# ---- load_writeback ----
### Sequential cells coloured by netlist name, load_writeback

Bar = 50 µm.
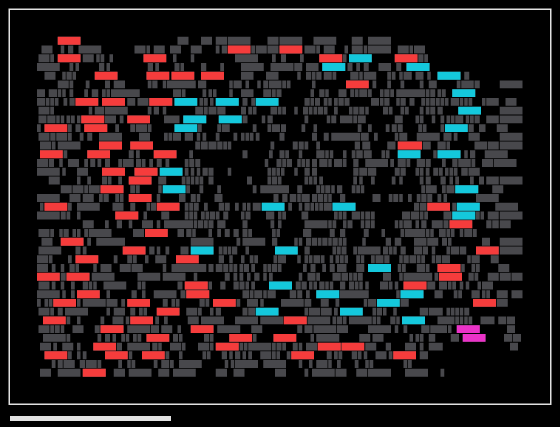

===== src/rtl/mips_cpu_pkg.sv =====
// Shared load-unit types: op encoding, FSM states, latched request and the
// byte-lane extract/extend/merge function used by load_data_align.
package mips_cpu_pkg;

    typedef enum logic [2:0] {
        LB      = 3'd0,
        LBU     = 3'd1,
        LH      = 3'd2,
        LHU     = 3'd3,
        LW      = 3'd4,
        LWL     = 3'd5,
        LWR     = 3'd6,
        LOP_ILL = 3'd7
    } load_op_t;

    typedef enum logic [1:0] {IDLE, REQ, WB, ERR} state_t;

    typedef struct packed {
        load_op_t    op;
        logic [31:0] addr;
        logic [4:0]  rt_index;
        logic [31:0] rt_old;
    } load_req_t;

    // o is the byte offset within the word; lanes are little-endian.
    function automatic logic [31:0] load_extend(input load_op_t op, input logic [1:0] o,
                                                input logic [31:0] word,
                                                input logic [31:0] rt_old);
        logic [7:0]  b;
        logic [15:0] h;
        logic [4:0]  sh;
        logic [4:0]  sh_l;
        logic [31:0] r;
        sh   = {o, 3'b000};
        sh_l = {~o, 3'b000};
        b    = word[sh +: 8];
        h    = word[{o[1], 4'b0000} +: 16];
        case (op)
            LB:      r = {{24{b[7]}}, b};
            LBU:     r = {24'd0, b};
            LH:      r = {{16{h[15]}}, h};
            LHU:     r = {16'd0, h};
            // LWL keeps the low 3-o bytes of rt_old; LWR keeps the high o bytes.
            LWL:     r = (word << sh_l) | (rt_old & ((32'hFFFF_FFFF >> sh) >> 8));
            LWR:     r = (word >> sh) | (rt_old & ~(32'hFFFF_FFFF >> sh));
            default: r = word;
        endcase
        return r;
    endfunction

endpackage


===== src/rtl/load_data_align.sv =====
// Combinational write-data former: picks the addressed lane(s) of the
// returned word and extends them or merges them into the old rt value.
module load_data_align
    import mips_cpu_pkg::*;
(
    input  load_op_t    op,
    input  logic [1:0]  o,
    input  logic [31:0] word,
    input  logic [31:0] rt_old,
    output logic [31:0] write_data
);

    always_comb write_data = load_extend(op, o, word, rt_old);

endmodule


===== src/rtl/load_writeback.sv =====
// Multi-cycle load unit: one bus word read per load, then one register-file write.
// Define MIPS_LOAD_UNALIGNED_EN to accept LWL/LWR; otherwise they raise error.
module load_writeback
    import mips_cpu_pkg::*;
#(
    parameter int unsigned WAIT_MAX = 0
) (
    input  logic        clk,
    input  logic        reset,
    input  logic        start,
    input  logic [2:0]  op,
    input  logic [31:0] addr,
    input  logic [4:0]  rt_index,
    input  logic [31:0] rt_old,
    output logic        busy,
    output logic        done,
    output logic        error,
    output logic [31:0] mem_address,
    output logic        mem_read,
    output logic [3:0]  mem_byteenable,
    input  logic [31:0] mem_readdata,
    input  logic        mem_waitrequest,
    output logic [4:0]  write_index,
    output logic        write_enable,
    output logic [31:0] write_data
);

    state_t      state_q, state_d;
    load_req_t   req_q, req_d;
    logic [31:0] rdata_q, rdata_d;
    logic [31:0] wait_cnt_q, wait_cnt_d;
    logic        legal;
    logic        timeout;
    logic [31:0] aligned_data;

    always_comb begin
        legal = 1'b0;
        case (load_op_t'(op))
            LB, LBU:  legal = 1'b1;
            LH, LHU:  legal = ~addr[0];
            LW:       legal = (addr[1:0] == 2'b00);
`ifdef MIPS_LOAD_UNALIGNED_EN
            LWL, LWR: legal = 1'b1;
`endif
            default:  legal = 1'b0;
        endcase
    end

    // Counter holds the number of stalled REQ cycles already seen.
    always_comb timeout = (WAIT_MAX != 0) && mem_waitrequest && (wait_cnt_q == WAIT_MAX - 1);

    always_ff @(posedge clk) begin
        if (reset) begin
            state_q    <= IDLE;
            req_q      <= '0;
            rdata_q    <= '0;
            wait_cnt_q <= '0;
        end else begin
            state_q    <= state_d;
            req_q      <= req_d;
            rdata_q    <= rdata_d;
            wait_cnt_q <= wait_cnt_d;
        end
    end

    always_comb begin
        state_d = state_q;
        case (state_q)
            IDLE:    if (start) state_d = legal ? REQ : ERR;
            REQ: begin
                if (!mem_waitrequest) state_d = WB;
                else if (timeout)     state_d = ERR;
            end
            WB:      state_d = IDLE;
            ERR:     state_d = IDLE;
            default: state_d = IDLE;
        endcase
    end

    always_comb begin
        req_d      = req_q;
        rdata_d    = rdata_q;
        wait_cnt_d = '0;
        if (state_q == IDLE && start)
            req_d = '{op: load_op_t'(op), addr: addr, rt_index: rt_index, rt_old: rt_old};
        if (state_q == REQ) begin
            if (!mem_waitrequest) rdata_d = mem_readdata;
            else                  wait_cnt_d = wait_cnt_q + 32'd1;
        end
    end

    load_data_align u_align (
        .op         (req_q.op),
        .o          (req_q.addr[1:0]),
        .word       (rdata_q),
        .rt_old     (req_q.rt_old),
        .write_data (aligned_data)
    );

    always_comb begin
        busy           = 1'b0;
        done           = 1'b0;
        error          = 1'b0;
        mem_address    = '0;
        mem_read       = 1'b0;
        mem_byteenable = '0;
        write_index    = '0;
        write_enable   = 1'b0;
        write_data     = '0;
        case (state_q)
            REQ: begin
                busy           = 1'b1;
                mem_read       = 1'b1;
                mem_address    = {req_q.addr[31:2], 2'b00};
                mem_byteenable = 4'b1111;
            end
            WB: begin
                busy         = 1'b1;
                done         = 1'b1;
                write_index  = req_q.rt_index;
                write_enable = (req_q.rt_index != 5'd0);
                write_data   = aligned_data;
            end
            ERR:     error = 1'b1;
            default: ;
        endcase
    end

endmodule


===== config.mk =====
export PLATFORM = sky130hd
export DESIGN_NAME = load_writeback
export DESIGN_NICKNAME = d
export VERILOG_FILES = /design/src/rtl/mips_cpu_pkg.sv /design/src/rtl/load_data_align.sv /design/src/rtl/load_writeback.sv
export SDC_FILE = /design/constraint.sdc
export NUM_CORES = 1
export LEC_CHECK = 0
export ABC_AREA = 1
export CORE_ASPECT_RATIO = 0.7
export CORE_MARGIN = 8
export CORE_UTILIZATION = 40
export CTS_CLUSTER_SIZE = 16
export DETAILED_ROUTE_END_ITERATION = 8
export HOLD_SLACK_MARGIN = 0.05
export PLACE_DENSITY = 0.69
export SKIP_LAST_GASP = 1
export SYNTH_ARGS = -nofsm -noshare
export SYNTH_HDL_FRONTEND = slang
export SYNTH_SLANG_ARGS = --single-unit

===== constraint.sdc =====
create_clock -name clk -period 2.7 [get_ports clk]
set_input_delay 0.27 -clock clk [delete_from_list [all_inputs] [get_ports clk]]
set_output_delay 0.27 -clock clk [all_outputs]
set_load 0.1 [all_outputs]

# ---- lpi_qchannel_ctrl ----
--- src/rtl/lpi_ctrl_pkg.sv ---
// lpi_ctrl_pkg: state encoding, default sizes and saturating increment for the Q-channel controller
package lpi_ctrl_pkg;

    typedef enum logic [2:0] {
        ST_RUN     = 3'd0,
        ST_REQ     = 3'd1,
        ST_STOPPED = 3'd2,
        ST_EXIT    = 3'd3,
        ST_DENIED  = 3'd4,
        ST_BACKOFF = 3'd5
    } lpi_state_e;

    localparam int IDLE_W_DEF      = 16;
    localparam int CNT_W_DEF       = 8;
    localparam int BACKOFF_CYC_DEF = 16;

    function automatic logic [31:0] sat_inc(input logic [31:0] v, input logic [31:0] max_v);
        return (v == max_v) ? v : v + 32'd1;
    endfunction

endpackage

--- src/rtl/lpi_idle_timer.sv ---
// lpi_idle_timer: counts qualifying idle cycles in RUN and flags when the live threshold is reached
module lpi_idle_timer
    import lpi_ctrl_pkg::*;
#(
    parameter int IDLE_W = IDLE_W_DEF
) (
    input  logic              pclk_i,
    input  logic              preset_i,
    input  logic              i_run,
    input  logic              i_en,
    input  logic              i_qactive,
    input  logic              i_wake,
    input  logic [IDLE_W-1:0] i_thresh,
    output logic              o_match
);

    logic [IDLE_W-1:0] r_cnt;
    logic [IDLE_W-1:0] w_nxt;
    logic              w_inc;

    // wake or activity clears the count, so a coincident wake always beats the threshold
    assign w_inc   = i_run & i_en & ~i_qactive & ~i_wake & (i_thresh != '0);
    assign w_nxt   = IDLE_W'(sat_inc(32'(r_cnt), 32'({IDLE_W{1'b1}})));
    assign o_match = w_inc & (w_nxt == i_thresh);

    // idle counter: saturating count while idle in RUN, cleared otherwise
    always_ff @(posedge pclk_i or posedge preset_i) begin
        if (preset_i) r_cnt <= '0;
        else          r_cnt <= w_inc ? w_nxt : '0;
    end

endmodule

--- src/rtl/lpi_qchannel_ctrl.sv ---
// lpi_qchannel_ctrl: Q-channel power controller sequencing quiescence of the APB isolator
module lpi_qchannel_ctrl
    import lpi_ctrl_pkg::*;
#(
    parameter int IDLE_W      = IDLE_W_DEF,
    parameter int BACKOFF_CYC = BACKOFF_CYC_DEF,
    parameter int CNT_W       = CNT_W_DEF
) (
    input  logic              pclk_i,
    input  logic              preset_i,
    input  logic              en_i,
    input  logic [IDLE_W-1:0] idle_thresh_i,
    input  logic              wake_i,
    input  logic              qactive_i,
    input  logic              qacceptn_i,
    input  logic              qdeny_i,
    output logic              qreqn_o,
    output logic              stopped_o,
    output logic [2:0]        state_o,
    output logic [CNT_W-1:0]  deny_cnt_o,
    output logic              deny_pulse_o,
    output logic              proto_err_o
);

    localparam int BO_W = $clog2(BACKOFF_CYC) + 1;

    lpi_state_e       r_state, w_next;
    logic [BO_W-1:0]  r_bo;
    logic [CNT_W-1:0] r_deny_cnt;
    logic             r_qreqn, r_stopped, r_deny_pulse, r_proto_err;
    logic             w_match, w_qreqn, w_stopped, w_deny_evt, w_proto_evt;

    lpi_idle_timer #(.IDLE_W(IDLE_W)) u_idle (
        .pclk_i    (pclk_i),
        .preset_i  (preset_i),
        .i_run     (r_state == ST_RUN),
        .i_en      (en_i),
        .i_qactive (qactive_i),
        .i_wake    (wake_i),
        .i_thresh  (idle_thresh_i),
        .o_match   (w_match)
    );

    // state register plus registered outputs; reset forces STOPPED with qreqn low
    always_ff @(posedge pclk_i or posedge preset_i) begin
        if (preset_i) begin
            r_state      <= ST_STOPPED;
            r_qreqn      <= 1'b0;
            r_stopped    <= 1'b1;
            r_deny_pulse <= 1'b0;
            r_proto_err  <= 1'b0;
        end else begin
            r_state      <= w_next;
            r_qreqn      <= w_qreqn;
            r_stopped    <= w_stopped;
            r_deny_pulse <= w_deny_evt;
            r_proto_err  <= w_proto_evt;
        end
    end

    // next-state: the request is held in REQ until the device accepts or denies
    always_comb begin
        w_next = r_state;
        case (r_state)
            ST_RUN:     w_next = w_match ? ST_REQ : ST_RUN;
            ST_REQ:     w_next = ~qacceptn_i ? ST_STOPPED : (qdeny_i ? ST_DENIED : ST_REQ);
            ST_STOPPED: w_next = (wake_i | qactive_i | ~en_i) ? ST_EXIT : ST_STOPPED;
            ST_EXIT:    w_next = (qacceptn_i & ~qdeny_i) ? ST_RUN : ST_EXIT;
            ST_DENIED:  w_next = qdeny_i ? ST_DENIED : ST_BACKOFF;
            ST_BACKOFF: w_next = (r_bo == '0) ? ST_RUN : ST_BACKOFF;
            default:    w_next = ST_STOPPED;
        endcase
    end

    // output decode: qreqn/stopped follow the next state, events flag denials and protocol violations
    always_comb begin
        w_qreqn     = ~((w_next == ST_REQ) || (w_next == ST_STOPPED));
        w_stopped   = (w_next == ST_STOPPED);
        w_deny_evt  = (r_state == ST_REQ) & qacceptn_i & qdeny_i;
        w_proto_evt = ((r_state == ST_REQ) & ~qacceptn_i & qdeny_i)
                    | ((r_state == ST_EXIT) & qdeny_i)
                    | ((r_state == ST_RUN) & (~qacceptn_i | qdeny_i));
    end

    // backoff timer: loaded when the denial is withdrawn, counts down to the RUN return
    always_ff @(posedge pclk_i or posedge preset_i) begin
        if (preset_i)                                    r_bo <= '0;
        else if ((r_state == ST_DENIED) && !qdeny_i)     r_bo <= BO_W'(BACKOFF_CYC - 1);
        else if ((r_state == ST_BACKOFF) && (r_bo != '0)) r_bo <= r_bo - BO_W'(1);
    end

    // saturating denial counter
    always_ff @(posedge pclk_i or posedge preset_i) begin
        if (preset_i)        r_deny_cnt <= '0;
        else if (w_deny_evt) r_deny_cnt <= CNT_W'(sat_inc(32'(r_deny_cnt), 32'({CNT_W{1'b1}})));
    end

    assign qreqn_o      = r_qreqn;
    assign stopped_o    = r_stopped;
    assign state_o      = r_state;
    assign deny_cnt_o   = r_deny_cnt;
    assign deny_pulse_o = r_deny_pulse;
    assign proto_err_o  = r_proto_err;

endmodule

--- config.mk ---
export PLATFORM = sky130hd
export DESIGN_NAME = lpi_qchannel_ctrl
export DESIGN_NICKNAME = d
export VERILOG_FILES = /design/src/rtl/lpi_ctrl_pkg.sv /design/src/rtl/lpi_idle_timer.sv /design/src/rtl/lpi_qchannel_ctrl.sv
export SDC_FILE = /design/constraint.sdc
export NUM_CORES = 1
export LEC_CHECK = 0
export ABC_AREA = 1
export CAP_MARGIN = 15
export CORE_ASPECT_RATIO = 0.75
export CORE_MARGIN = 2
export CORE_UTILIZATION = 45
export CTS_CLUSTER_SIZE = 25
export DETAILED_ROUTE_END_ITERATION = 16
export PLACE_DENSITY = 0.79
export SLEW_MARGIN = 40
export SYNTH_ARGS = -nofsm -noshare
export SYNTH_HDL_FRONTEND = slang
export SYNTH_HIERARCHICAL = 1
export SYNTH_SLANG_ARGS = --single-unit
--- constraint.sdc ---
create_clock -name pclk_i -period 2.08 [get_ports pclk_i]
set_clock_uncertainty 0.15 [all_clocks]
set_input_delay 0.208 -clock pclk_i [delete_from_list [all_inputs] [get_ports pclk_i]]
set_output_delay 0.208 -clock pclk_i [all_outputs]
set_load 0.02 [all_outputs]
# ---- ddr_req_arbiter_flat ----
<file path="config.mk">
export PLATFORM = sky130hd
export DESIGN_NAME = ddr_req_arbiter_flat
export DESIGN_NICKNAME = d
export VERILOG_FILES = /design/src/rtl/ddr_pkg.sv /design/src/rtl/ddr_req_arbiter_if.sv /design/src/rtl/ddr_refresh_timer.sv /design/src/rtl/ddr_req_arbiter.sv /design/src/flat_wrapper.sv
export SDC_FILE = /design/constraint.sdc
export NUM_CORES = 1
export LEC_CHECK = 0
export CORE_ASPECT_RATIO = 0.75
export CORE_MARGIN = 5
export CORE_UTILIZATION = 45
export CTS_BUF_LIST = sky130_fd_sc_hd__clkbuf_8 sky130_fd_sc_hd__clkbuf_16
export CTS_CLUSTER_SIZE = 10
export DETAILED_ROUTE_END_ITERATION = 10
export PLACE_DENSITY = 0.87
export SLEW_MARGIN = 20
export SYNTH_ARGS = -nofsm -noshare
export SYNTH_HDL_FRONTEND = slang
export SYNTH_SLANG_ARGS = --single-unit
</file>
<file path="constraint.sdc">
create_clock -name DDR_CLK -period 5.55 [get_ports DDR_CLK]
set_input_delay 0.8325 -clock DDR_CLK [delete_from_list [all_inputs] [get_ports DDR_CLK]]
set_output_delay 0.8325 -clock DDR_CLK [all_outputs]
set_load 0.02 [all_outputs]
</file>
<file path="src/rtl/ddr_pkg.sv">
// Shared types for the DDR request arbiter: controller command codes, FSM states
// and the mapping from a requester's access type to its controller command.
package ddr_pkg;

    typedef enum logic [1:0] {
        CMD_NOP     = 2'b00,
        CMD_READ    = 2'b01,
        CMD_WRITE   = 2'b10,
        CMD_REFRESH = 2'b11
    } cmd_e;

    typedef enum logic [1:0] {
        ST_IDLE      = 2'd0,
        ST_ISSUE_REQ = 2'd1,
        ST_ISSUE_REF = 2'd2
    } state_e;

    function automatic cmd_e rw_to_cmd(input logic rw);
        return rw ? CMD_WRITE : CMD_READ;
    endfunction

endpackage

</file>
<file path="src/rtl/ddr_req_arbiter_if.sv">
// Signal bundle between two requesters, the arbiter and the DDR controller.
// Handshake: REQn is a level held until GNTn pulses; COMMAND and its fields are valid
// while BUSY is high and are consumed at the rising edge where ACCEPTED is high.
interface ddr_req_arbiter_if;
    import ddr_pkg::*;

    logic        REQ0;
    logic        REQ1;
    logic        RW0;
    logic        RW1;
    logic [1:0]  BA0;
    logic [1:0]  BA1;
    logic [22:0] ADDR0;
    logic [22:0] ADDR1;
    logic [1:0]  BL0;
    logic [1:0]  BL1;
    logic        WL0;
    logic        WL1;
    logic        GNT0;
    logic        GNT1;
    logic [1:0]  COMMAND;
    logic [1:0]  BA_IN;
    logic [22:0] ADDR_IN;
    logic [1:0]  BL;
    logic        WRITE_LENGTH;
    logic        ACCEPTED;
    logic        GRANT_ID;
    logic        BUSY;
    state_e      STATE_DBG;

    modport slave (
        input  REQ0, REQ1, RW0, RW1, BA0, BA1, ADDR0, ADDR1, BL0, BL1, WL0, WL1, ACCEPTED,
        output GNT0, GNT1, COMMAND, BA_IN, ADDR_IN, BL, WRITE_LENGTH, GRANT_ID, BUSY,
               STATE_DBG
    );

    modport master (
        output REQ0, REQ1, RW0, RW1, BA0, BA1, ADDR0, ADDR1, BL0, BL1, WL0, WL1, ACCEPTED,
        input  GNT0, GNT1, COMMAND, BA_IN, ADDR_IN, BL, WRITE_LENGTH, GRANT_ID, BUSY,
               STATE_DBG
    );

endinterface

</file>
<file path="src/rtl/ddr_refresh_timer.sv">
// Free-running refresh interval counter feeding a saturating count of refreshes
// that are owed to the DRAM but not yet accepted by the controller.
module ddr_refresh_timer #(
    parameter int REFRESH_INTERVAL = 780,
    parameter int REF_PEND_MAX     = 3
) (
    input  logic clk_i,
    input  logic rst_n_i,
    input  logic ref_done_i,
    output logic ref_pend_nz_o
);
    localparam int CW = (REFRESH_INTERVAL > 1) ? $clog2(REFRESH_INTERVAL) : 1;
    localparam int PW = (REF_PEND_MAX > 0) ? $clog2(REF_PEND_MAX + 1) : 1;
    localparam logic [CW-1:0] RELOAD   = CW'(REFRESH_INTERVAL - 1);
    localparam logic [PW-1:0] PEND_MAX = PW'(REF_PEND_MAX);

    logic [CW-1:0] cnt_q, cnt_d;
    logic [PW-1:0] pend_q, pend_d;
    logic          expire;

    assign expire = (cnt_q == '0);

    always_comb begin
        cnt_d  = expire ? RELOAD : cnt_q - CW'(1);
        pend_d = pend_q;
        // An expiry and a completed refresh in the same cycle cancel each other.
        if (expire && !ref_done_i) begin
            if (pend_q != PEND_MAX) pend_d = pend_q + PW'(1);
        end else if (ref_done_i && !expire) begin
            if (pend_q != '0) pend_d = pend_q - PW'(1);
        end
    end

    always_ff @(posedge clk_i or negedge rst_n_i) begin
        if (!rst_n_i) begin
            cnt_q  <= RELOAD;
            pend_q <= '0;
        end else begin
            cnt_q  <= cnt_d;
            pend_q <= pend_d;
        end
    end

    assign ref_pend_nz_o = (pend_q != '0);

endmodule

</file>
<file path="src/rtl/ddr_req_arbiter.sv">
// Two-requester round-robin arbiter in front of a DDR controller; owed refreshes
// take priority over requests and every command is followed by a NOP cycle.
module ddr_req_arbiter
    import ddr_pkg::*;
#(
    parameter int REFRESH_INTERVAL = 780,
    parameter int REF_PEND_MAX     = 3
) (
    input  logic             DDR_CLK,
    input  logic             RST_N,
    ddr_req_arbiter_if.slave bus
);
    state_e      state_q, state_d;
    cmd_e        cmd_q, cmd_d;
    logic [1:0]  ba_q, ba_d;
    logic [22:0] addr_q, addr_d;
    logic [1:0]  bl_q, bl_d;
    logic        wl_q, wl_d;
    logic        gid_q, gid_d;
    logic [1:0]  gnt_q, gnt_d;
    logic        last_q, last_d;

    logic        ref_pend_nz;
    logic        ref_done;
    logic [1:0]  req_eff;
    logic        winner;

    assign ref_done = (state_q == ST_ISSUE_REF) && bus.ACCEPTED;

    ddr_refresh_timer #(
        .REFRESH_INTERVAL (REFRESH_INTERVAL),
        .REF_PEND_MAX     (REF_PEND_MAX)
    ) u_refresh_timer (
        .clk_i         (DDR_CLK),
        .rst_n_i       (RST_N),
        .ref_done_i    (ref_done),
        .ref_pend_nz_o (ref_pend_nz)
    );

    // A requester whose grant pulse is on the wire has not yet had a chance to drop REQ.
    assign req_eff = {bus.REQ1, bus.REQ0} & ~gnt_q;
    assign winner  = (req_eff == 2'b11) ? ~last_q : req_eff[1];

    always_comb begin
        state_d = state_q;
        cmd_d   = cmd_q;
        ba_d    = ba_q;
        addr_d  = addr_q;
        bl_d    = bl_q;
        wl_d    = wl_q;
        gid_d   = gid_q;
        last_d  = last_q;
        gnt_d   = 2'b00;
        case (state_q)
            ST_IDLE: begin
                if (ref_pend_nz) begin
                    state_d = ST_ISSUE_REF;
                    cmd_d   = CMD_REFRESH;
                end else if (req_eff != 2'b00) begin
                    state_d = ST_ISSUE_REQ;
                    cmd_d   = rw_to_cmd(winner ? bus.RW1 : bus.RW0);
                    ba_d    = winner ? bus.BA1   : bus.BA0;
                    addr_d  = winner ? bus.ADDR1 : bus.ADDR0;
                    bl_d    = winner ? bus.BL1   : bus.BL0;
                    wl_d    = winner ? bus.WL1   : bus.WL0;
                    gid_d   = winner;
                end else begin
                    cmd_d = CMD_NOP;
                end
            end
            ST_ISSUE_REQ: begin
                if (bus.ACCEPTED) begin
                    state_d        = ST_IDLE;
                    cmd_d          = CMD_NOP;
                    gnt_d[gid_q]   = 1'b1;
                    last_d         = gid_q;
                end
            end
            ST_ISSUE_REF: begin
                if (bus.ACCEPTED) begin
                    state_d = ST_IDLE;
                    cmd_d   = CMD_NOP;
                end
            end
            default: begin
                state_d = ST_IDLE;
                cmd_d   = CMD_NOP;
            end
        endcase
    end

    always_ff @(posedge DDR_CLK or negedge RST_N) begin
        if (!RST_N) begin
            state_q <= ST_IDLE;
            cmd_q   <= CMD_NOP;
            ba_q    <= '0;
            addr_q  <= '0;
            bl_q    <= '0;
            wl_q    <= 1'b0;
            gid_q   <= 1'b0;
            gnt_q   <= 2'b00;
            last_q  <= 1'b1;
        end else begin
            state_q <= state_d;
            cmd_q   <= cmd_d;
            ba_q    <= ba_d;
            addr_q  <= addr_d;
            bl_q    <= bl_d;
            wl_q    <= wl_d;
            gid_q   <= gid_d;
            gnt_q   <= gnt_d;
            last_q  <= last_d;
        end
    end

    assign bus.COMMAND      = cmd_q;
    assign bus.BA_IN        = ba_q;
    assign bus.ADDR_IN      = addr_q;
    assign bus.BL           = bl_q;
    assign bus.WRITE_LENGTH = wl_q;
    assign bus.GRANT_ID     = gid_q;
    assign bus.GNT0         = gnt_q[0];
    assign bus.GNT1         = gnt_q[1];
    assign bus.BUSY         = (state_q != ST_IDLE);
    assign bus.STATE_DBG    = state_q;

endmodule

</file>
<file path="src/flat_wrapper.sv">
// flat-port wrapper written by rule: the top's interface ports become plain ports
module ddr_req_arbiter_flat import ddr_pkg::*;
#(
    parameter int REFRESH_INTERVAL = 780,
    parameter int REF_PEND_MAX     = 3
)
  (DDR_CLK, RST_N, bus_REQ0, bus_REQ1, bus_RW0, bus_RW1, bus_BA0, bus_BA1, bus_ADDR0, bus_ADDR1, bus_BL0, bus_BL1, bus_WL0, bus_WL1, bus_ACCEPTED, bus_GNT0, bus_GNT1, bus_COMMAND, bus_BA_IN, bus_ADDR_IN, bus_BL, bus_WRITE_LENGTH, bus_GRANT_ID, bus_BUSY, bus_STATE_DBG);
  ddr_req_arbiter_if bus_i ();
  input  logic DDR_CLK;
  input  logic RST_N;
  input wire logic [$bits(bus_i.REQ0)-1:0] bus_REQ0;
  input wire logic [$bits(bus_i.REQ1)-1:0] bus_REQ1;
  input wire logic [$bits(bus_i.RW0)-1:0] bus_RW0;
  input wire logic [$bits(bus_i.RW1)-1:0] bus_RW1;
  input wire logic [$bits(bus_i.BA0)-1:0] bus_BA0;
  input wire logic [$bits(bus_i.BA1)-1:0] bus_BA1;
  input wire logic [$bits(bus_i.ADDR0)-1:0] bus_ADDR0;
  input wire logic [$bits(bus_i.ADDR1)-1:0] bus_ADDR1;
  input wire logic [$bits(bus_i.BL0)-1:0] bus_BL0;
  input wire logic [$bits(bus_i.BL1)-1:0] bus_BL1;
  input wire logic [$bits(bus_i.WL0)-1:0] bus_WL0;
  input wire logic [$bits(bus_i.WL1)-1:0] bus_WL1;
  input wire logic [$bits(bus_i.ACCEPTED)-1:0] bus_ACCEPTED;
  output wire logic [$bits(bus_i.GNT0)-1:0] bus_GNT0;
  output wire logic [$bits(bus_i.GNT1)-1:0] bus_GNT1;
  output wire logic [$bits(bus_i.COMMAND)-1:0] bus_COMMAND;
  output wire logic [$bits(bus_i.BA_IN)-1:0] bus_BA_IN;
  output wire logic [$bits(bus_i.ADDR_IN)-1:0] bus_ADDR_IN;
  output wire logic [$bits(bus_i.BL)-1:0] bus_BL;
  output wire logic [$bits(bus_i.WRITE_LENGTH)-1:0] bus_WRITE_LENGTH;
  output wire logic [$bits(bus_i.GRANT_ID)-1:0] bus_GRANT_ID;
  output wire logic [$bits(bus_i.BUSY)-1:0] bus_BUSY;
  output wire logic [$bits(bus_i.STATE_DBG)-1:0] bus_STATE_DBG;
  assign bus_i.REQ0 = bus_REQ0;
  assign bus_i.REQ1 = bus_REQ1;
  assign bus_i.RW0 = bus_RW0;
  assign bus_i.RW1 = bus_RW1;
  assign bus_i.BA0 = bus_BA0;
  assign bus_i.BA1 = bus_BA1;
  assign bus_i.ADDR0 = bus_ADDR0;
  assign bus_i.ADDR1 = bus_ADDR1;
  assign bus_i.BL0 = bus_BL0;
  assign bus_i.BL1 = bus_BL1;
  assign bus_i.WL0 = bus_WL0;
  assign bus_i.WL1 = bus_WL1;
  assign bus_i.ACCEPTED = bus_ACCEPTED;
  assign bus_GNT0 = bus_i.GNT0;
  assign bus_GNT1 = bus_i.GNT1;
  assign bus_COMMAND = bus_i.COMMAND;
  assign bus_BA_IN = bus_i.BA_IN;
  assign bus_ADDR_IN = bus_i.ADDR_IN;
  assign bus_BL = bus_i.BL;
  assign bus_WRITE_LENGTH = bus_i.WRITE_LENGTH;
  assign bus_GRANT_ID = bus_i.GRANT_ID;
  assign bus_BUSY = bus_i.BUSY;
  assign bus_STATE_DBG = bus_i.STATE_DBG;
  ddr_req_arbiter #(.REFRESH_INTERVAL(REFRESH_INTERVAL), .REF_PEND_MAX(REF_PEND_MAX)) u_core (.DDR_CLK(DDR_CLK), .RST_N(RST_N), .bus(bus_i));
endmodule
</file>
# ---- multiword_add_sequencer_flat ----
$ cat config.mk
export PLATFORM = sky130hd
export DESIGN_NAME = multiword_add_sequencer_flat
export DESIGN_NICKNAME = d
export VERILOG_FILES = /design/src/rtl/multiword_add_sequencer_if.sv /design/src/rtl/multiword_add_sequencer.sv /design/src/flat_wrapper.sv
export SDC_FILE = /design/constraint.sdc
export NUM_CORES = 1
export LEC_CHECK = 0
export ABC_CLOCK_PERIOD_IN_PS = 8800
export CORE_AREA = 2 2 70 138
export DETAILED_ROUTE_END_ITERATION = 8
export DIE_AREA = 0 0 72 140
export PLACE_DENSITY = 0.8
export SETUP_SLACK_MARGIN = 0.15
export SLEW_MARGIN = 10
export SYNTH_ARGS = -nofsm -noshare
export SYNTH_HDL_FRONTEND = slang
export SYNTH_SLANG_ARGS = --single-unit
$ cat constraint.sdc
create_clock -name clk -period 8.8 [get_ports clk]
set_input_delay 2.64 -clock clk [delete_from_list [all_inputs] [get_ports clk]]
set_output_delay 2.64 -clock clk [all_outputs]
set_load 0.02 [all_outputs]
$ cat src/rtl/multiword_add_sequencer_if.sv
// Request/response bundle between the datapath control FSM and the wide add/sub sequencer.
interface multiword_add_sequencer_if #(
    parameter int N     = 8,
    parameter int WORDS = 4
);
    localparam int W = N * WORDS;

    logic         start_valid;
    logic         start_ready;
    logic         op_sub;
    logic [W-1:0] a;
    logic [W-1:0] b;
    logic         res_valid;
    logic         res_ready;
    logic [W-1:0] sum;
    logic         cout;
    logic         ovf;
    logic         busy;

    modport master (
        output start_valid, op_sub, a, b, res_ready,
        input  start_ready, res_valid, sum, cout, ovf, busy
    );

    modport slave (
        input  start_valid, op_sub, a, b, res_ready,
        output start_ready, res_valid, sum, cout, ovf, busy
    );
endinterface

$ cat src/rtl/multiword_add_sequencer.sv
// Wide add/subtract done one N-bit word per cycle on a single shared carry-select adder.
module carry_select_adder #(
    parameter int N = 8
) (
    input  logic [N-1:0] a,
    input  logic [N-1:0] b,
    input  logic         cin,
    output logic [N-1:0] sum,
    output logic         cout
);
    generate
        if (N < 2) begin : g_ripple
            logic [N:0] s;
            assign s    = {1'b0, a} + {1'b0, b} + {{N{1'b0}}, cin};
            assign sum  = s[N-1:0];
            assign cout = s[N];
        end else begin : g_select
            localparam int L = N / 2;
            localparam int H = N - L;
            logic [L:0] lo;
            logic [H:0] hi0, hi1;
            // Upper half is precomputed for both carry-ins; the low-half carry picks one.
            assign lo   = {1'b0, a[L-1:0]} + {1'b0, b[L-1:0]} + {{L{1'b0}}, cin};
            assign hi0  = {1'b0, a[N-1:L]} + {1'b0, b[N-1:L]};
            assign hi1  = {1'b0, a[N-1:L]} + {1'b0, b[N-1:L]} + {{H{1'b0}}, 1'b1};
            assign sum  = {lo[L] ? hi1[H-1:0] : hi0[H-1:0], lo[L-1:0]};
            assign cout = lo[L] ? hi1[H] : hi0[H];
        end
    endgenerate
endmodule

module multiword_add_sequencer #(
    parameter int N     = 8,
    parameter int WORDS = 4
) (
    input logic                      clk,
    input logic                      rst,
    multiword_add_sequencer_if.slave bus
);
    localparam int IW = (WORDS > 1) ? $clog2(WORDS) : 1;

    typedef enum logic [1:0] {IDLE, RUN, DONE} state_t;

    state_t                      state;
    logic [IW-1:0]               idx;
    logic [WORDS-1:0][N-1:0]     a_q, b_q, sum_q;
    logic                        carry_q, cout_q, ovf_q;
    logic                        start_ready_q, res_valid_q, busy_q;
    logic [N-1:0]                s_w;
    logic                        c_w;
    logic                        last_w;

    carry_select_adder #(.N(N)) u_csa (
        .a    (a_q[idx]),
        .b    (b_q[idx]),
        .cin  (carry_q),
        .sum  (s_w),
        .cout (c_w)
    );

    assign last_w = (idx == IW'(WORDS - 1));

    always_ff @(posedge clk) begin
        if (rst) begin
            state         <= IDLE;
            idx           <= '0;
            a_q           <= '0;
            b_q           <= '0;
            sum_q         <= '0;
            carry_q       <= 1'b0;
            cout_q        <= 1'b0;
            ovf_q         <= 1'b0;
            start_ready_q <= 1'b1;
            res_valid_q   <= 1'b0;
            busy_q        <= 1'b0;
        end else begin
            case (state)
                IDLE: begin
                    if (bus.start_valid && start_ready_q) begin
                        a_q           <= bus.a;
                        // Subtraction is a + ~b + 1: invert here, the +1 enters as word-0 carry.
                        b_q           <= bus.op_sub ? ~bus.b : bus.b;
                        carry_q       <= bus.op_sub;
                        idx           <= '0;
                        start_ready_q <= 1'b0;
                        busy_q        <= 1'b1;
                        state         <= RUN;
                    end
                end
                RUN: begin
                    sum_q[idx] <= s_w;
                    carry_q    <= c_w;
                    if (last_w) begin
                        idx         <= '0;
                        cout_q      <= c_w;
                        ovf_q       <= (a_q[WORDS-1][N-1] == b_q[WORDS-1][N-1]) &&
                                       (s_w[N-1] != a_q[WORDS-1][N-1]);
                        res_valid_q <= 1'b1;
                        state       <= DONE;
                    end else begin
                        idx <= idx + IW'(1);
                    end
                end
                DONE: begin
                    if (bus.res_ready) begin
                        res_valid_q   <= 1'b0;
                        busy_q        <= 1'b0;
                        start_ready_q <= 1'b1;
                        state         <= IDLE;
                    end
                end
                default: state <= IDLE;
            endcase
        end
    end

    assign bus.start_ready = start_ready_q;
    assign bus.res_valid   = res_valid_q;
    assign bus.sum         = sum_q;
    assign bus.cout        = cout_q;
    assign bus.ovf         = ovf_q;
    assign bus.busy        = busy_q;
endmodule
$ cat src/flat_wrapper.sv
// flat-port wrapper written by rule: the top's interface ports become plain ports
module multiword_add_sequencer_flat 
#(
    parameter int N     = 8,
    parameter int WORDS = 4
)
  (clk, rst, bus_start_valid, bus_op_sub, bus_a, bus_b, bus_res_ready, bus_start_ready, bus_res_valid, bus_sum, bus_cout, bus_ovf, bus_busy);
  multiword_add_sequencer_if #(.N(N), .WORDS(WORDS)) bus_i ();
  input logic clk;
  input logic rst;
  input wire logic [$bits(bus_i.start_valid)-1:0] bus_start_valid;
  input wire logic [$bits(bus_i.op_sub)-1:0] bus_op_sub;
  input wire logic [$bits(bus_i.a)-1:0] bus_a;
  input wire logic [$bits(bus_i.b)-1:0] bus_b;
  input wire logic [$bits(bus_i.res_ready)-1:0] bus_res_ready;
  output wire logic [$bits(bus_i.start_ready)-1:0] bus_start_ready;
  output wire logic [$bits(bus_i.res_valid)-1:0] bus_res_valid;
  output wire logic [$bits(bus_i.sum)-1:0] bus_sum;
  output wire logic [$bits(bus_i.cout)-1:0] bus_cout;
  output wire logic [$bits(bus_i.ovf)-1:0] bus_ovf;
  output wire logic [$bits(bus_i.busy)-1:0] bus_busy;
  assign bus_i.start_valid = bus_start_valid;
  assign bus_i.op_sub = bus_op_sub;
  assign bus_i.a = bus_a;
  assign bus_i.b = bus_b;
  assign bus_i.res_ready = bus_res_ready;
  assign bus_start_ready = bus_i.start_ready;
  assign bus_res_valid = bus_i.res_valid;
  assign bus_sum = bus_i.sum;
  assign bus_cout = bus_i.cout;
  assign bus_ovf = bus_i.ovf;
  assign bus_busy = bus_i.busy;
  multiword_add_sequencer #(.N(N), .WORDS(WORDS)) u_core (.clk(clk), .rst(rst), .bus(bus_i));
endmodule
### Placed cells, one colour a class, load_writeback

Fill, decap, tap and diode cells in grey.
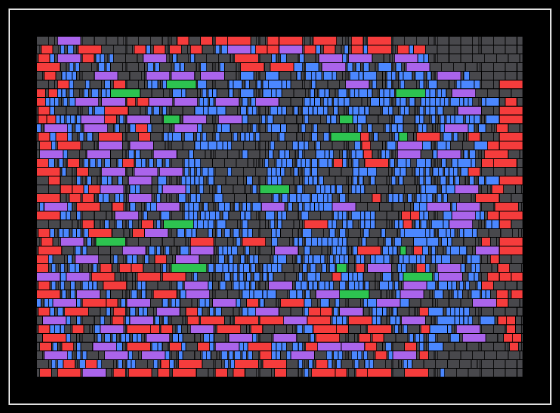
legend:
  remaining buffers and delay cells:
    colour: red
    cells: 206
    share_of_their_area: 29%
  registers:
    colour: purple
    cells: 106
    share_of_their_area: 23%
  clock drivers and dummy loads:
    colour: green
    cells: 15
    share_of_their_area: 3.3%
  remaining logic cells:
    colour: blue
    cells: 900
    share_of_their_area: 45%
Core Box Area: 16100 µm²
fin area: 9500 µm²
row count: 39
fin util: 0.592

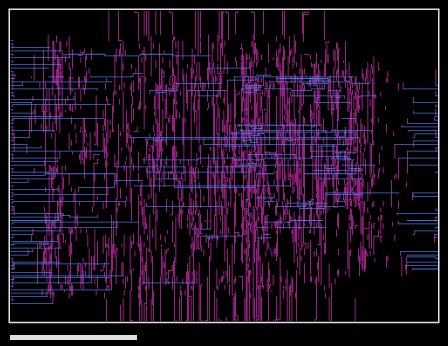
*Wiring by layer, load_writeback*
Bar = 50 µm. Two of the layers only.
legend:
  M2:
    colour: magenta
    wire_length: 9510 µm
  M3:
    colour: blue
    wire_length: 3010 µm

About 'Sequential cells coloured by netlist name' of load_writeback:
legend:
  req_q:
    colour: red
    placed_flops: 72
    where: all over the die
  rdata_q:
    colour: cyan
    placed_flops: 32
  state_q:
    colour: magenta
    placed_flops: 2
Reg area: 2120 µm²
Seq/total area: 0.223
P_seq: 2140 µW

==> CHANGELOG.md, load_writeback <==
## Flow update

* Die X-Extent at 168 µm
* Setup repair after global routing missed its margin: no
* Number of cells in Yosys stat at 1086
* Pwr Total at between 8000 and 9000 µW
* Max FFs per register at 72
* Via density at 5.16
* Ys Warns at 0
* Clk root buf: clkbuf_16
* CTS tree: done
* Post-Layout Cell Count at 1432
* Non-clk buf share at 0.282
* Clock buf/inv share at 0.0317
* Max Clock Freq at slightly above 0.4 GHz
* Crit path capture type: output pin
* DRC at 0
* Clock Power Share at 0.167
* Critical path cell sequence: inv_1 -> ha_2 -> o21ai_0 -> nor2_4 -> buf_12
* Flops after synth at ~110
* Outcome: completed
* MI comb cells at slightly below 800
* Hold WS at 0.383 ns
* Leak Pwr at about 0.0042 µW
* Post-synth ARST share at 0
* Layout cells sized above 1 at 0.137
* Synthesized cell area at roughly 6500 µm²
* Max IR drop VDD at just over 0.7 mV
* Final setup viols at 0
* Pre-Repair DR Iteration Count at 6
* Most common logic cells in the final layout: nand2_1, clkdlybuf4s50_1, dfxtp_1, nor2_1, inv_1
* Clock network power at between 1000 and 1500 µW
* Clock skew after layout at about 0.0048 ns
* Commonest Layout Cell: nand2_1
* Max Fanout on Critical Path at 33
* Synth logic family: simple AND/OR/NAND/NOR gates
* Yosys top cell by area: dfxtp_1
* Antenna Nets Post-Route at 0
## load_writeback: final timing paths
path                            slack (ns)        from  depth (start not counted)        endpoint
worst min-delay path                  0.38       reset                          2        req_q[0]
worst max register to register        0.71  state_q[1]                          8     rdata_q[10]
worst max-delay path                  0.23  state_q[0]                          5  write_data[30]
worst min register to register        0.47   req_q[68]                          2       req_q[68]
## load_writeback: per-layer routing
layer / GRT usage / up-vias / routed length, µm
li1: - / 3727 / -
met1: 0.322 / 3309 / 11300
met5: 0 / - / 0
met3: 0.100 / 30 / 3010
met2: 0.324 / 324 / 9510
met4: 0.0645 / 0 / 422
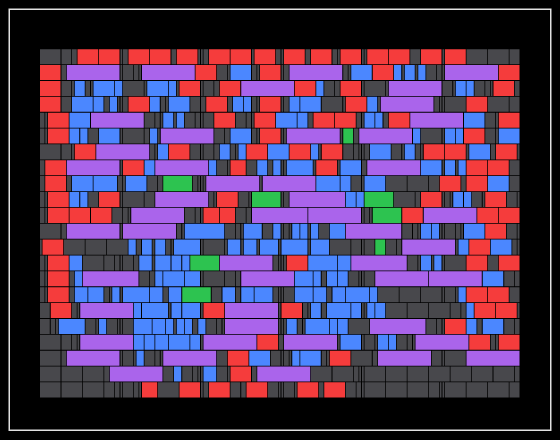
*Placed cells, one colour a class, ddr_req_arbiter_flat*
Fill, decap, tap and diode cells in grey.
legend:
  clock drivers and dummy loads:
    colour: green
    cells: 8
    share_of_their_area: 2.8%
  registers:
    colour: purple
    cells: 48
    share_of_their_area: 36%
  remaining logic cells:
    colour: blue
    cells: 162
    share_of_their_area: 32%
  remaining buffers and delay cells:
    colour: red
    cells: 101
    share_of_their_area: 30%

==> CHANGELOG.md, ddr_req_arbiter_flat <==
## Flow update

* Logic area at about 1000 µm²
* CTS tree: done
* Busiest grt layer: met2
* Reg-to-Reg Start: u_core.u_refresh_timer.cnt_q[0]
* Drt wl/cell at 14.8 µm
* Critical path startpoint category: input pin
* Compound Share, Synth at 0.117
* # placed instances at about 370
* Clock network power at 212 µW
* Combinational power share at 0.527
* Die Footprint at approximately 6700 µm²
* CP required at about 5.7 ns
* Final net count at roughly 390
* Die height at 71.9 µm
* Clk root buf: clkbuf_8
* Flop count at approximately 48
* Max Slew Vio Count at 0
* FF-to-FF End: u_core.u_refresh_timer.pend_q[0]
* Outcome: completed
* Post-synth ARST share at 1.00
* Yosys cell types at 39
* Top sig layer: met4
* Slew Limit Headroom at 0.570
* Adder Area Share at 0.0326
* Met2 wire len at 2.73 mm
* Commonest Layout Cell: clkdlybuf4s50_1
* Gr ovfl total at 0
* PwrDens at around 480 nW/µm²
* Basic Gates by Area at 0.144
[ddr_req_arbiter_flat: worst max-delay path: cells and delay by family]
family / cells / cell delay (ns)
buf+inv: 2 / 0.86
mux: 1 / 0.24
compound gates: 2 / 0.69
simple gates: 1 / 0.24
[ddr_req_arbiter_flat: metrics by stage]
step / power, µW / util / hold slack [ns]
6_report: 1640 / 0.698 / 0.474
5_1_grt: 1760 / 0.698 / 0.499
4_1_cts: 1660 / 0.698 / 0.474
3_5_place_dp: 1450 / 0.679 / 0.454
3_3_place_gp: 1420 / 0.679 / 0.447
2_1_floorplan: 1050 / - / 0.436
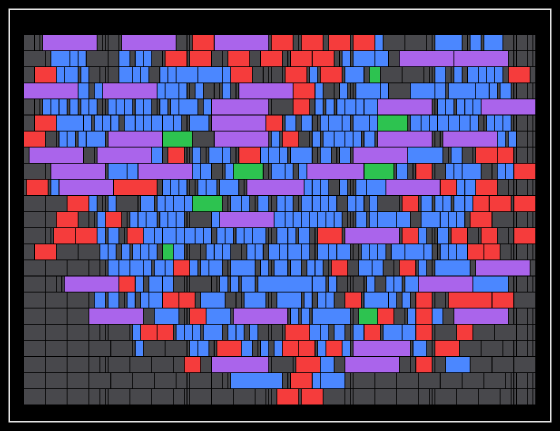
*Placed cells, one colour a class, lpi_qchannel_ctrl*
Fill, decap, tap and diode cells in grey.
legend:
  remaining buffers and delay cells:
    colour: red
    cells: 81
    share_of_their_area: 22%
  registers:
    colour: purple
    cells: 36
    share_of_their_area: 26%
  clock drivers and dummy loads:
    colour: green
    cells: 8
    share_of_their_area: 2.5%
  remaining logic cells:
    colour: blue
    cells: 335
    share_of_their_area: 50%
fin area: 3550 µm²
row count: 23
Core Box Area: 5410 µm²

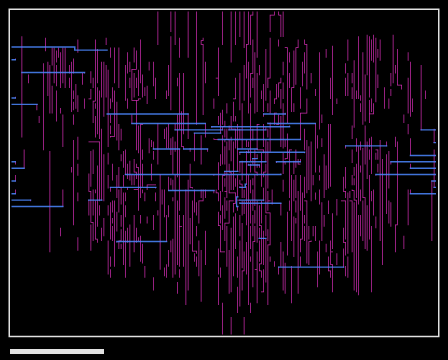
*Wiring by layer, lpi_qchannel_ctrl*
Bar = 20 µm. Two of the layers only.
legend:
  M2:
    colour: magenta
    wire_length: 3260 µm
  M3:
    colour: blue
    wire_length: 361 µm

==> CHANGELOG.md, lpi_qchannel_ctrl <==
## Flow update

* Antenna Nets Post-Route at 0
* WL final at around 7.0 mm
* Final period util at 1.08
* MI comb cells at between 200 and 300
* Via Count at approximately 2700
* Combinational power share at 0.441
* Setup crit end: stopped_o
* Post-Layout Cell Count at ~540
* Met3 Routed Length at ~360 µm
* Fp_density at 0.475
* Global-route usage over all layers at 0.232
* Synthesized cell area at around 2600 µm²
* Max-area cell class: logic gates
* Maxcap violations at 0
* Setup TNS at -0.397 ns
* Outcome: complete, but fails checks
* Final worst slack at -0.158 ns
* Post-synth ARST share at 1.00
* HP Class: input pin to asynchronous set/reset pin
* Initial antenna violation count at 0
* Busiest grt layer: met2
* R2R setup slack at -0.16 ns
* Mean post-synth cell area at 6.83 µm²
* Top power group: combinational cells
* Fin. Hold Viols at 0
* Final setup viols at 3
* CP required at between 2 and 2.5 ns
* Top cells, area: dfrtp_1, nand2_1, inv_1
* Flop pwr share at 0.375
* Layout cells sized above 1 at 0.215
* Critical path startpoint category: flop
* Yosys cell types at 29
* CTS tree: done
* Syn_nets at 403
* Met2 usage at 0.380
* # diodes at 0
* Violated checks: setup timing
* Clk slew on worst S/H paths at roughly 0.080 ns
* Flops after synth at 36
* Top_reg_cell synth: dfrtp_1
* Crit path capture type: flop
* Die height at around 70 µm
* Max Slew Vio Count at 0
* Clk sinks at 36
* DR iter-0 viols at 196
* Flop count at 36
* Setup repair after global routing missed its margin: yes
* Pre-Repair DR Iteration Count at 5
-- lpi_qchannel_ctrl: cells by family (layout without fill, tap and decap cells) --
group / Yosys count / count (layout) / share of synthesized area
flops: 36 / 36 / 0.352
compound gates: 33 / 33 / 0.0712
simple gates: 227 / 227 / 0.407
fa+ha+maj: 4 / 4 / 0.0195
buf+inv: 62 / 146 / 0.0970
xor+xnor: 14 / 14 / 0.0536
-- lpi_qchannel_ctrl: what timing repair did --
action / 4_1_cts / 5_1_grt
pin swaps: 5 / 8
gates resized: 19 / 7
setup buffers: 7 / 3
setup endpoints to repair: 3 / 3
cloned: 0 / 0
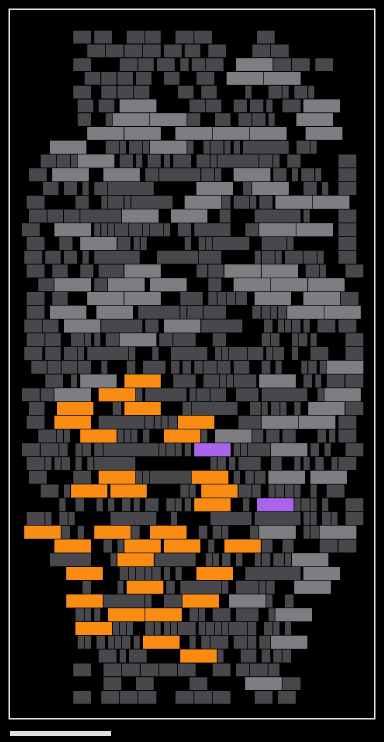
*Sequential cells coloured by netlist name, multiword_add_sequencer_flat*
Bar = 20 µm.
legend:
  u_core.idx:
    colour: purple
    placed_flops: 2
  u_core.a_q:
    colour: orange
    placed_flops: 32

==> CHANGELOG.md, multiword_add_sequencer_flat <==
## Flow update

* Reg area at 2120 µm²
* Hpwl dp at 8.02 mm
* Outcome: completed
* Routability cong. at just under 0.9
* Internal at about 900 µW
* Seq/Total Area, Yosys at 0.448
* Post-CTS Resized at 0
* Compound Share, Synth at 0.156
* Synth logic family: simple AND/OR/NAND/NOR gates
* # diodes at 0
* Most common logic cells in the final layout: dfxtp_1, clkdlybuf4s50_1, nand2_1, a21oi_1, nor2_1
* Post-cts hold buffer count at 0
* Fin area at around 6100 µm²
* CTS Buffer Depth at 2
* CTS Buf Count at 9
* Pre-CTS WS at 4.09 ns
* Clock skew after layout at around 0.0074 ns
* Hold path cells at 2
* CP bufs+invs at 2
* Post-Layout Cell Count at roughly 710
multiword_add_sequencer_flat: cell type report:
class / count / share of cell area
multi-input cells: 373 / 0.398
flip-flops and latches: 106 / 0.348
repair buffers: 107 / 0.174
clock buffers: 12 / 0.0421
well taps: 102 / 0.0209
clock inverters: 4 / 0.0121
inverters: 9 / 0.00554
multiword_add_sequencer_flat: metal layers:
metal / vias up / part of all wire / global-route usage
li1: 1968 / - / -
met1: 1789 / 0.35 / 0.225
met2: 117 / 0.56 / 0.415
met3: 31 / 0.039 / 0.0288
met4: 0 / 0.052 / 0.158
met5: - / 0 / 0

# ---- ram_sdp_pipe ----
### Placed cells, one colour a class, ram_sdp_pipe

Fill, decap, tap and diode cells in grey.
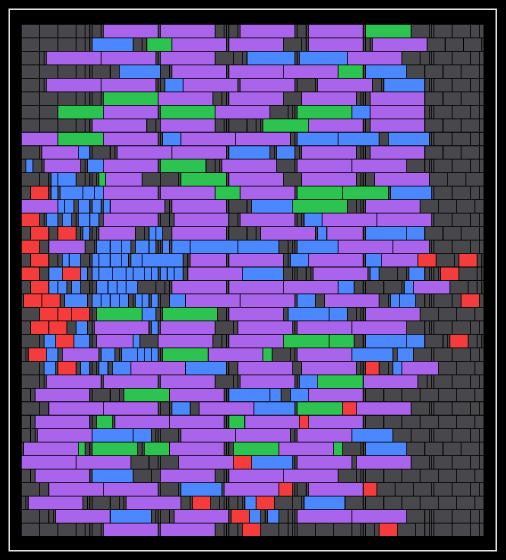

<file path="src/rtl/ram_pkg.sv">
// Shared types and helpers for the simple dual-port RAM family and its FIFO/buffer users.
package ram_pkg;

  typedef enum logic {
    INIT  = 1'b0,
    READY = 1'b1
  } ram_state_t;

  localparam int RDW_OLD = 0;
  localparam int RDW_NEW = 1;

  // be_merge works on the widest supported word; callers size-cast in and out.
  localparam int MERGE_W    = 256;
  localparam int MERGE_BE_W = MERGE_W / 8;

  function automatic logic [MERGE_W-1:0] be_merge(
    input logic [MERGE_W-1:0]    old_word,
    input logic [MERGE_W-1:0]    new_word,
    input logic [MERGE_BE_W-1:0] be
  );
    logic [MERGE_W-1:0] res;
    res = old_word;
    for (int i = 0; i < MERGE_BE_W; i++) begin
      if (be[i]) res[8*i +: 8] = new_word[8*i +: 8];
    end
    return res;
  endfunction

endpackage

</file>
<file path="src/rtl/ram_init_ctrl.sv">
// Post-reset clear sequencer: walks the array once writing zero, then hands over to normal traffic.
// state | meaning
// INIT  | clear sequence running, requests ignored
// READY | normal operation
module ram_init_ctrl
  import ram_pkg::*;
#(
  parameter int DEPTH     = 16,
  parameter int ADDR_W    = 4,
  parameter bit INIT_ZERO = 1'b1
) (
  input  logic              clk,
  input  logic              rst,
  output logic [ADDR_W-1:0] clr_addr,
  output logic              clr_we,
  output logic              init_busy
);

  localparam ram_state_t        RST_STATE = INIT_ZERO ? INIT : READY;
  localparam logic [ADDR_W-1:0] LAST_ADDR = ADDR_W'(DEPTH - 1);

  ram_state_t        state_q, state_d;
  logic [ADDR_W-1:0] cnt_q, cnt_d;
  logic              busy_q, busy_d;

  always_ff @(posedge clk) begin
    if (rst) begin
      state_q <= RST_STATE;
      cnt_q   <= '0;
      busy_q  <= INIT_ZERO;
    end else begin
      state_q <= state_d;
      cnt_q   <= cnt_d;
      busy_q  <= busy_d;
    end
  end

  always_comb begin
    state_d = state_q;
    cnt_d   = cnt_q;
    if (state_q == INIT) begin
      cnt_d = cnt_q + ADDR_W'(1);
      if (cnt_q == LAST_ADDR) begin
        state_d = READY;
        cnt_d   = '0;
      end
    end
    // busy is registered off the next state so it drops on the same edge as the last clear
    busy_d = (state_d == INIT);
  end

  always_comb begin
    clr_we    = (state_q == INIT) && !rst;
    clr_addr  = cnt_q;
    init_busy = busy_q;
  end

endmodule

</file>
<file path="src/rtl/ram_sdp_pipe.sv">
// Simple dual-port RAM with byte enables, qualified reads, 1- or 2-cycle read latency,
// selectable read-during-write policy and post-reset zero clear.
module ram_sdp_pipe
  import ram_pkg::*;
#(
  parameter int DATA_W    = 8,
  parameter int ADDR_W    = 4,
  parameter int DEPTH     = 16,
  parameter int BE_W      = DATA_W / 8,
  parameter int RD_LAT    = 1,
  parameter int RDW_MODE  = 0,
  parameter bit INIT_ZERO = 1'b1
) (
  input  logic              clk,
  input  logic              rst,
  input  logic              we,
  input  logic [BE_W-1:0]   w_be,
  input  logic [ADDR_W-1:0] w_addr,
  input  logic [DATA_W-1:0] w_data,
  input  logic              re,
  input  logic [ADDR_W-1:0] r_addr,
  output logic [DATA_W-1:0] r_data,
  output logic              r_valid,
  output logic              init_busy
);

  localparam bit FWD_EN = (RDW_MODE == RDW_NEW);

  logic [DATA_W-1:0] mem_q [DEPTH];

  logic [ADDR_W-1:0] clr_addr;
  logic              clr_we;

  logic              wr_ok, rd_ok, w_in_range, r_in_range;
  logic              wr_en;
  logic [ADDR_W-1:0] wr_addr;
  logic [DATA_W-1:0] wr_word;

  logic              s1_valid_q, s1_valid_d;
  logic [DATA_W-1:0] s1_data_q, s1_data_d;

  ram_init_ctrl #(
    .DEPTH     (DEPTH),
    .ADDR_W    (ADDR_W),
    .INIT_ZERO (INIT_ZERO)
  ) u_init_ctrl (
    .clk       (clk),
    .rst       (rst),
    .clr_addr  (clr_addr),
    .clr_we    (clr_we),
    .init_busy (init_busy)
  );

  always_comb begin
    w_in_range = (int'(w_addr) < DEPTH);
    r_in_range = (int'(r_addr) < DEPTH);
    wr_ok      = !rst && !init_busy && we && (w_be != '0) && w_in_range;
    rd_ok      = !rst && !init_busy && re;
  end

  always_comb begin
    wr_en   = 1'b0;
    wr_addr = w_addr;
    wr_word = '0;
    if (clr_we) begin
      wr_en   = 1'b1;
      wr_addr = clr_addr;
    end else if (wr_ok) begin
      wr_en   = 1'b1;
      wr_word = DATA_W'(be_merge(MERGE_W'(mem_q[w_addr]), MERGE_W'(w_data), MERGE_BE_W'(w_be)));
    end
  end

  always_ff @(posedge clk) begin
    if (wr_en) mem_q[wr_addr] <= wr_word;
  end

  // Stage 1 captures the read word; data holds when no read is issued.
  always_comb begin
    s1_valid_d = rd_ok;
    s1_data_d  = s1_data_q;
    if (rd_ok) begin
      s1_data_d = '0;
      if (r_in_range) begin
        s1_data_d = mem_q[r_addr];
        if (FWD_EN && wr_ok && (w_addr == r_addr))
          s1_data_d = DATA_W'(be_merge(MERGE_W'(mem_q[r_addr]), MERGE_W'(w_data), MERGE_BE_W'(w_be)));
      end
    end
  end

  always_ff @(posedge clk) begin
    if (rst) begin
      s1_valid_q <= 1'b0;
      s1_data_q  <= '0;
    end else begin
      s1_valid_q <= s1_valid_d;
      s1_data_q  <= s1_data_d;
    end
  end

  generate
    if (RD_LAT == 2) begin : g_lat2
      logic              s2_valid_q, s2_valid_d;
      logic [DATA_W-1:0] s2_data_q, s2_data_d;

      always_comb begin
        s2_valid_d = s1_valid_q;
        s2_data_d  = s1_valid_q ? s1_data_q : s2_data_q;
      end

      always_ff @(posedge clk) begin
        if (rst) begin
          s2_valid_q <= 1'b0;
          s2_data_q  <= '0;
        end else begin
          s2_valid_q <= s2_valid_d;
          s2_data_q  <= s2_data_d;
        end
      end

      assign r_valid = s2_valid_q;
      assign r_data  = s2_data_q;
    end else begin : g_lat1
      assign r_valid = s1_valid_q;
      assign r_data  = s1_data_q;
    end
  endgenerate

endmodule

</file>
<file path="config.mk">
export PLATFORM = sky130hd
export DESIGN_NAME = ram_sdp_pipe
export DESIGN_NICKNAME = d
export VERILOG_FILES = /design/src/rtl/ram_pkg.sv /design/src/rtl/ram_init_ctrl.sv /design/src/rtl/ram_sdp_pipe.sv
export SDC_FILE = /design/constraint.sdc
export NUM_CORES = 1
export LEC_CHECK = 0
export CORE_AREA = 2 2 96 107
export CTS_CLUSTER_DIAMETER = 30
export DETAILED_ROUTE_END_ITERATION = 6
export DIE_AREA = 0 0 98 109
export GPL_TIMING_DRIVEN = 1
export PLACE_DENSITY = 0.78
export SETUP_SLACK_MARGIN = 0.3
export SYNTH_ARGS = -nofsm -noshare
export SYNTH_HDL_FRONTEND = slang
export SYNTH_SLANG_ARGS = --single-unit
</file>
<file path="constraint.sdc">
create_clock -name clk -period 3.8 [get_ports clk]
set_input_delay 0.38 -clock clk [delete_from_list [all_inputs] [get_ports clk]]
set_output_delay 0.38 -clock clk [all_outputs]
set_load 0.05 [all_outputs]
</file>
# ---- pwm_output_stage_flat ----
==> src/rtl/pwm_output_stage_if.sv <==
// Configuration/output bundle between the SPI register block (master) and the PWM output stage (slave).
// Optional macro PWM_PERIOD_TICK_EN adds the pwm_period_tick signal.
interface pwm_output_stage_if;
    logic [7:0] en_reg_out_7_0;
    logic [7:0] en_reg_out_15_8;
    logic [7:0] en_reg_pwm_7_0;
    logic [7:0] en_reg_pwm_15_8;
    logic [7:0] pwm_duty_cycle;
    logic [7:0] out_7_0;
    logic [7:0] out_15_8;
`ifdef PWM_PERIOD_TICK_EN
    logic       pwm_period_tick;
`endif

    modport master (
        output en_reg_out_7_0, en_reg_out_15_8, en_reg_pwm_7_0, en_reg_pwm_15_8, pwm_duty_cycle,
        input  out_7_0, out_15_8
`ifdef PWM_PERIOD_TICK_EN
        , input pwm_period_tick
`endif
    );

    modport slave (
        input  en_reg_out_7_0, en_reg_out_15_8, en_reg_pwm_7_0, en_reg_pwm_15_8, pwm_duty_cycle,
        output out_7_0, out_15_8
`ifdef PWM_PERIOD_TICK_EN
        , output pwm_period_tick
`endif
    );
endinterface

==> src/rtl/pwm_output_stage.sv <==
// 16-output PWM stage: per-output force-low / static-high / shared PWM, duty double-buffered at period boundary.
// Optional macro PWM_PERIOD_TICK_EN adds a one-clk pulse on the first output cycle of each new period.
module pwm_output_stage #(
    parameter int unsigned CLK_DIV = 3000
) (
    input  logic               clk,
    input  logic               rst_n,
    pwm_output_stage_if.slave  bus
);
    localparam logic [15:0] DIV_LAST = 16'(CLK_DIV - 1);
    localparam logic [7:0]  CNT_LAST = 8'd254;

    logic [15:0] prescaler_reg;
    logic [7:0]  pwm_cnt_reg;
    logic [7:0]  duty_shadow_reg;
    logic [15:0] out_reg;

    logic        step;
    logic        boundary;
    logic        pwm_sig;
    logic [15:0] en_out;
    logic [15:0] en_pwm;
    logic [15:0] next_out;

    assign step     = (prescaler_reg == DIV_LAST);
    assign boundary = step && (pwm_cnt_reg == CNT_LAST);
    // Counter tops out at 254, so duty 0xFF keeps the signal high all period.
    assign pwm_sig  = (pwm_cnt_reg < duty_shadow_reg);
    assign en_out   = {bus.en_reg_out_15_8, bus.en_reg_out_7_0};
    assign en_pwm   = {bus.en_reg_pwm_15_8, bus.en_reg_pwm_7_0};

    for (genvar gi = 0; gi < 16; gi++) begin : g_out
        assign next_out[gi] = en_out[gi] & (en_pwm[gi] ? pwm_sig : 1'b1);
    end

    always_ff @(posedge clk or negedge rst_n) begin
        if (!rst_n) begin
            prescaler_reg   <= 16'd0;
            pwm_cnt_reg     <= 8'd0;
            duty_shadow_reg <= 8'd0;
            out_reg         <= 16'd0;
        end else begin
            out_reg <= next_out;
            if (step) begin
                prescaler_reg <= 16'd0;
                pwm_cnt_reg   <= (pwm_cnt_reg == CNT_LAST) ? 8'd0 : pwm_cnt_reg + 8'd1;
            end else begin
                prescaler_reg <= prescaler_reg + 16'd1;
            end
            if (boundary) begin
                duty_shadow_reg <= bus.pwm_duty_cycle;
            end
        end
    end

    assign bus.out_7_0  = out_reg[7:0];
    assign bus.out_15_8 = out_reg[15:8];

`ifdef PWM_PERIOD_TICK_EN
    // Two stages: the new duty reaches the outputs one clk after the boundary edge.
    logic period_start_reg;
    logic tick_reg;

    always_ff @(posedge clk or negedge rst_n) begin
        if (!rst_n) begin
            period_start_reg <= 1'b0;
            tick_reg         <= 1'b0;
        end else begin
            period_start_reg <= boundary;
            tick_reg         <= period_start_reg;
        end
    end

    assign bus.pwm_period_tick = tick_reg;
`endif
endmodule

==> src/flat_wrapper.sv <==
// flat-port wrapper written by rule: the top's interface ports become plain ports
module pwm_output_stage_flat 
#(
    parameter int unsigned CLK_DIV = 3000
)
  (clk, rst_n, bus_en_reg_out_7_0, bus_en_reg_out_15_8, bus_en_reg_pwm_7_0, bus_en_reg_pwm_15_8, bus_pwm_duty_cycle, bus_out_7_0, bus_out_15_8);
  pwm_output_stage_if bus_i ();
  input  logic clk;
  input  logic rst_n;
  input wire logic [$bits(bus_i.en_reg_out_7_0)-1:0] bus_en_reg_out_7_0;
  input wire logic [$bits(bus_i.en_reg_out_15_8)-1:0] bus_en_reg_out_15_8;
  input wire logic [$bits(bus_i.en_reg_pwm_7_0)-1:0] bus_en_reg_pwm_7_0;
  input wire logic [$bits(bus_i.en_reg_pwm_15_8)-1:0] bus_en_reg_pwm_15_8;
  input wire logic [$bits(bus_i.pwm_duty_cycle)-1:0] bus_pwm_duty_cycle;
  output wire logic [$bits(bus_i.out_7_0)-1:0] bus_out_7_0;
  output wire logic [$bits(bus_i.out_15_8)-1:0] bus_out_15_8;
  assign bus_i.en_reg_out_7_0 = bus_en_reg_out_7_0;
  assign bus_i.en_reg_out_15_8 = bus_en_reg_out_15_8;
  assign bus_i.en_reg_pwm_7_0 = bus_en_reg_pwm_7_0;
  assign bus_i.en_reg_pwm_15_8 = bus_en_reg_pwm_15_8;
  assign bus_i.pwm_duty_cycle = bus_pwm_duty_cycle;
  assign bus_out_7_0 = bus_i.out_7_0;
  assign bus_out_15_8 = bus_i.out_15_8;
  pwm_output_stage #(.CLK_DIV(CLK_DIV)) u_core (.clk(clk), .rst_n(rst_n), .bus(bus_i));
endmodule
==> config.mk <==
export PLATFORM = sky130hd
export DESIGN_NAME = pwm_output_stage_flat
export DESIGN_NICKNAME = d
export VERILOG_FILES = /design/src/rtl/pwm_output_stage_if.sv /design/src/rtl/pwm_output_stage.sv /design/src/flat_wrapper.sv
export SDC_FILE = /design/constraint.sdc
export NUM_CORES = 1
export LEC_CHECK = 0
export CAP_MARGIN = 10
export CORE_AREA = 2 2 71 73
export CTS_BUF_LIST = sky130_fd_sc_hd__clkbuf_8
export DETAILED_ROUTE_END_ITERATION = 8
export DIE_AREA = 0 0 73 75
export GPL_TIMING_DRIVEN = 0
export PLACE_DENSITY = 0.79
export SYNTH_ARGS = -nofsm -noshare
export SYNTH_HDL_FRONTEND = slang
export SYNTH_SLANG_ARGS = --single-unit
==> constraint.sdc <==
create_clock -name clk -period 1.9 [get_ports clk]
set_input_delay 0.285 -clock clk [delete_from_list [all_inputs] [get_ports clk]]
set_output_delay 0.285 -clock clk [all_outputs]
set_load 0.005 [all_outputs]
### Wiring by layer, ram_sdp_pipe

Bar = 20 µm. Two of the layers only.
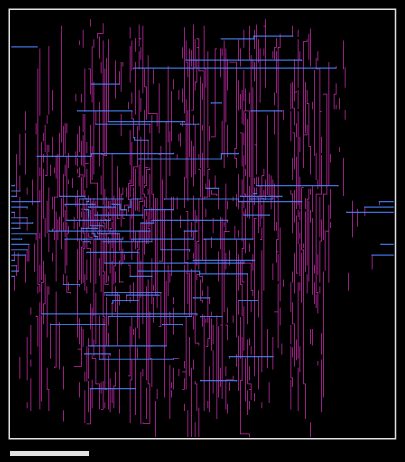
legend:
  M2:
    colour: magenta
    wire_length: 5780 µm
  M3:
    colour: blue
    wire_length: 920 µm

## Picture notes: 'Placed cells, one colour a class' of ram_sdp_pipe
legend:
  remaining logic cells:
    colour: blue
    cells: 139
    share_of_their_area: 22%
  registers:
    colour: purple
    cells: 143
    share_of_their_area: 63%
  clock drivers and dummy loads:
    colour: green
    cells: 32
    share_of_their_area: 10%
  remaining buffers and delay cells:
    colour: red
    cells: 35
    share_of_their_area: 5.1%
fin util: 0.693
Core Box Area: 9650 µm²

==> CHANGELOG.md, ram_sdp_pipe <==
## Flow update

* Number of global-route vias before repair at between 2000 and 3000
* Max Slew Vio Count at 0
* R2R setup slack at around 1.5 ns
* Non-clk buf share at 0.0497
* WL final at roughly 12 mm
* Comb/total area at 0.209
* Critical path startpoint category: input pin
* Clk root buf: clkbuf_8
* Busiest grt layer: met2
* Initial antenna violation count at 0
* DR iter-0 viols at roughly 380
* Logic area at roughly 1400 µm²
* # diodes at 0
* Die height at ~110 µm
* Gate Count Post-Synth at ~300
* Seq/Total Area, Yosys at 0.732
* Max Fanout on Critical Path at 11
* Yosys top cell by area: edfxtp_1
* Routability cong. at approximately 0.82
* Via density at roughly 6.3
* Nonclk buf count at 35
* Global-route usage over all layers at 0.235
* Max-area cell class: registers
* Leak Pwr at roughly 0.0024 µW
* Clk slew on worst S/H paths at ~0.060 ns
* Setup repair after global routing missed its margin: no
* Hold WS at 0.476 ns
* Met3 Use GR at 0.0679
* Final worst slack at 1.38 ns
* MI comb cells at approximately 140
* Inverter count at 3
* Met2 usage at 0.369
* CTS Buf Count at 17
* CTS Buffer Depth at 2
* Count of library flops with an enable pin at ~130
* Commonest Layout Cell: edfxtp_1
* Slowest stage cell on the critical path: nor2_1
* Taps Inserted at 120
* Yosys cell types at 33
* Placed Area at approximately 6000 µm²
* Outcome: completed
==> ram_sdp_pipe: power by group <==
group | leakage [µW] | switching (µW) | internal (µW)
logic | 0.000621 | 71.0 | 63.6
registers | 0.00149 | 7.55 | 1710
clock network | 0.000323 | 590 | 1200
total | 0.00243 | 668 | 2970
==> ram_sdp_pipe: tightest hold or removal path: stages, from the launching register on <==
cell       delay (ns)
dfxtp_1          0.33
a2bb2oi_1        0.06
o21ai_1          0.06
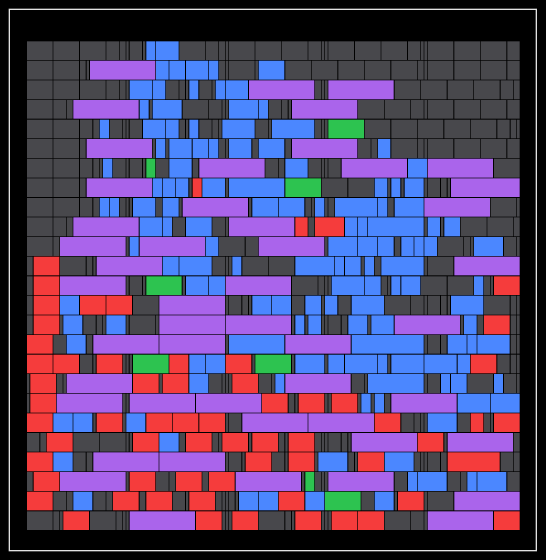
*Placed cells, one colour a class, pwm_output_stage_flat*
Fill, decap, tap and diode cells in grey.
legend:
  clock drivers and dummy loads:
    colour: green
    cells: 8
    share_of_their_area: 3.0%
  registers:
    colour: purple
    cells: 48
    share_of_their_area: 40%
  remaining buffers and delay cells:
    colour: red
    cells: 63
    share_of_their_area: 21%
  remaining logic cells:
    colour: blue
    cells: 139
    share_of_their_area: 36%

==> CHANGELOG.md, pwm_output_stage_flat <==
## Flow update

* Outcome: completed
* Top-count cell post-synth: dfrtp_1
* Postcts setup bufs at 0
* Top cells, area: dfrtp_1, ha_1, a21boi_0
* Crit-path max cell delay at ~0.43 ns
* Leak Pwr at roughly 0.0013 µW
* Final period util at 0.954
* Max Slew Vio Count at 0
* Maxcap violations at 0
* Ys Warns at 0
* Count of library flops with an enable pin at 0
* Busiest grt layer: met2
* Post-layout min period at between 1.5 and 2 ns
* Final setup viols at 0
* Synthesized cell area at around 2300 µm²
* Delay-heaviest family, CP: simple AND/OR/NAND/NOR gates
* Core Box Area at approximately 4700 µm²
* CP required at ~2.1 ns
* Post-synthesis chip area from yosys at 2260 µm²
* Slowest stage cell on the critical path: dfrtp_1
* Clock Power Share at 0.335
* Top power group: sequential cells
* Routability cong. at roughly 0.77
* Critical path cell sequence: inv_1 -> ha_2 -> and3_4 -> nand2_2 -> nor2_4 -> mux2_2
* P_comb at roughly 160 µW
* CP startpoint: u_core.pwm_cnt_reg[0]
* Worst-margin pin slew at 0.339 ns
* Comb/total area at 0.338
* # placed instances at 304
* Post-cts hold buffer count at 1
* IO buf count at 57
* Syn_nets at between 200 and 250
* Met2 usage at 0.338
* DR iter-0 viols at 61
* Pre-Repair DR Iteration Count at 4
* Reg-to-Reg Start: u_core.pwm_cnt_reg[0]
* P_seq at just over 1000 µW
* CTS Buffer Depth at 2
* Post-CTS Resized at 2
* Post-synth top area share at 0.532
* M1 WL at about 1.8 mm
* Late-Pin Clk Latency at 0.30 ns
* WL final at about 4.6 mm
* Reg area at 1200 µm²
* Layout cells sized above 1 at 0.151
* Clk sinks at 48
* Internal at between 1000 and 1500 µW
* Gr ovfl total at 0
* Clk_buf instances at 6
* Met2 wire len at roughly 2.5 mm
* Post-synth top cells: dfrtp_1, a21boi_0, nor2_1, inv_1
* Met3 Routed Length at between 150 and 200 µm
* Taps Inserted at 54
==> pwm_output_stage_flat: logic make-up after synthesis <==
logic type | count (synthesis) | synth area share
AND-OR/OR-AND | 37 | 0.130
buffers and inverters | 18 | 0.0344
flip-flops | 48 | 0.532
XOR/XNOR | 14 | 0.0577
multiplexers | 9 | 0.0444
adder cells (fa/ha/maj) | 10 | 0.0555
AND/OR/NAND/NOR | 56 | 0.145
==> pwm_output_stage_flat: stage by stage <==
stage	util	setup TNS [ns]
floorplan	-	0
global placement	0.621	-43.27
detailed placement	0.624	-3.31
CTS	0.649	0
global route	0.659	0
finish	0.659	0

==> screenshots <==
Clock distribution.
Bar = 20 µm.
image #1
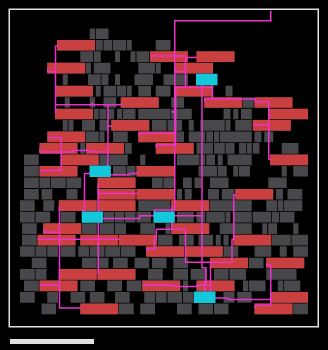
image #2
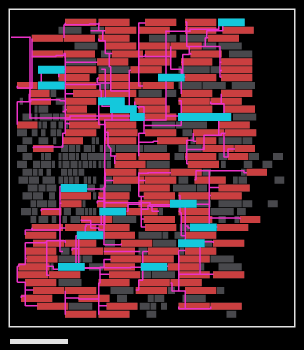
pwm_output_stage_flat is image #1.
ram_sdp_pipe is image #2.

Key to image #1:
legend:
  clock-net drivers:
    colour: cyan
    count: 5
  flip-flops:
    colour: red
    count: 48
  clock wires:
    colour: magenta
    length: 567 µm
routed clock nets: 6


# ---- dco_freq_meter ----
### Clock wiring as the flow saved it, dco_freq_meter

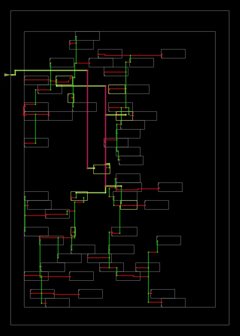

### src/rtl/adpll_meas_pkg.sv
// Shared types and constants for the ADPLL frequency-measurement blocks.
package adpll_meas_pkg;

  localparam int CNT_W_DEF = 16;
  localparam int WIN_W_DEF = 12;
  localparam int CNT_MAX   = (1 << CNT_W_DEF) - 1;

  typedef enum logic [1:0] {
    IDLE  = 2'd0,
    COUNT = 2'd1,
    HOLD  = 2'd2
  } meas_state_e;

endpackage

### src/rtl/sat_counter.sv
// Saturating up-counter with synchronous clear, enable and a sticky overflow flag.
// Exposes its next-state view so the owner can capture a total that includes this cycle's increment.
module sat_counter
  import adpll_meas_pkg::*;
#(
  parameter int W = CNT_W_DEF
) (
  input  logic         clk,
  input  logic         rst,
  input  logic         clr,
  input  logic         en,
  output logic [W-1:0] value_nxt,
  output logic         ovf_nxt
);

  logic [W-1:0] value;
  logic         ovf;

  always_comb begin
    // NOTE: defaults first so every path assigns both outputs and no latch is inferred.
    value_nxt = value;
    ovf_nxt   = ovf;
    if (clr) begin
      value_nxt = '0;
      ovf_nxt   = 1'b0;
    end else if (en) begin
      if (value == '1) ovf_nxt   = 1'b1;
      else             value_nxt = value + 1'b1;
    end
  end

  always_ff @(posedge clk) begin
    if (rst) begin
      value <= '0;
      ovf   <= 1'b0;
    end else begin
      value <= value_nxt;
      ovf   <= ovf_nxt;
    end
  end

endmodule

### src/rtl/dco_freq_meter.sv
// Counts synchronized DCO ticks over a window of N reference cycles and
// hands the result to the loop controller through a valid/ready handshake.
module dco_freq_meter
  import adpll_meas_pkg::*;
#(
  parameter int CNT_W = CNT_W_DEF,
  parameter int WIN_W = WIN_W_DEF
) (
  input  logic             clk,
  input  logic             rst,
  input  logic             start,
  input  logic [WIN_W-1:0] win_len,
  input  logic             tick,
  output logic             busy,
  output logic             res_valid,
  input  logic             res_ready,
  output logic [CNT_W-1:0] count,
  output logic             overflow
);

  meas_state_e      state;
  logic [WIN_W-1:0] win_cnt;
  logic             acc_clr;
  logic             acc_en;
  logic [CNT_W-1:0] acc_nxt;
  logic             acc_ovf_nxt;

  assign acc_clr = (state == IDLE) && start;
  assign acc_en  = (state == COUNT) && tick;

  sat_counter #(.W(CNT_W)) u_acc (
    .clk       (clk),
    .rst       (rst),
    .clr       (acc_clr),
    .en        (acc_en),
    .value_nxt (acc_nxt),
    .ovf_nxt   (acc_ovf_nxt)
  );

  // NOTE: all state and registered outputs use non-blocking assignments so every
  // register samples pre-edge values regardless of statement order.
  always_ff @(posedge clk) begin
    if (rst) begin
      state     <= IDLE;
      win_cnt   <= '0;
      busy      <= 1'b0;
      res_valid <= 1'b0;
      count     <= '0;
      overflow  <= 1'b0;
    end else begin
      case (state)
        IDLE: begin
          if (start) begin
            busy <= 1'b1;
            if (win_len != '0) begin
              win_cnt <= win_len - 1'b1;
              state   <= COUNT;
            end else begin
              state     <= HOLD;
              res_valid <= 1'b1;
              count     <= '0;
              overflow  <= 1'b0;
            end
          end
        end
        COUNT: begin
          // The last window cycle's tick is already folded into acc_nxt.
          if (win_cnt == '0) begin
            state     <= HOLD;
            res_valid <= 1'b1;
            count     <= acc_nxt;
            overflow  <= acc_ovf_nxt;
          end else begin
            win_cnt <= win_cnt - 1'b1;
          end
        end
        HOLD: begin
          if (res_ready) begin
            state     <= IDLE;
            res_valid <= 1'b0;
            busy      <= 1'b0;
          end
        end
        default: state <= IDLE;
      endcase
    end
  end

endmodule

### config.mk
export PLATFORM = sky130hd
export DESIGN_NAME = dco_freq_meter
export DESIGN_NICKNAME = d
export VERILOG_FILES = /design/src/rtl/adpll_meas_pkg.sv /design/src/rtl/sat_counter.sv /design/src/rtl/dco_freq_meter.sv
export SDC_FILE = /design/constraint.sdc
export NUM_CORES = 1
export LEC_CHECK = 0
export ABC_AREA = 1
export ABC_CLOCK_PERIOD_IN_PS = 1980
export CORE_ASPECT_RATIO = 1.5
export CORE_MARGIN = 4
export CORE_UTILIZATION = 55
export CTS_BUF_LIST = sky130_fd_sc_hd__clkbuf_8
export CTS_CLUSTER_DIAMETER = 200
export DETAILED_ROUTE_END_ITERATION = 10
export GPL_TIMING_DRIVEN = 0
export PLACE_DENSITY = 0.88
export SYNTH_ARGS = -nofsm -noshare
export SYNTH_HDL_FRONTEND = slang
export SYNTH_SLANG_ARGS = --single-unit
### constraint.sdc
create_clock -name clk -period 1.98 [get_ports clk]
set_input_delay 0.198 -clock clk [delete_from_list [all_inputs] [get_ports clk]]
set_output_delay 0.198 -clock clk [all_outputs]
set_load 0.02 [all_outputs]
# ---- spi_slave_ctrl_flat ----
File: src/rtl/spi_pkg.sv
// spi_pkg: definitions shared by the SPI slave controller, the command RAM and the
// wrapper.
//   state_e    - controller FSM states
//   OP_*       - frame opcodes carried in rx_data[9:8]
//   FRAME_LEN  - MOSI frame length in bits
package spi_pkg;

  typedef enum logic [2:0] {
    IDLE,
    CHK_CMD,
    WRITE,
    READ_ADD,
    READ_DATA
  } state_e;

  localparam logic [1:0] OP_WR_ADDR = 2'b00;
  localparam logic [1:0] OP_WR_DATA = 2'b01;
  localparam logic [1:0] OP_RD_ADDR = 2'b10;
  localparam logic [1:0] OP_RD_DATA = 2'b11;

  localparam int unsigned FRAME_LEN = 10;

endpackage

File: src/rtl/spi_slave_ctrl_if.sv
// spi_slave_ctrl_if: SPI pin and RAM command signals of the SPI slave controller.
//   ss_n, mosi, miso   - SPI pins (SCK is carried separately as clk)
//   rx_data, rx_valid  - 10-bit command frame to the RAM with a one-cycle strobe
//   tx_data, tx_valid  - read byte returned by the RAM, valid as a level
// Modports: slave = controller side, master = pins/RAM side.
interface spi_slave_ctrl_if
  import spi_pkg::*;
#(
  parameter int unsigned ADDR_SIZE = 8
);

  logic                 ss_n;
  logic                 mosi;
  logic                 miso;
  logic [FRAME_LEN-1:0] rx_data;
  logic                 rx_valid;
  logic [ADDR_SIZE-1:0] tx_data;
  logic                 tx_valid;

  modport slave (
    input  ss_n,
    input  mosi,
    input  tx_data,
    input  tx_valid,
    output miso,
    output rx_data,
    output rx_valid
  );

  modport master (
    output ss_n,
    output mosi,
    output tx_data,
    output tx_valid,
    input  miso,
    input  rx_data,
    input  rx_valid
  );

endinterface

File: src/rtl/spi_slave_ctrl.sv
// spi_slave_ctrl: SPI slave protocol controller for the single-port command RAM.
// Deserialises 10-bit MOSI frames (MSB first) into RAM commands and, for read-data
// frames, serialises the returned RAM byte onto MISO (MSB first).
// Ports:
//   clk    - SPI serial clock, all logic on the rising edge
//   rst_n  - synchronous active-low reset
//   bus    - spi_slave_ctrl_if.slave (ss_n, mosi, miso, rx_data, rx_valid,
//            tx_data, tx_valid)
module spi_slave_ctrl
  import spi_pkg::*;
#(
  parameter int unsigned ADDR_SIZE = 8
) (
  input  logic               clk,
  input  logic               rst_n,
  spi_slave_ctrl_if.slave    bus
);

  localparam logic [3:0] RxBitsLeft = 4'(FRAME_LEN - 1);
  // Byte bits plus one trailing edge that retires rd_addr_done.
  localparam logic [3:0] TxBitsLeft = 4'(ADDR_SIZE);

  state_e               state_q, state_d;
  logic [3:0]           cnt_q, cnt_d;
  logic [FRAME_LEN-1:0] rx_q, rx_d;
  logic [ADDR_SIZE-1:0] tx_q, tx_d;
  logic                 rd_addr_done_q, rd_addr_done_d;
  logic                 frame_done_q, frame_done_d;
  logic                 rx_valid_q, rx_valid_d;
  logic                 miso_q, miso_d;

  always_ff @(posedge clk) begin
    if (!rst_n) begin
      state_q        <= IDLE;
      cnt_q          <= '0;
      rx_q           <= '0;
      tx_q           <= '0;
      rd_addr_done_q <= 1'b0;
      frame_done_q   <= 1'b0;
      rx_valid_q     <= 1'b0;
      miso_q         <= 1'b0;
    end else begin
      state_q        <= state_d;
      cnt_q          <= cnt_d;
      rx_q           <= rx_d;
      tx_q           <= tx_d;
      rd_addr_done_q <= rd_addr_done_d;
      frame_done_q   <= frame_done_d;
      rx_valid_q     <= rx_valid_d;
      miso_q         <= miso_d;
    end
  end

  always_comb begin
    state_d        = state_q;
    cnt_d          = cnt_q;
    rx_d           = rx_q;
    tx_d           = tx_q;
    rd_addr_done_d = rd_addr_done_q;
    frame_done_d   = frame_done_q;
    rx_valid_d     = 1'b0;
    miso_d         = miso_q;

    if (state_q != IDLE && bus.ss_n) begin
      // Abort: drop any partial frame, keep rd_addr_done.
      state_d      = IDLE;
      cnt_d        = '0;
      frame_done_d = 1'b0;
      miso_d       = 1'b0;
    end else begin
      unique case (state_q)
        IDLE: begin
          if (!bus.ss_n) state_d = CHK_CMD;
        end

        CHK_CMD: begin
          rx_d  = {rx_q[FRAME_LEN-2:0], bus.mosi};
          cnt_d = RxBitsLeft;
          if (!bus.mosi)          state_d = WRITE;
          else if (rd_addr_done_q) state_d = READ_DATA;
          else                     state_d = READ_ADD;
        end

        WRITE, READ_ADD, READ_DATA: begin
          if (!frame_done_q) begin
            rx_d  = {rx_q[FRAME_LEN-2:0], bus.mosi};
            cnt_d = cnt_q - 4'd1;
            if (cnt_q == 4'd1) begin
              rx_valid_d   = 1'b1;
              frame_done_d = 1'b1;
              if (state_q == READ_ADD) rd_addr_done_d = 1'b1;
            end
          end else if (state_q == READ_DATA) begin
            if (rx_valid_q) begin
              // Strobe cycle: tx_valid is still stale from the previous command.
            end else if (!rd_addr_done_q) begin
              // Byte already shifted out; hold until ss_n rises.
            end else if (cnt_q == 4'd0) begin
              if (bus.tx_valid) begin
                miso_d = bus.tx_data[ADDR_SIZE-1];
                tx_d   = {bus.tx_data[ADDR_SIZE-2:0], 1'b0};
                cnt_d  = TxBitsLeft;
              end
            end else if (cnt_q == 4'd1) begin
              miso_d         = 1'b0;
              rd_addr_done_d = 1'b0;
              cnt_d          = '0;
            end else begin
              miso_d = tx_q[ADDR_SIZE-1];
              tx_d   = {tx_q[ADDR_SIZE-2:0], 1'b0};
              cnt_d  = cnt_q - 4'd1;
            end
          end
        end

        default: state_d = IDLE;
      endcase
    end
  end

  assign bus.miso     = miso_q;
  assign bus.rx_data  = rx_q;
  assign bus.rx_valid = rx_valid_q;

endmodule
File: src/flat_wrapper.sv
// flat-port wrapper written by rule: the top's interface ports become plain ports
module spi_slave_ctrl_flat import spi_pkg::*;
#(
  parameter int unsigned ADDR_SIZE = 8
)
  (clk, rst_n, bus_ss_n, bus_mosi, bus_tx_data, bus_tx_valid, bus_miso, bus_rx_data, bus_rx_valid);
  spi_slave_ctrl_if #(.ADDR_SIZE(ADDR_SIZE)) bus_i ();
  input  logic clk;
  input  logic rst_n;
  input wire logic [$bits(bus_i.ss_n)-1:0] bus_ss_n;
  input wire logic [$bits(bus_i.mosi)-1:0] bus_mosi;
  input wire logic [$bits(bus_i.tx_data)-1:0] bus_tx_data;
  input wire logic [$bits(bus_i.tx_valid)-1:0] bus_tx_valid;
  output wire logic [$bits(bus_i.miso)-1:0] bus_miso;
  output wire logic [$bits(bus_i.rx_data)-1:0] bus_rx_data;
  output wire logic [$bits(bus_i.rx_valid)-1:0] bus_rx_valid;
  assign bus_i.ss_n = bus_ss_n;
  assign bus_i.mosi = bus_mosi;
  assign bus_i.tx_data = bus_tx_data;
  assign bus_i.tx_valid = bus_tx_valid;
  assign bus_miso = bus_i.miso;
  assign bus_rx_data = bus_i.rx_data;
  assign bus_rx_valid = bus_i.rx_valid;
  spi_slave_ctrl #(.ADDR_SIZE(ADDR_SIZE)) u_core (.clk(clk), .rst_n(rst_n), .bus(bus_i));
endmodule
File: config.mk
export PLATFORM = sky130hd
export DESIGN_NAME = spi_slave_ctrl_flat
export DESIGN_NICKNAME = d
export VERILOG_FILES = /design/src/rtl/spi_pkg.sv /design/src/rtl/spi_slave_ctrl_if.sv /design/src/rtl/spi_slave_ctrl.sv /design/src/flat_wrapper.sv
export SDC_FILE = /design/constraint.sdc
export NUM_CORES = 1
export LEC_CHECK = 0
export CORE_UTILIZATION = 58
export CTS_BUF_LIST = sky130_fd_sc_hd__clkbuf_2 sky130_fd_sc_hd__clkbuf_4 sky130_fd_sc_hd__clkbuf_8
export CTS_CLUSTER_SIZE = 16
export DETAILED_ROUTE_END_ITERATION = 8
export GPL_TIMING_DRIVEN = 0
export PLACE_DENSITY = 0.95
export SYNTH_ARGS = -nofsm -noshare
export SYNTH_HDL_FRONTEND = slang
export SYNTH_SLANG_ARGS = --single-unit
export TNS_END_PERCENT = 1
File: constraint.sdc
create_clock -name clk -period 5.5 [get_ports clk]
set_clock_uncertainty 0.05 [all_clocks]
set_input_delay 0.825 -clock clk [delete_from_list [all_inputs] [get_ports clk]]
set_output_delay 0.825 -clock clk [all_outputs]
set_load 0.01 [all_outputs]
# ---- cpu_ctrl_fsm_flat ----
===== config.mk =====
export PLATFORM = sky130hd
export DESIGN_NAME = cpu_ctrl_fsm_flat
export DESIGN_NICKNAME = d
export VERILOG_FILES = /design/src/rtl/cpu_ctrl_pkg.sv /design/src/rtl/cpu_ctrl_fsm_if.sv /design/src/rtl/alu_ctrl_decode.sv /design/src/rtl/cpu_ctrl_fsm.sv /design/src/flat_wrapper.sv
export SDC_FILE = /design/constraint.sdc
export NUM_CORES = 1
export LEC_CHECK = 0
export ABC_CLOCK_PERIOD_IN_PS = 5850
export CAP_MARGIN = 20
export CORE_MARGIN = 1.5
export CORE_UTILIZATION = 45
export CTS_BUF_LIST = sky130_fd_sc_hd__clkbuf_16
export DETAILED_ROUTE_END_ITERATION = 6
export PLACE_DENSITY = 0.86
export SYNTH_ARGS = -nofsm -noshare
export SYNTH_HDL_FRONTEND = slang
export SYNTH_SLANG_ARGS = --single-unit

===== constraint.sdc =====
create_clock -name clk -period 5.85 [get_ports clk]
set_clock_uncertainty 0.15 [all_clocks]
set_input_delay 1.755 -clock clk [delete_from_list [all_inputs] [get_ports clk]]
set_output_delay 1.755 -clock clk [all_outputs]
set_load 0.01 [all_outputs]

===== src/rtl/cpu_ctrl_pkg.sv =====
// Shared constants and types for the multicycle CPU control unit:
// opcode/funct encodings, ALU operation codes, FSM states and instruction classes.
package cpu_ctrl_pkg;

    localparam logic [5:0] OP_RTYPE = 6'h00;
    localparam logic [5:0] OP_BEQ   = 6'h04;
    localparam logic [5:0] OP_ADDI  = 6'h08;
    localparam logic [5:0] OP_ADDIU = 6'h09;
    localparam logic [5:0] OP_SUBI  = 6'h0E;
    localparam logic [5:0] OP_SUBIU = 6'h0F;
    localparam logic [5:0] OP_LW    = 6'h23;
    localparam logic [5:0] OP_SW    = 6'h2B;

    localparam logic [5:0] FN_ADD  = 6'h20;
    localparam logic [5:0] FN_ADDU = 6'h21;
    localparam logic [5:0] FN_SUB  = 6'h22;
    localparam logic [5:0] FN_SUBU = 6'h23;

    // ALU code bits: [5] arithmetic, [1] subtract, [0] unsigned
    localparam logic [5:0] ALU_ADD   = 6'b100000;
    localparam logic [5:0] ALU_ADDU  = 6'b100001;
    localparam logic [5:0] ALU_SUB   = 6'b100010;
    localparam logic [5:0] ALU_SUBU  = 6'b100011;
    localparam logic [5:0] ALU_LOAD  = 6'b001110;
    localparam logic [5:0] ALU_STORE = 6'b011110;
    localparam logic [5:0] ALU_BEQ   = 6'b000000;

    typedef enum logic [2:0] {
        ST_FETCH     = 3'd0,
        ST_DECODE    = 3'd1,
        ST_EXECUTE   = 3'd2,
        ST_MEM       = 3'd3,
        ST_WRITEBACK = 3'd4,
        ST_HALT      = 3'd5
    } state_e;

    typedef enum logic [2:0] {
        CLS_RTYPE     = 3'd0,
        CLS_ARITH_IMM = 3'd1,
        CLS_LOAD      = 3'd2,
        CLS_STORE     = 3'd3,
        CLS_BRANCH    = 3'd4,
        CLS_NONE      = 3'd5
    } instr_class_e;

endpackage


===== src/rtl/cpu_ctrl_fsm_if.sv =====
// Control-unit <-> datapath/memory signal bundle; master is the control FSM,
// slave is the datapath side that supplies the IR fields and status flags.
interface cpu_ctrl_fsm_if #(
    parameter int RETIRE_W = 32
);
    logic [5:0]          opcode;
    logic [5:0]          funct;
    logic                alu_zero;
    logic                mem_ready;
    logic                mem_req;
    logic                mem_we;
    logic                mem_addr_sel;
    logic                ir_write;
    logic                pc_write;
    logic                branch_taken;
    logic [5:0]          alu_control;
    logic                alu_src_imm;
    logic                reg_write;
    logic                reg_dst_rt;
    logic                mem_to_reg;
    logic                illegal;
    logic [RETIRE_W-1:0] retired;

    modport master (
        input  opcode, funct, alu_zero, mem_ready,
        output mem_req, mem_we, mem_addr_sel, ir_write, pc_write, branch_taken,
               alu_control, alu_src_imm, reg_write, reg_dst_rt, mem_to_reg,
               illegal, retired
    );

    modport slave (
        output opcode, funct, alu_zero, mem_ready,
        input  mem_req, mem_we, mem_addr_sel, ir_write, pc_write, branch_taken,
               alu_control, alu_src_imm, reg_write, reg_dst_rt, mem_to_reg,
               illegal, retired
    );
endinterface


===== src/rtl/alu_ctrl_decode.sv =====
// Combinational instruction decoder: opcode/funct -> ALU code, instruction
// class and illegal flag. Undecodable pairs yield code 0 and class NONE.
module alu_ctrl_decode
    import cpu_ctrl_pkg::*;
(
    input  logic [5:0]   opcode,
    input  logic [5:0]   funct,
    output logic [5:0]   alu_control,
    output instr_class_e instr_class,
    output logic         illegal
);

    // Opcode/funct lookup; anything not listed stays illegal
    always_comb begin
        alu_control = 6'b000000;
        instr_class = CLS_NONE;
        illegal     = 1'b1;
        case (opcode)
            OP_RTYPE: begin
                case (funct)
                    FN_ADD:  begin alu_control = ALU_ADD;  instr_class = CLS_RTYPE; illegal = 1'b0; end
                    FN_ADDU: begin alu_control = ALU_ADDU; instr_class = CLS_RTYPE; illegal = 1'b0; end
                    FN_SUB:  begin alu_control = ALU_SUB;  instr_class = CLS_RTYPE; illegal = 1'b0; end
                    FN_SUBU: begin alu_control = ALU_SUBU; instr_class = CLS_RTYPE; illegal = 1'b0; end
                    default: begin alu_control = 6'b000000; instr_class = CLS_NONE; illegal = 1'b1; end
                endcase
            end
            OP_ADDI:  begin alu_control = ALU_ADD;   instr_class = CLS_ARITH_IMM; illegal = 1'b0; end
            OP_ADDIU: begin alu_control = ALU_ADDU;  instr_class = CLS_ARITH_IMM; illegal = 1'b0; end
            OP_SUBI:  begin alu_control = ALU_SUB;   instr_class = CLS_ARITH_IMM; illegal = 1'b0; end
            OP_SUBIU: begin alu_control = ALU_SUBU;  instr_class = CLS_ARITH_IMM; illegal = 1'b0; end
            OP_LW:    begin alu_control = ALU_LOAD;  instr_class = CLS_LOAD;      illegal = 1'b0; end
            OP_SW:    begin alu_control = ALU_STORE; instr_class = CLS_STORE;     illegal = 1'b0; end
            OP_BEQ:   begin alu_control = ALU_BEQ;   instr_class = CLS_BRANCH;    illegal = 1'b0; end
            default:  begin alu_control = 6'b000000; instr_class = CLS_NONE;      illegal = 1'b1; end
        endcase
    end

endmodule


===== src/rtl/cpu_ctrl_fsm.sv =====
// Multicycle control FSM: FETCH/DECODE/EXECUTE/MEM/WRITEBACK/HALT sequencing,
// registered ALU code, sticky illegal flag and retired-instruction counter.
module cpu_ctrl_fsm
    import cpu_ctrl_pkg::*;
#(
    parameter int RETIRE_W = 32
) (
    input  logic           clk,
    input  logic           reset_n,
    cpu_ctrl_fsm_if.master bus
);

    state_e              state_r;
    state_e              next_state_s;
    logic [5:0]          alu_control_r;
    instr_class_e        class_r;
    logic                illegal_r;
    logic [RETIRE_W-1:0] retired_r;

    logic [5:0]          dec_alu_s;
    instr_class_e        dec_class_s;
    logic                dec_illegal_s;

    logic                retire_s;
    logic                mem_req_s;
    logic                mem_we_s;
    logic                mem_addr_sel_s;
    logic                ir_write_s;
    logic                pc_write_s;
    logic                branch_taken_s;
    logic                alu_src_imm_s;
    logic                reg_write_s;
    logic                reg_dst_rt_s;
    logic                mem_to_reg_s;

    alu_ctrl_decode u_decode (
        .opcode      (bus.opcode),
        .funct       (bus.funct),
        .alu_control (dec_alu_s),
        .instr_class (dec_class_s),
        .illegal     (dec_illegal_s)
    );

    // State register plus decode capture, sticky illegal and retire counter
    always_ff @(posedge clk) begin
        if (!reset_n) begin
            state_r       <= ST_FETCH;
            alu_control_r <= 6'b000000;
            class_r       <= CLS_NONE;
            illegal_r     <= 1'b0;
            retired_r     <= {RETIRE_W{1'b0}};
        end else begin
            state_r <= next_state_s;
            if (state_r == ST_DECODE) begin
                alu_control_r <= dec_alu_s;
                class_r       <= dec_class_s;
                illegal_r     <= illegal_r | dec_illegal_s;
            end
            if (retire_s) begin
                retired_r <= retired_r + {{(RETIRE_W-1){1'b0}}, 1'b1};
            end
        end
    end

    // Next-state and strobe decode; everything is held low while reset_n is low
    always_comb begin
        next_state_s   = state_r;
        retire_s       = 1'b0;
        mem_req_s      = 1'b0;
        mem_we_s       = 1'b0;
        mem_addr_sel_s = 1'b0;
        ir_write_s     = 1'b0;
        pc_write_s     = 1'b0;
        branch_taken_s = 1'b0;
        alu_src_imm_s  = 1'b0;
        reg_write_s    = 1'b0;
        reg_dst_rt_s   = 1'b0;
        mem_to_reg_s   = 1'b0;
        if (reset_n) begin
            case (state_r)
                ST_FETCH: begin
                    mem_req_s = 1'b1;
                    if (bus.mem_ready) begin
                        ir_write_s   = 1'b1;
                        pc_write_s   = 1'b1;
                        next_state_s = ST_DECODE;
                    end else begin
                        next_state_s = ST_FETCH;
                    end
                end
                ST_DECODE: begin
                    if (dec_illegal_s) begin
                        next_state_s = ST_HALT;
                    end else begin
                        next_state_s = ST_EXECUTE;
                    end
                end
                ST_EXECUTE: begin
                    case (class_r)
                        CLS_RTYPE:     next_state_s = ST_WRITEBACK;
                        CLS_ARITH_IMM: begin alu_src_imm_s = 1'b1; next_state_s = ST_WRITEBACK; end
                        CLS_LOAD,
                        CLS_STORE:     begin alu_src_imm_s = 1'b1; next_state_s = ST_MEM; end
                        CLS_BRANCH: begin
                            branch_taken_s = bus.alu_zero;
                            retire_s       = 1'b1;
                            next_state_s   = ST_FETCH;
                        end
                        default:       next_state_s = ST_HALT;
                    endcase
                end
                ST_MEM: begin
                    mem_req_s      = 1'b1;
                    mem_addr_sel_s = 1'b1;
                    mem_we_s       = (class_r == CLS_STORE);
                    if (!bus.mem_ready) begin
                        next_state_s = ST_MEM;
                    end else if (class_r == CLS_STORE) begin
                        retire_s     = 1'b1;
                        next_state_s = ST_FETCH;
                    end else begin
                        next_state_s = ST_WRITEBACK;
                    end
                end
                ST_WRITEBACK: begin
                    reg_write_s  = 1'b1;
                    reg_dst_rt_s = (class_r != CLS_RTYPE);
                    mem_to_reg_s = (class_r == CLS_LOAD);
                    retire_s     = 1'b1;
                    next_state_s = ST_FETCH;
                end
                ST_HALT:  next_state_s = ST_HALT;
                default:  next_state_s = ST_FETCH;
            endcase
        end else begin
            next_state_s = ST_FETCH;
        end
    end

    assign bus.mem_req      = mem_req_s;
    assign bus.mem_we       = mem_we_s;
    assign bus.mem_addr_sel = mem_addr_sel_s;
    assign bus.ir_write     = ir_write_s;
    assign bus.pc_write     = pc_write_s;
    assign bus.branch_taken = branch_taken_s;
    assign bus.alu_control  = alu_control_r;
    assign bus.alu_src_imm  = alu_src_imm_s;
    assign bus.reg_write    = reg_write_s;
    assign bus.reg_dst_rt   = reg_dst_rt_s;
    assign bus.mem_to_reg   = mem_to_reg_s;
    assign bus.illegal      = illegal_r;
    assign bus.retired      = retired_r;

endmodule


===== src/flat_wrapper.sv =====
// flat-port wrapper written by rule: the top's interface ports become plain ports
module cpu_ctrl_fsm_flat import cpu_ctrl_pkg::*;
#(
    parameter int RETIRE_W = 32
)
  (clk, reset_n, bus_opcode, bus_funct, bus_alu_zero, bus_mem_ready, bus_mem_req, bus_mem_we, bus_mem_addr_sel, bus_ir_write, bus_pc_write, bus_branch_taken, bus_alu_control, bus_alu_src_imm, bus_reg_write, bus_reg_dst_rt, bus_mem_to_reg, bus_illegal, bus_retired);
  cpu_ctrl_fsm_if #(.RETIRE_W(RETIRE_W)) bus_i ();
  input  logic clk;
  input  logic reset_n;
  input wire logic [$bits(bus_i.opcode)-1:0] bus_opcode;
  input wire logic [$bits(bus_i.funct)-1:0] bus_funct;
  input wire logic [$bits(bus_i.alu_zero)-1:0] bus_alu_zero;
  input wire logic [$bits(bus_i.mem_ready)-1:0] bus_mem_ready;
  output wire logic [$bits(bus_i.mem_req)-1:0] bus_mem_req;
  output wire logic [$bits(bus_i.mem_we)-1:0] bus_mem_we;
  output wire logic [$bits(bus_i.mem_addr_sel)-1:0] bus_mem_addr_sel;
  output wire logic [$bits(bus_i.ir_write)-1:0] bus_ir_write;
  output wire logic [$bits(bus_i.pc_write)-1:0] bus_pc_write;
  output wire logic [$bits(bus_i.branch_taken)-1:0] bus_branch_taken;
  output wire logic [$bits(bus_i.alu_control)-1:0] bus_alu_control;
  output wire logic [$bits(bus_i.alu_src_imm)-1:0] bus_alu_src_imm;
  output wire logic [$bits(bus_i.reg_write)-1:0] bus_reg_write;
  output wire logic [$bits(bus_i.reg_dst_rt)-1:0] bus_reg_dst_rt;
  output wire logic [$bits(bus_i.mem_to_reg)-1:0] bus_mem_to_reg;
  output wire logic [$bits(bus_i.illegal)-1:0] bus_illegal;
  output wire logic [$bits(bus_i.retired)-1:0] bus_retired;
  assign bus_i.opcode = bus_opcode;
  assign bus_i.funct = bus_funct;
  assign bus_i.alu_zero = bus_alu_zero;
  assign bus_i.mem_ready = bus_mem_ready;
  assign bus_mem_req = bus_i.mem_req;
  assign bus_mem_we = bus_i.mem_we;
  assign bus_mem_addr_sel = bus_i.mem_addr_sel;
  assign bus_ir_write = bus_i.ir_write;
  assign bus_pc_write = bus_i.pc_write;
  assign bus_branch_taken = bus_i.branch_taken;
  assign bus_alu_control = bus_i.alu_control;
  assign bus_alu_src_imm = bus_i.alu_src_imm;
  assign bus_reg_write = bus_i.reg_write;
  assign bus_reg_dst_rt = bus_i.reg_dst_rt;
  assign bus_mem_to_reg = bus_i.mem_to_reg;
  assign bus_illegal = bus_i.illegal;
  assign bus_retired = bus_i.retired;
  cpu_ctrl_fsm #(.RETIRE_W(RETIRE_W)) u_core (.clk(clk), .reset_n(reset_n), .bus(bus_i));
endmodule

# ---- bigmul_operand_loader ----
## src/rtl/bigmul_operand_loader.sv

```systemverilog
// Streams A/B limbs into the bigmul_unit_csa operand banks, starts the multiplier and reports lengths/cycle counts.
// Define BIGMUL_LOADER_CLEAR_EN to zero both banks before every load.
module bigmul_operand_loader #(
  parameter int unsigned NUM_LIMBS = 64,
  parameter int unsigned LIMB_W    = 64,
  parameter int unsigned IDX_W     = 6
) (
  input  logic              clk,
  input  logic              rst,
  input  logic              go,
  input  logic              in_valid,
  output logic              in_ready,
  input  logic [LIMB_W-1:0] in_data,
  input  logic              in_last,
  output logic              wr_a_en,
  output logic              wr_b_en,
  output logic [IDX_W-1:0]  wr_idx,
  output logic [LIMB_W-1:0] wr_data,
  output logic              mul_start,
  input  logic              mul_busy,
  input  logic              mul_done,
  input  logic [63:0]       mul_cycles,
  output logic              busy,
  output logic              done,
  output logic [IDX_W:0]    a_len,
  output logic [IDX_W:0]    b_len,
  output logic [63:0]       mul_cycles_q,
  output logic [63:0]       total_cycles,
  output logic              err_ovf
);

  localparam int unsigned LEN_W = IDX_W + 1;
  localparam logic [LEN_W-1:0] LEN_MAX = LEN_W'(NUM_LIMBS);

  typedef enum logic [2:0] {
    S_IDLE,
    S_CLEAR,
    S_LOAD_A,
    S_LOAD_B,
    S_START,
    S_WAIT
  } state_t;

  state_t state, state_nxt;
  logic   accept;

`ifdef BIGMUL_LOADER_CLEAR_EN
  localparam logic [IDX_W-1:0] CLR_LAST = IDX_W'(NUM_LIMBS - 1);
  logic [IDX_W-1:0] clr_idx;
`endif

  // State register
  always_ff @(posedge clk or posedge rst) begin
    if (rst) state <= S_IDLE;
    else     state <= state_nxt;
  end

  // Next state plus the combinational handshake, bank-write and start outputs
  always_comb begin
    state_nxt = state;
    in_ready  = 1'b0;
    accept    = 1'b0;
    wr_a_en   = 1'b0;
    wr_b_en   = 1'b0;
    wr_idx    = '0;
    wr_data   = '0;
    mul_start = 1'b0;
    busy      = (state != S_IDLE);
    case (state)
      S_IDLE: begin
        if (go) begin
`ifdef BIGMUL_LOADER_CLEAR_EN
          state_nxt = S_CLEAR;
`else
          state_nxt = S_LOAD_A;
`endif
        end
      end
`ifdef BIGMUL_LOADER_CLEAR_EN
      S_CLEAR: begin
        wr_a_en = 1'b1;
        wr_b_en = 1'b1;
        wr_idx  = clr_idx;
        if (clr_idx == CLR_LAST) state_nxt = S_LOAD_A;
      end
`endif
      S_LOAD_A: begin
        in_ready = 1'b1;
        accept   = in_valid;
        wr_idx   = a_len[IDX_W-1:0];
        wr_data  = in_data;
        wr_a_en  = accept && (a_len < LEN_MAX);
        if (accept && in_last) state_nxt = S_LOAD_B;
      end
      S_LOAD_B: begin
        in_ready = 1'b1;
        accept   = in_valid;
        wr_idx   = b_len[IDX_W-1:0];
        wr_data  = in_data;
        wr_b_en  = accept && (b_len < LEN_MAX);
        if (accept && in_last) state_nxt = S_START;
      end
      S_START: begin
        // A still-busy multiplier postpones the single start pulse
        if (!mul_busy) begin
          mul_start = 1'b1;
          state_nxt = S_WAIT;
        end
      end
      S_WAIT: begin
        if (mul_done) state_nxt = S_IDLE;
      end
      default: state_nxt = S_IDLE;
    endcase
  end

  // Lengths, overflow flag, cycle counters and done pulse
  always_ff @(posedge clk or posedge rst) begin
    if (rst) begin
      a_len        <= '0;
      b_len        <= '0;
      err_ovf      <= 1'b0;
      total_cycles <= '0;
      mul_cycles_q <= '0;
      done         <= 1'b0;
`ifdef BIGMUL_LOADER_CLEAR_EN
      clr_idx      <= '0;
`endif
    end else begin
      done <= 1'b0;
      if (busy) total_cycles <= total_cycles + 64'd1;
      case (state)
        S_IDLE: begin
          if (go) begin
            a_len        <= '0;
            b_len        <= '0;
            err_ovf      <= 1'b0;
            total_cycles <= '0;
`ifdef BIGMUL_LOADER_CLEAR_EN
            clr_idx      <= '0;
`endif
          end
        end
`ifdef BIGMUL_LOADER_CLEAR_EN
        S_CLEAR: clr_idx <= clr_idx + IDX_W'(1);
`endif
        // Beats past the bank depth are consumed but only flag overflow
        S_LOAD_A: begin
          if (accept) begin
            if (a_len < LEN_MAX) a_len <= a_len + LEN_W'(1);
            else                 err_ovf <= 1'b1;
          end
        end
        S_LOAD_B: begin
          if (accept) begin
            if (b_len < LEN_MAX) b_len <= b_len + LEN_W'(1);
            else                 err_ovf <= 1'b1;
          end
        end
        S_WAIT: begin
          if (mul_done) begin
            mul_cycles_q <= mul_cycles;
            done         <= 1'b1;
          end
        end
        default: ;
      endcase
    end
  end

endmodule

```

## config.mk

```make
export PLATFORM = sky130hd
export DESIGN_NAME = bigmul_operand_loader
export DESIGN_NICKNAME = d
export VERILOG_FILES = /design/src/rtl/bigmul_operand_loader.sv
export SDC_FILE = /design/constraint.sdc
export NUM_CORES = 1
export LEC_CHECK = 0
export ABC_AREA = 1
export CORE_UTILIZATION = 43
export CTS_BUF_LIST = sky130_fd_sc_hd__clkbuf_8 sky130_fd_sc_hd__clkbuf_16
export CTS_CLUSTER_DIAMETER = 150
export DETAILED_ROUTE_END_ITERATION = 6
export GPL_ROUTABILITY_DRIVEN = 1
export PLACE_DENSITY = 0.83
export SKIP_LAST_GASP = 1
export SLEW_MARGIN = 40
export SYNTH_ARGS = -nofsm -noshare
export SYNTH_HDL_FRONTEND = slang
export SYNTH_SLANG_ARGS = --single-unit
```

## constraint.sdc

```tcl
create_clock -name clk -period 7.1 [get_ports clk]
set_input_delay 2.13 -clock clk [delete_from_list [all_inputs] [get_ports clk]]
set_output_delay 2.13 -clock clk [all_outputs]
set_load 0.02 [all_outputs]
```

### Sequential cells coloured by netlist name, dco_freq_meter

Bar = 20 µm.
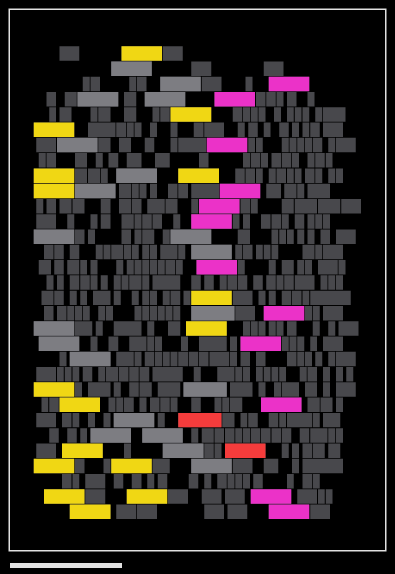
legend:
  state:
    colour: red
    placed_flops: 2
  count:
    colour: yellow
    placed_flops: 16
  win_cnt:
    colour: magenta
    placed_flops: 12
not coloured: 20
Seq/total area: 0.295
fin util: 0.692
Reg area: 1000 µm²
P_seq: 1160 µW

## Picture notes: 'Clock wiring as the flow saved it' of dco_freq_meter
Late-Pin Clk Latency: 0.30 ns
clk_buf instances: 6

==> CHANGELOG.md, dco_freq_meter <==
## Flow update

* Final worst slack at between 0.1 and 0.15 ns
* Post-synthesis chip area from yosys at 2850 µm²
* Ys Warns at 0
* Pwr Total at about 2700 µW
* Worst path depth at 13
* Syn_nets at 458
* Compound Share, Synth at 0.0795
* Met2 wire len at between 4 and 5 mm
* Max IR drop VDD at between 0.6 and 0.7 mV
* PwrDens at around 790 nW/µm²
* Clk slew on worst S/H paths at 0.09 ns
* Outcome: completed
* OpenROAD warning count at 26
* Top cells, area: dfxtp_1, nand2_1, nand3_1
* Via density at between 5 and 6
* Post-CTS Resized at 0
* Yosys top cell by area: dfxtp_1
* M1 WL at approximately 2.7 mm
* # IOs at 36
* Row count at 31
* Most common logic cells in the final layout: nand2_1, inv_1, nand3_1, nor2_1, dfxtp_1
* Internal at approximately 1700 µW
* Clock Power Share at 0.220
* CTS Buffer Depth at 2
==> dco_freq_meter: logic make-up after synthesis <==
logic type	Yosys count
AND/OR/NAND/NOR	264
buffers and inverters	71
flip-flops	50
AND-OR/OR-AND	44
XOR/XNOR	8
adder cells (fa/ha/maj)	2
==> dco_freq_meter: area by class of cell <==
class / instances / area [µm²]
multi-input combinational: 318 / 1570
clock inverter: 2 / 8.76
buffer: 13 / 87.6
clock buffer: 6 / 82.6
sequential: 50 / 1000
timing repair buffer: 35 / 350
inverter: 58 / 220
fill: 464 / 1520
tap: 66 / 82.6
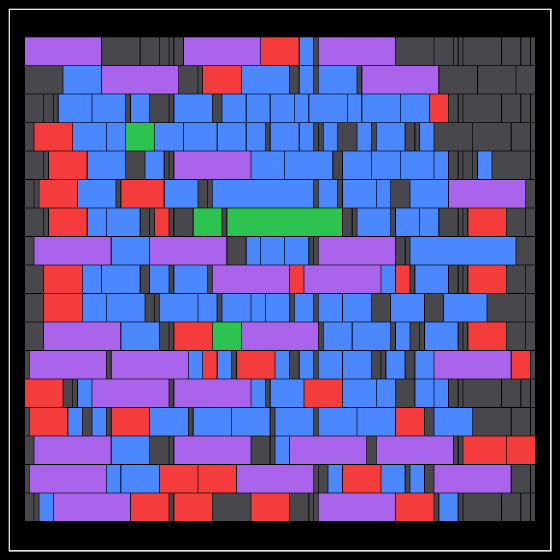
*Placed cells, one colour a class, spi_slave_ctrl_flat*
Fill, decap, tap and diode cells in grey.
legend:
  remaining logic cells:
    colour: blue
    cells: 111
    share_of_their_area: 47%
  registers:
    colour: purple
    cells: 28
    share_of_their_area: 33%
  remaining buffers and delay cells:
    colour: red
    cells: 34
    share_of_their_area: 18%
  clock drivers and dummy loads:
    colour: green
    cells: 4
    share_of_their_area: 3.1%
fin area: 1750 µm²
Core Box Area: 2250 µm²
Seq/total area: 0.320

==> CHANGELOG.md, spi_slave_ctrl_flat <==
## Flow update

* Seq/Total Area, Yosys at 0.394
* Drt wl/cell at between 15 and 20 µm
* Late-Pin Clk Latency at roughly 0.34 ns
* Final net count at between 150 and 200
* Slew Limit Headroom at 0.692
* Clk sinks at 28
* WHS Endpoint: u_core.tx_q[6]
* Slowest stage cell on the critical path: clkdlybuf4s50_1
* Ys Warns at 0
* Hold path cells at 2
* Row count at 17
* Crit path capture type: flop
* CTS Buffer Depth at 2
* Fillers at 152
* Hold WS at around 0.48 ns
* Clock buf/inv share at 0.0300
* Count of library flops with an enable pin at 0
* OpenROAD warning count at 27
* Delay-heaviest family, CP: AND-OR/OR-AND gates
* Post-layout min period at ~2.5 ns
* CTS Buf Count at 3
* Non-clk buf share at 0.173
* Top-count cell post-synth: dfxtp_1
* Number of H-tree levels at 1
* Pre-Repair DR Iteration Count at 4
* Critical path startpoint category: input pin
* Die height at roughly 52 µm
* Final setup viols at 0
* Outcome: completed
* CP startpoint: bus_ss_n
* Max Fanout on Critical Path at 10
* Post-CTS Resized at 0
* Postcts setup bufs at 0
* # diodes at 0
* WP data arrival at approximately 2.7 ns
* Worst-margin pin slew at about 0.45 ns
* Flop count at 28
* Commonest Layout Cell: dfxtp_1
* WL final at about 3.2 mm
* Setup crit end: u_core.tx_q[4]
* Max Clock Freq at between 0.3 and 0.4 GHz
* Fin util at 0.777
* Clk_buf instances at 3
* CP bufs+invs at 2
* Yosys cell types at around 44
* DRC at 0
* Nonclk buf count at 34
-- spi_slave_ctrl_flat: flip-flops by register name, summed over array words and instances, names as in the netlist --
name	count
u_core.state_q	3
u_core.tx_q	7
u_core.bus.rx_valid	1
u_core.rd_addr_done_q	1
u_core.frame_done_q	1
u_core.cnt_q	4
u_core.bus.miso	1
u_core.bus.rx_data	10
-- spi_slave_ctrl_flat: where the power goes --
group          internal, µW  leakage (µW)  switching [µW]
sequential              207      0.000226            5.11
combinational          37.2      0.000406            44.1
clock                  73.8     0.0000279            62.7
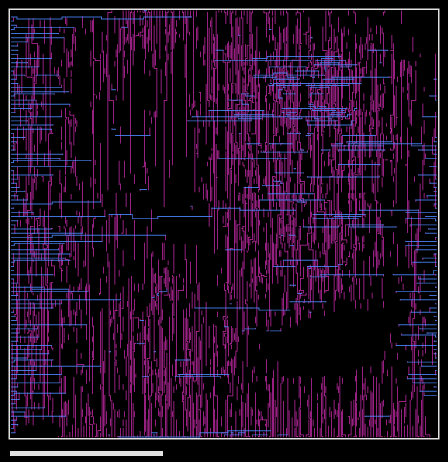
*Wiring by layer, bigmul_operand_loader*
Bar = 50 µm. Two of the layers only.
legend:
  M2:
    colour: magenta
    wire_length: 12600 µm
  M3:
    colour: blue
    wire_length: 2510 µm
Via Count: 8871
global-route usage over all layers: 0.271
WL final: 26.5 mm
drt wl/cell: 14.8 µm

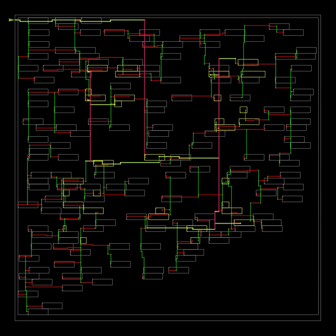
*Clock wiring as the flow saved it, bigmul_operand_loader*
clk_buf instances: 17
CTS Buf Count: 17
Late-Pin Clk Latency: 0.43 ns
clk sinks: 147
clock network power: 929 µW

==> CHANGELOG.md, bigmul_operand_loader <==
## Flow update

* Outcome: completed
* Gr ovfl total at 0
* Maxcap violations at 0
* Top-count cell post-synth: nand2_1
* Die X-Extent at about 140 µm
* Post-synth top area share at 0.449
* Combinational power share at 0.469
* Comb/total area at 0.298
* Final period util at 0.796
* Taps Inserted at between 200 and 250
* Pre-CTS WS at ~1.4 ns
* Critical path type: input pin to output pin
* Met3 Use GR at 0.0817
* Inverter count at about 170
* CTS Buffer Depth at 2
* # diodes at 0
* Critical path startpoint category: input pin
* CP required at a little under 5 ns
* Number of H-tree levels at 4
* Top cells, area: dfrtp_1, nand2_1, nor2_1
* Delay-heaviest family, CP: buffers and inverters
* Die Footprint at 19600 µm²
* PwrDens at ~320 nW/µm²
* Final setup viols at 0
* Compound Share, Synth at 0.0488
* Area grow syn2layout at 52.9%
* Post-CTS Resized at 0
* Crit-path max cell delay at roughly 0.64 ns
* Ys Warns at 0
* Fin area at between 10000 and 15000 µm²
* Flop pwr share at 0.301
* Post-synthesis chip area from yosys at ~8000 µm²
* Nonclk buf count at around 360
* Met2 usage at 0.449
* Non-clk buf share at 0.284
* Clock skew after layout at 0.0151 ns
* Top power group: combinational cells
* Max Clock Freq at ~0.18 GHz
* Setup TNS at 0 ns
==> bigmul_operand_loader: state kept, by name, indices dropped and copies added (netlist names) <==
name / count
a_len: 7
err_ovf: 1
b_len: 7
done: 1
total_cycles: 64
state: 3
mul_cycles_q: 64
==> bigmul_operand_loader: worst max path at each step <==
stage	cells after the start	from	end	slack, ns
floorplan	1	rst	a_len[0]	1.02
global placement	4	in_valid	wr_a_en	1.47
detailed placement	4	in_valid	wr_a_en	1.45
CTS	4	in_valid	wr_a_en	1.45
global route	4	in_valid	wr_a_en	1.36
finish	4	in_valid	wr_a_en	1.45
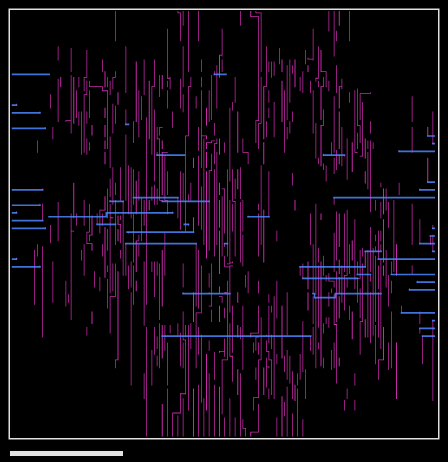
*Wiring by layer, cpu_ctrl_fsm_flat*
Bar = 20 µm. Two of the layers only.
legend:
  M2:
    colour: magenta
    wire_length: 2750 µm
  M3:
    colour: blue
    wire_length: 271 µm
drt wl/cell: 14.0 µm
global-route usage over all layers: 0.207

==> CHANGELOG.md, cpu_ctrl_fsm_flat <==
## Flow update

* Fillers at 461
* Gr ovfl total at 0
* Area grow syn2layout at 34.3%
* Inverter count at 7
* Outcome: completed
* Top cells, area: dfxtp_1, xor2_1, nor2_1
* HP Class: flop to flop
* Area fraction in mux cells at 0.00474
* Top sig layer: met4
* FF-to-FF End: u_core.bus.retired[31]
* Seq/total area at 0.276
* DR iter-0 viols at approximately 130
* Slew Limit Headroom at 0.375
* Clk slew on worst S/H paths at around 0.05 ns
* MI comb cells at 217
==> cpu_ctrl_fsm_flat: report_power, final <==
part	leakage, µW	internal, µW	switching (µW)
registers	0.000355	307	16.1
clock network	0.0000738	153	103
logic	0.000621	41.0	47.9
total	0.00105	501	167
==> cpu_ctrl_fsm_flat: registers in the layout, summed over array words and instances, names as in the netlist <==
name                    cells
u_core.bus.illegal          1
u_core.bus.alu_control      5
u_core.class_r              3
u_core.bus.retired         32
u_core.state_r              3

==> layout pictures side by side <==
Clock distribution.
panel A
Bar = 50 µm.
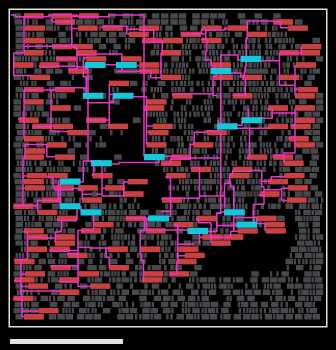
panel B
Bar = 20 µm.
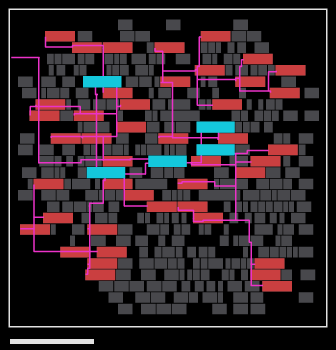
panel C
Bar = 20 µm.
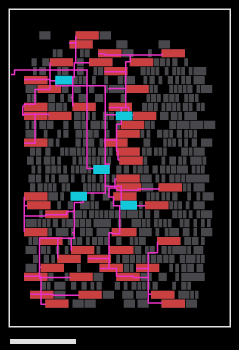
panel D
Bar = 20 µm.
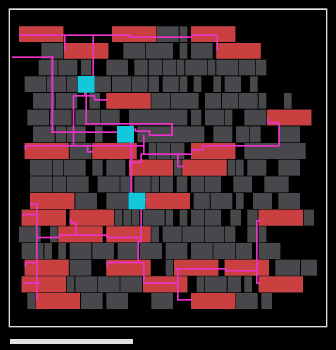
- largest die: panel A
- most sequential cells: panel A
panel A: bigmul_operand_loader
panel D: spi_slave_ctrl_flat
panel C: dco_freq_meter
panel B: cpu_ctrl_fsm_flat



==> gallery <==
Placed cells, one colour a class.
Fill, decap, tap and diode cells in grey.
shot_01.png
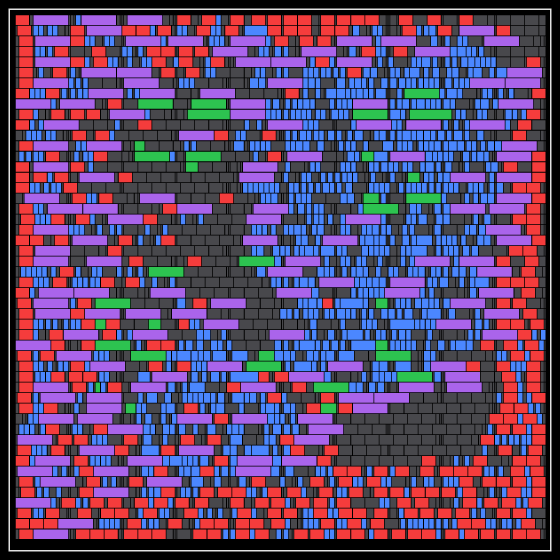
shot_02.png
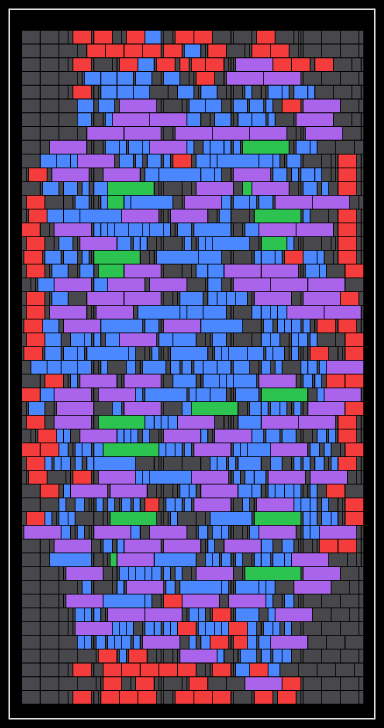
shot_03.png
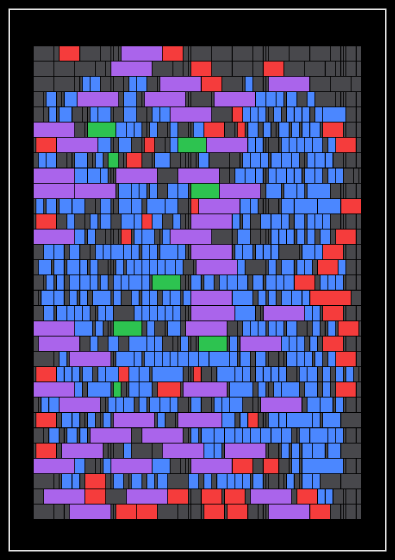
shot_04.png
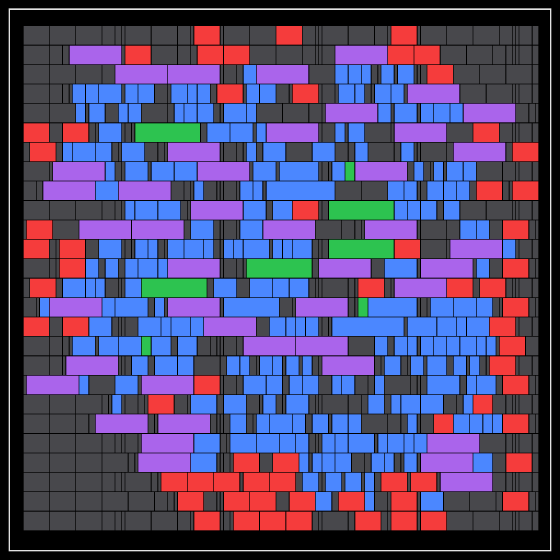
shot_04.png is cpu_ctrl_fsm_flat.
shot_03.png is dco_freq_meter.
shot_02.png is multiword_add_sequencer_flat.
shot_01.png is bigmul_operand_loader.


==> notes/layouts.md <==
Pictures saved along the way, in no particular order.

Clock wiring as the flow saved it.
picture 1
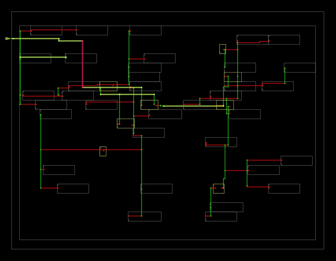
picture 2
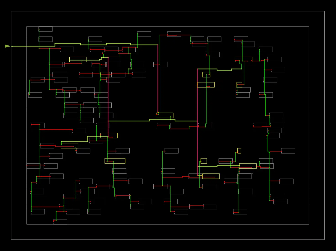
picture 3
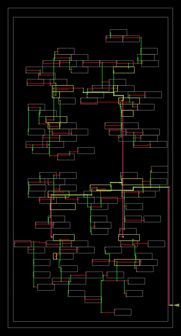
picture 4
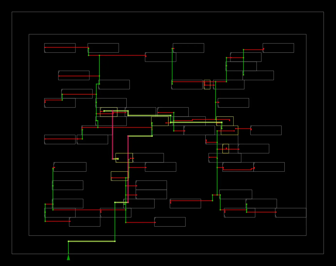
picture 5
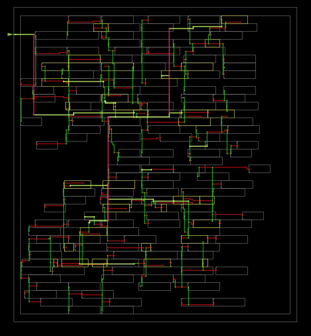
picture 6
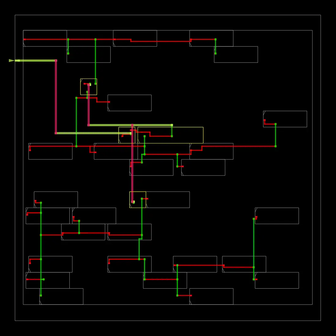
ddr_req_arbiter_flat is picture 4.
multiword_add_sequencer_flat is picture 3.
ram_sdp_pipe is picture 5.
load_writeback is picture 2.
spi_slave_ctrl_flat is picture 6.
lpi_qchannel_ctrl is picture 1.

Power is estimated from default activity; no workload was simulated.
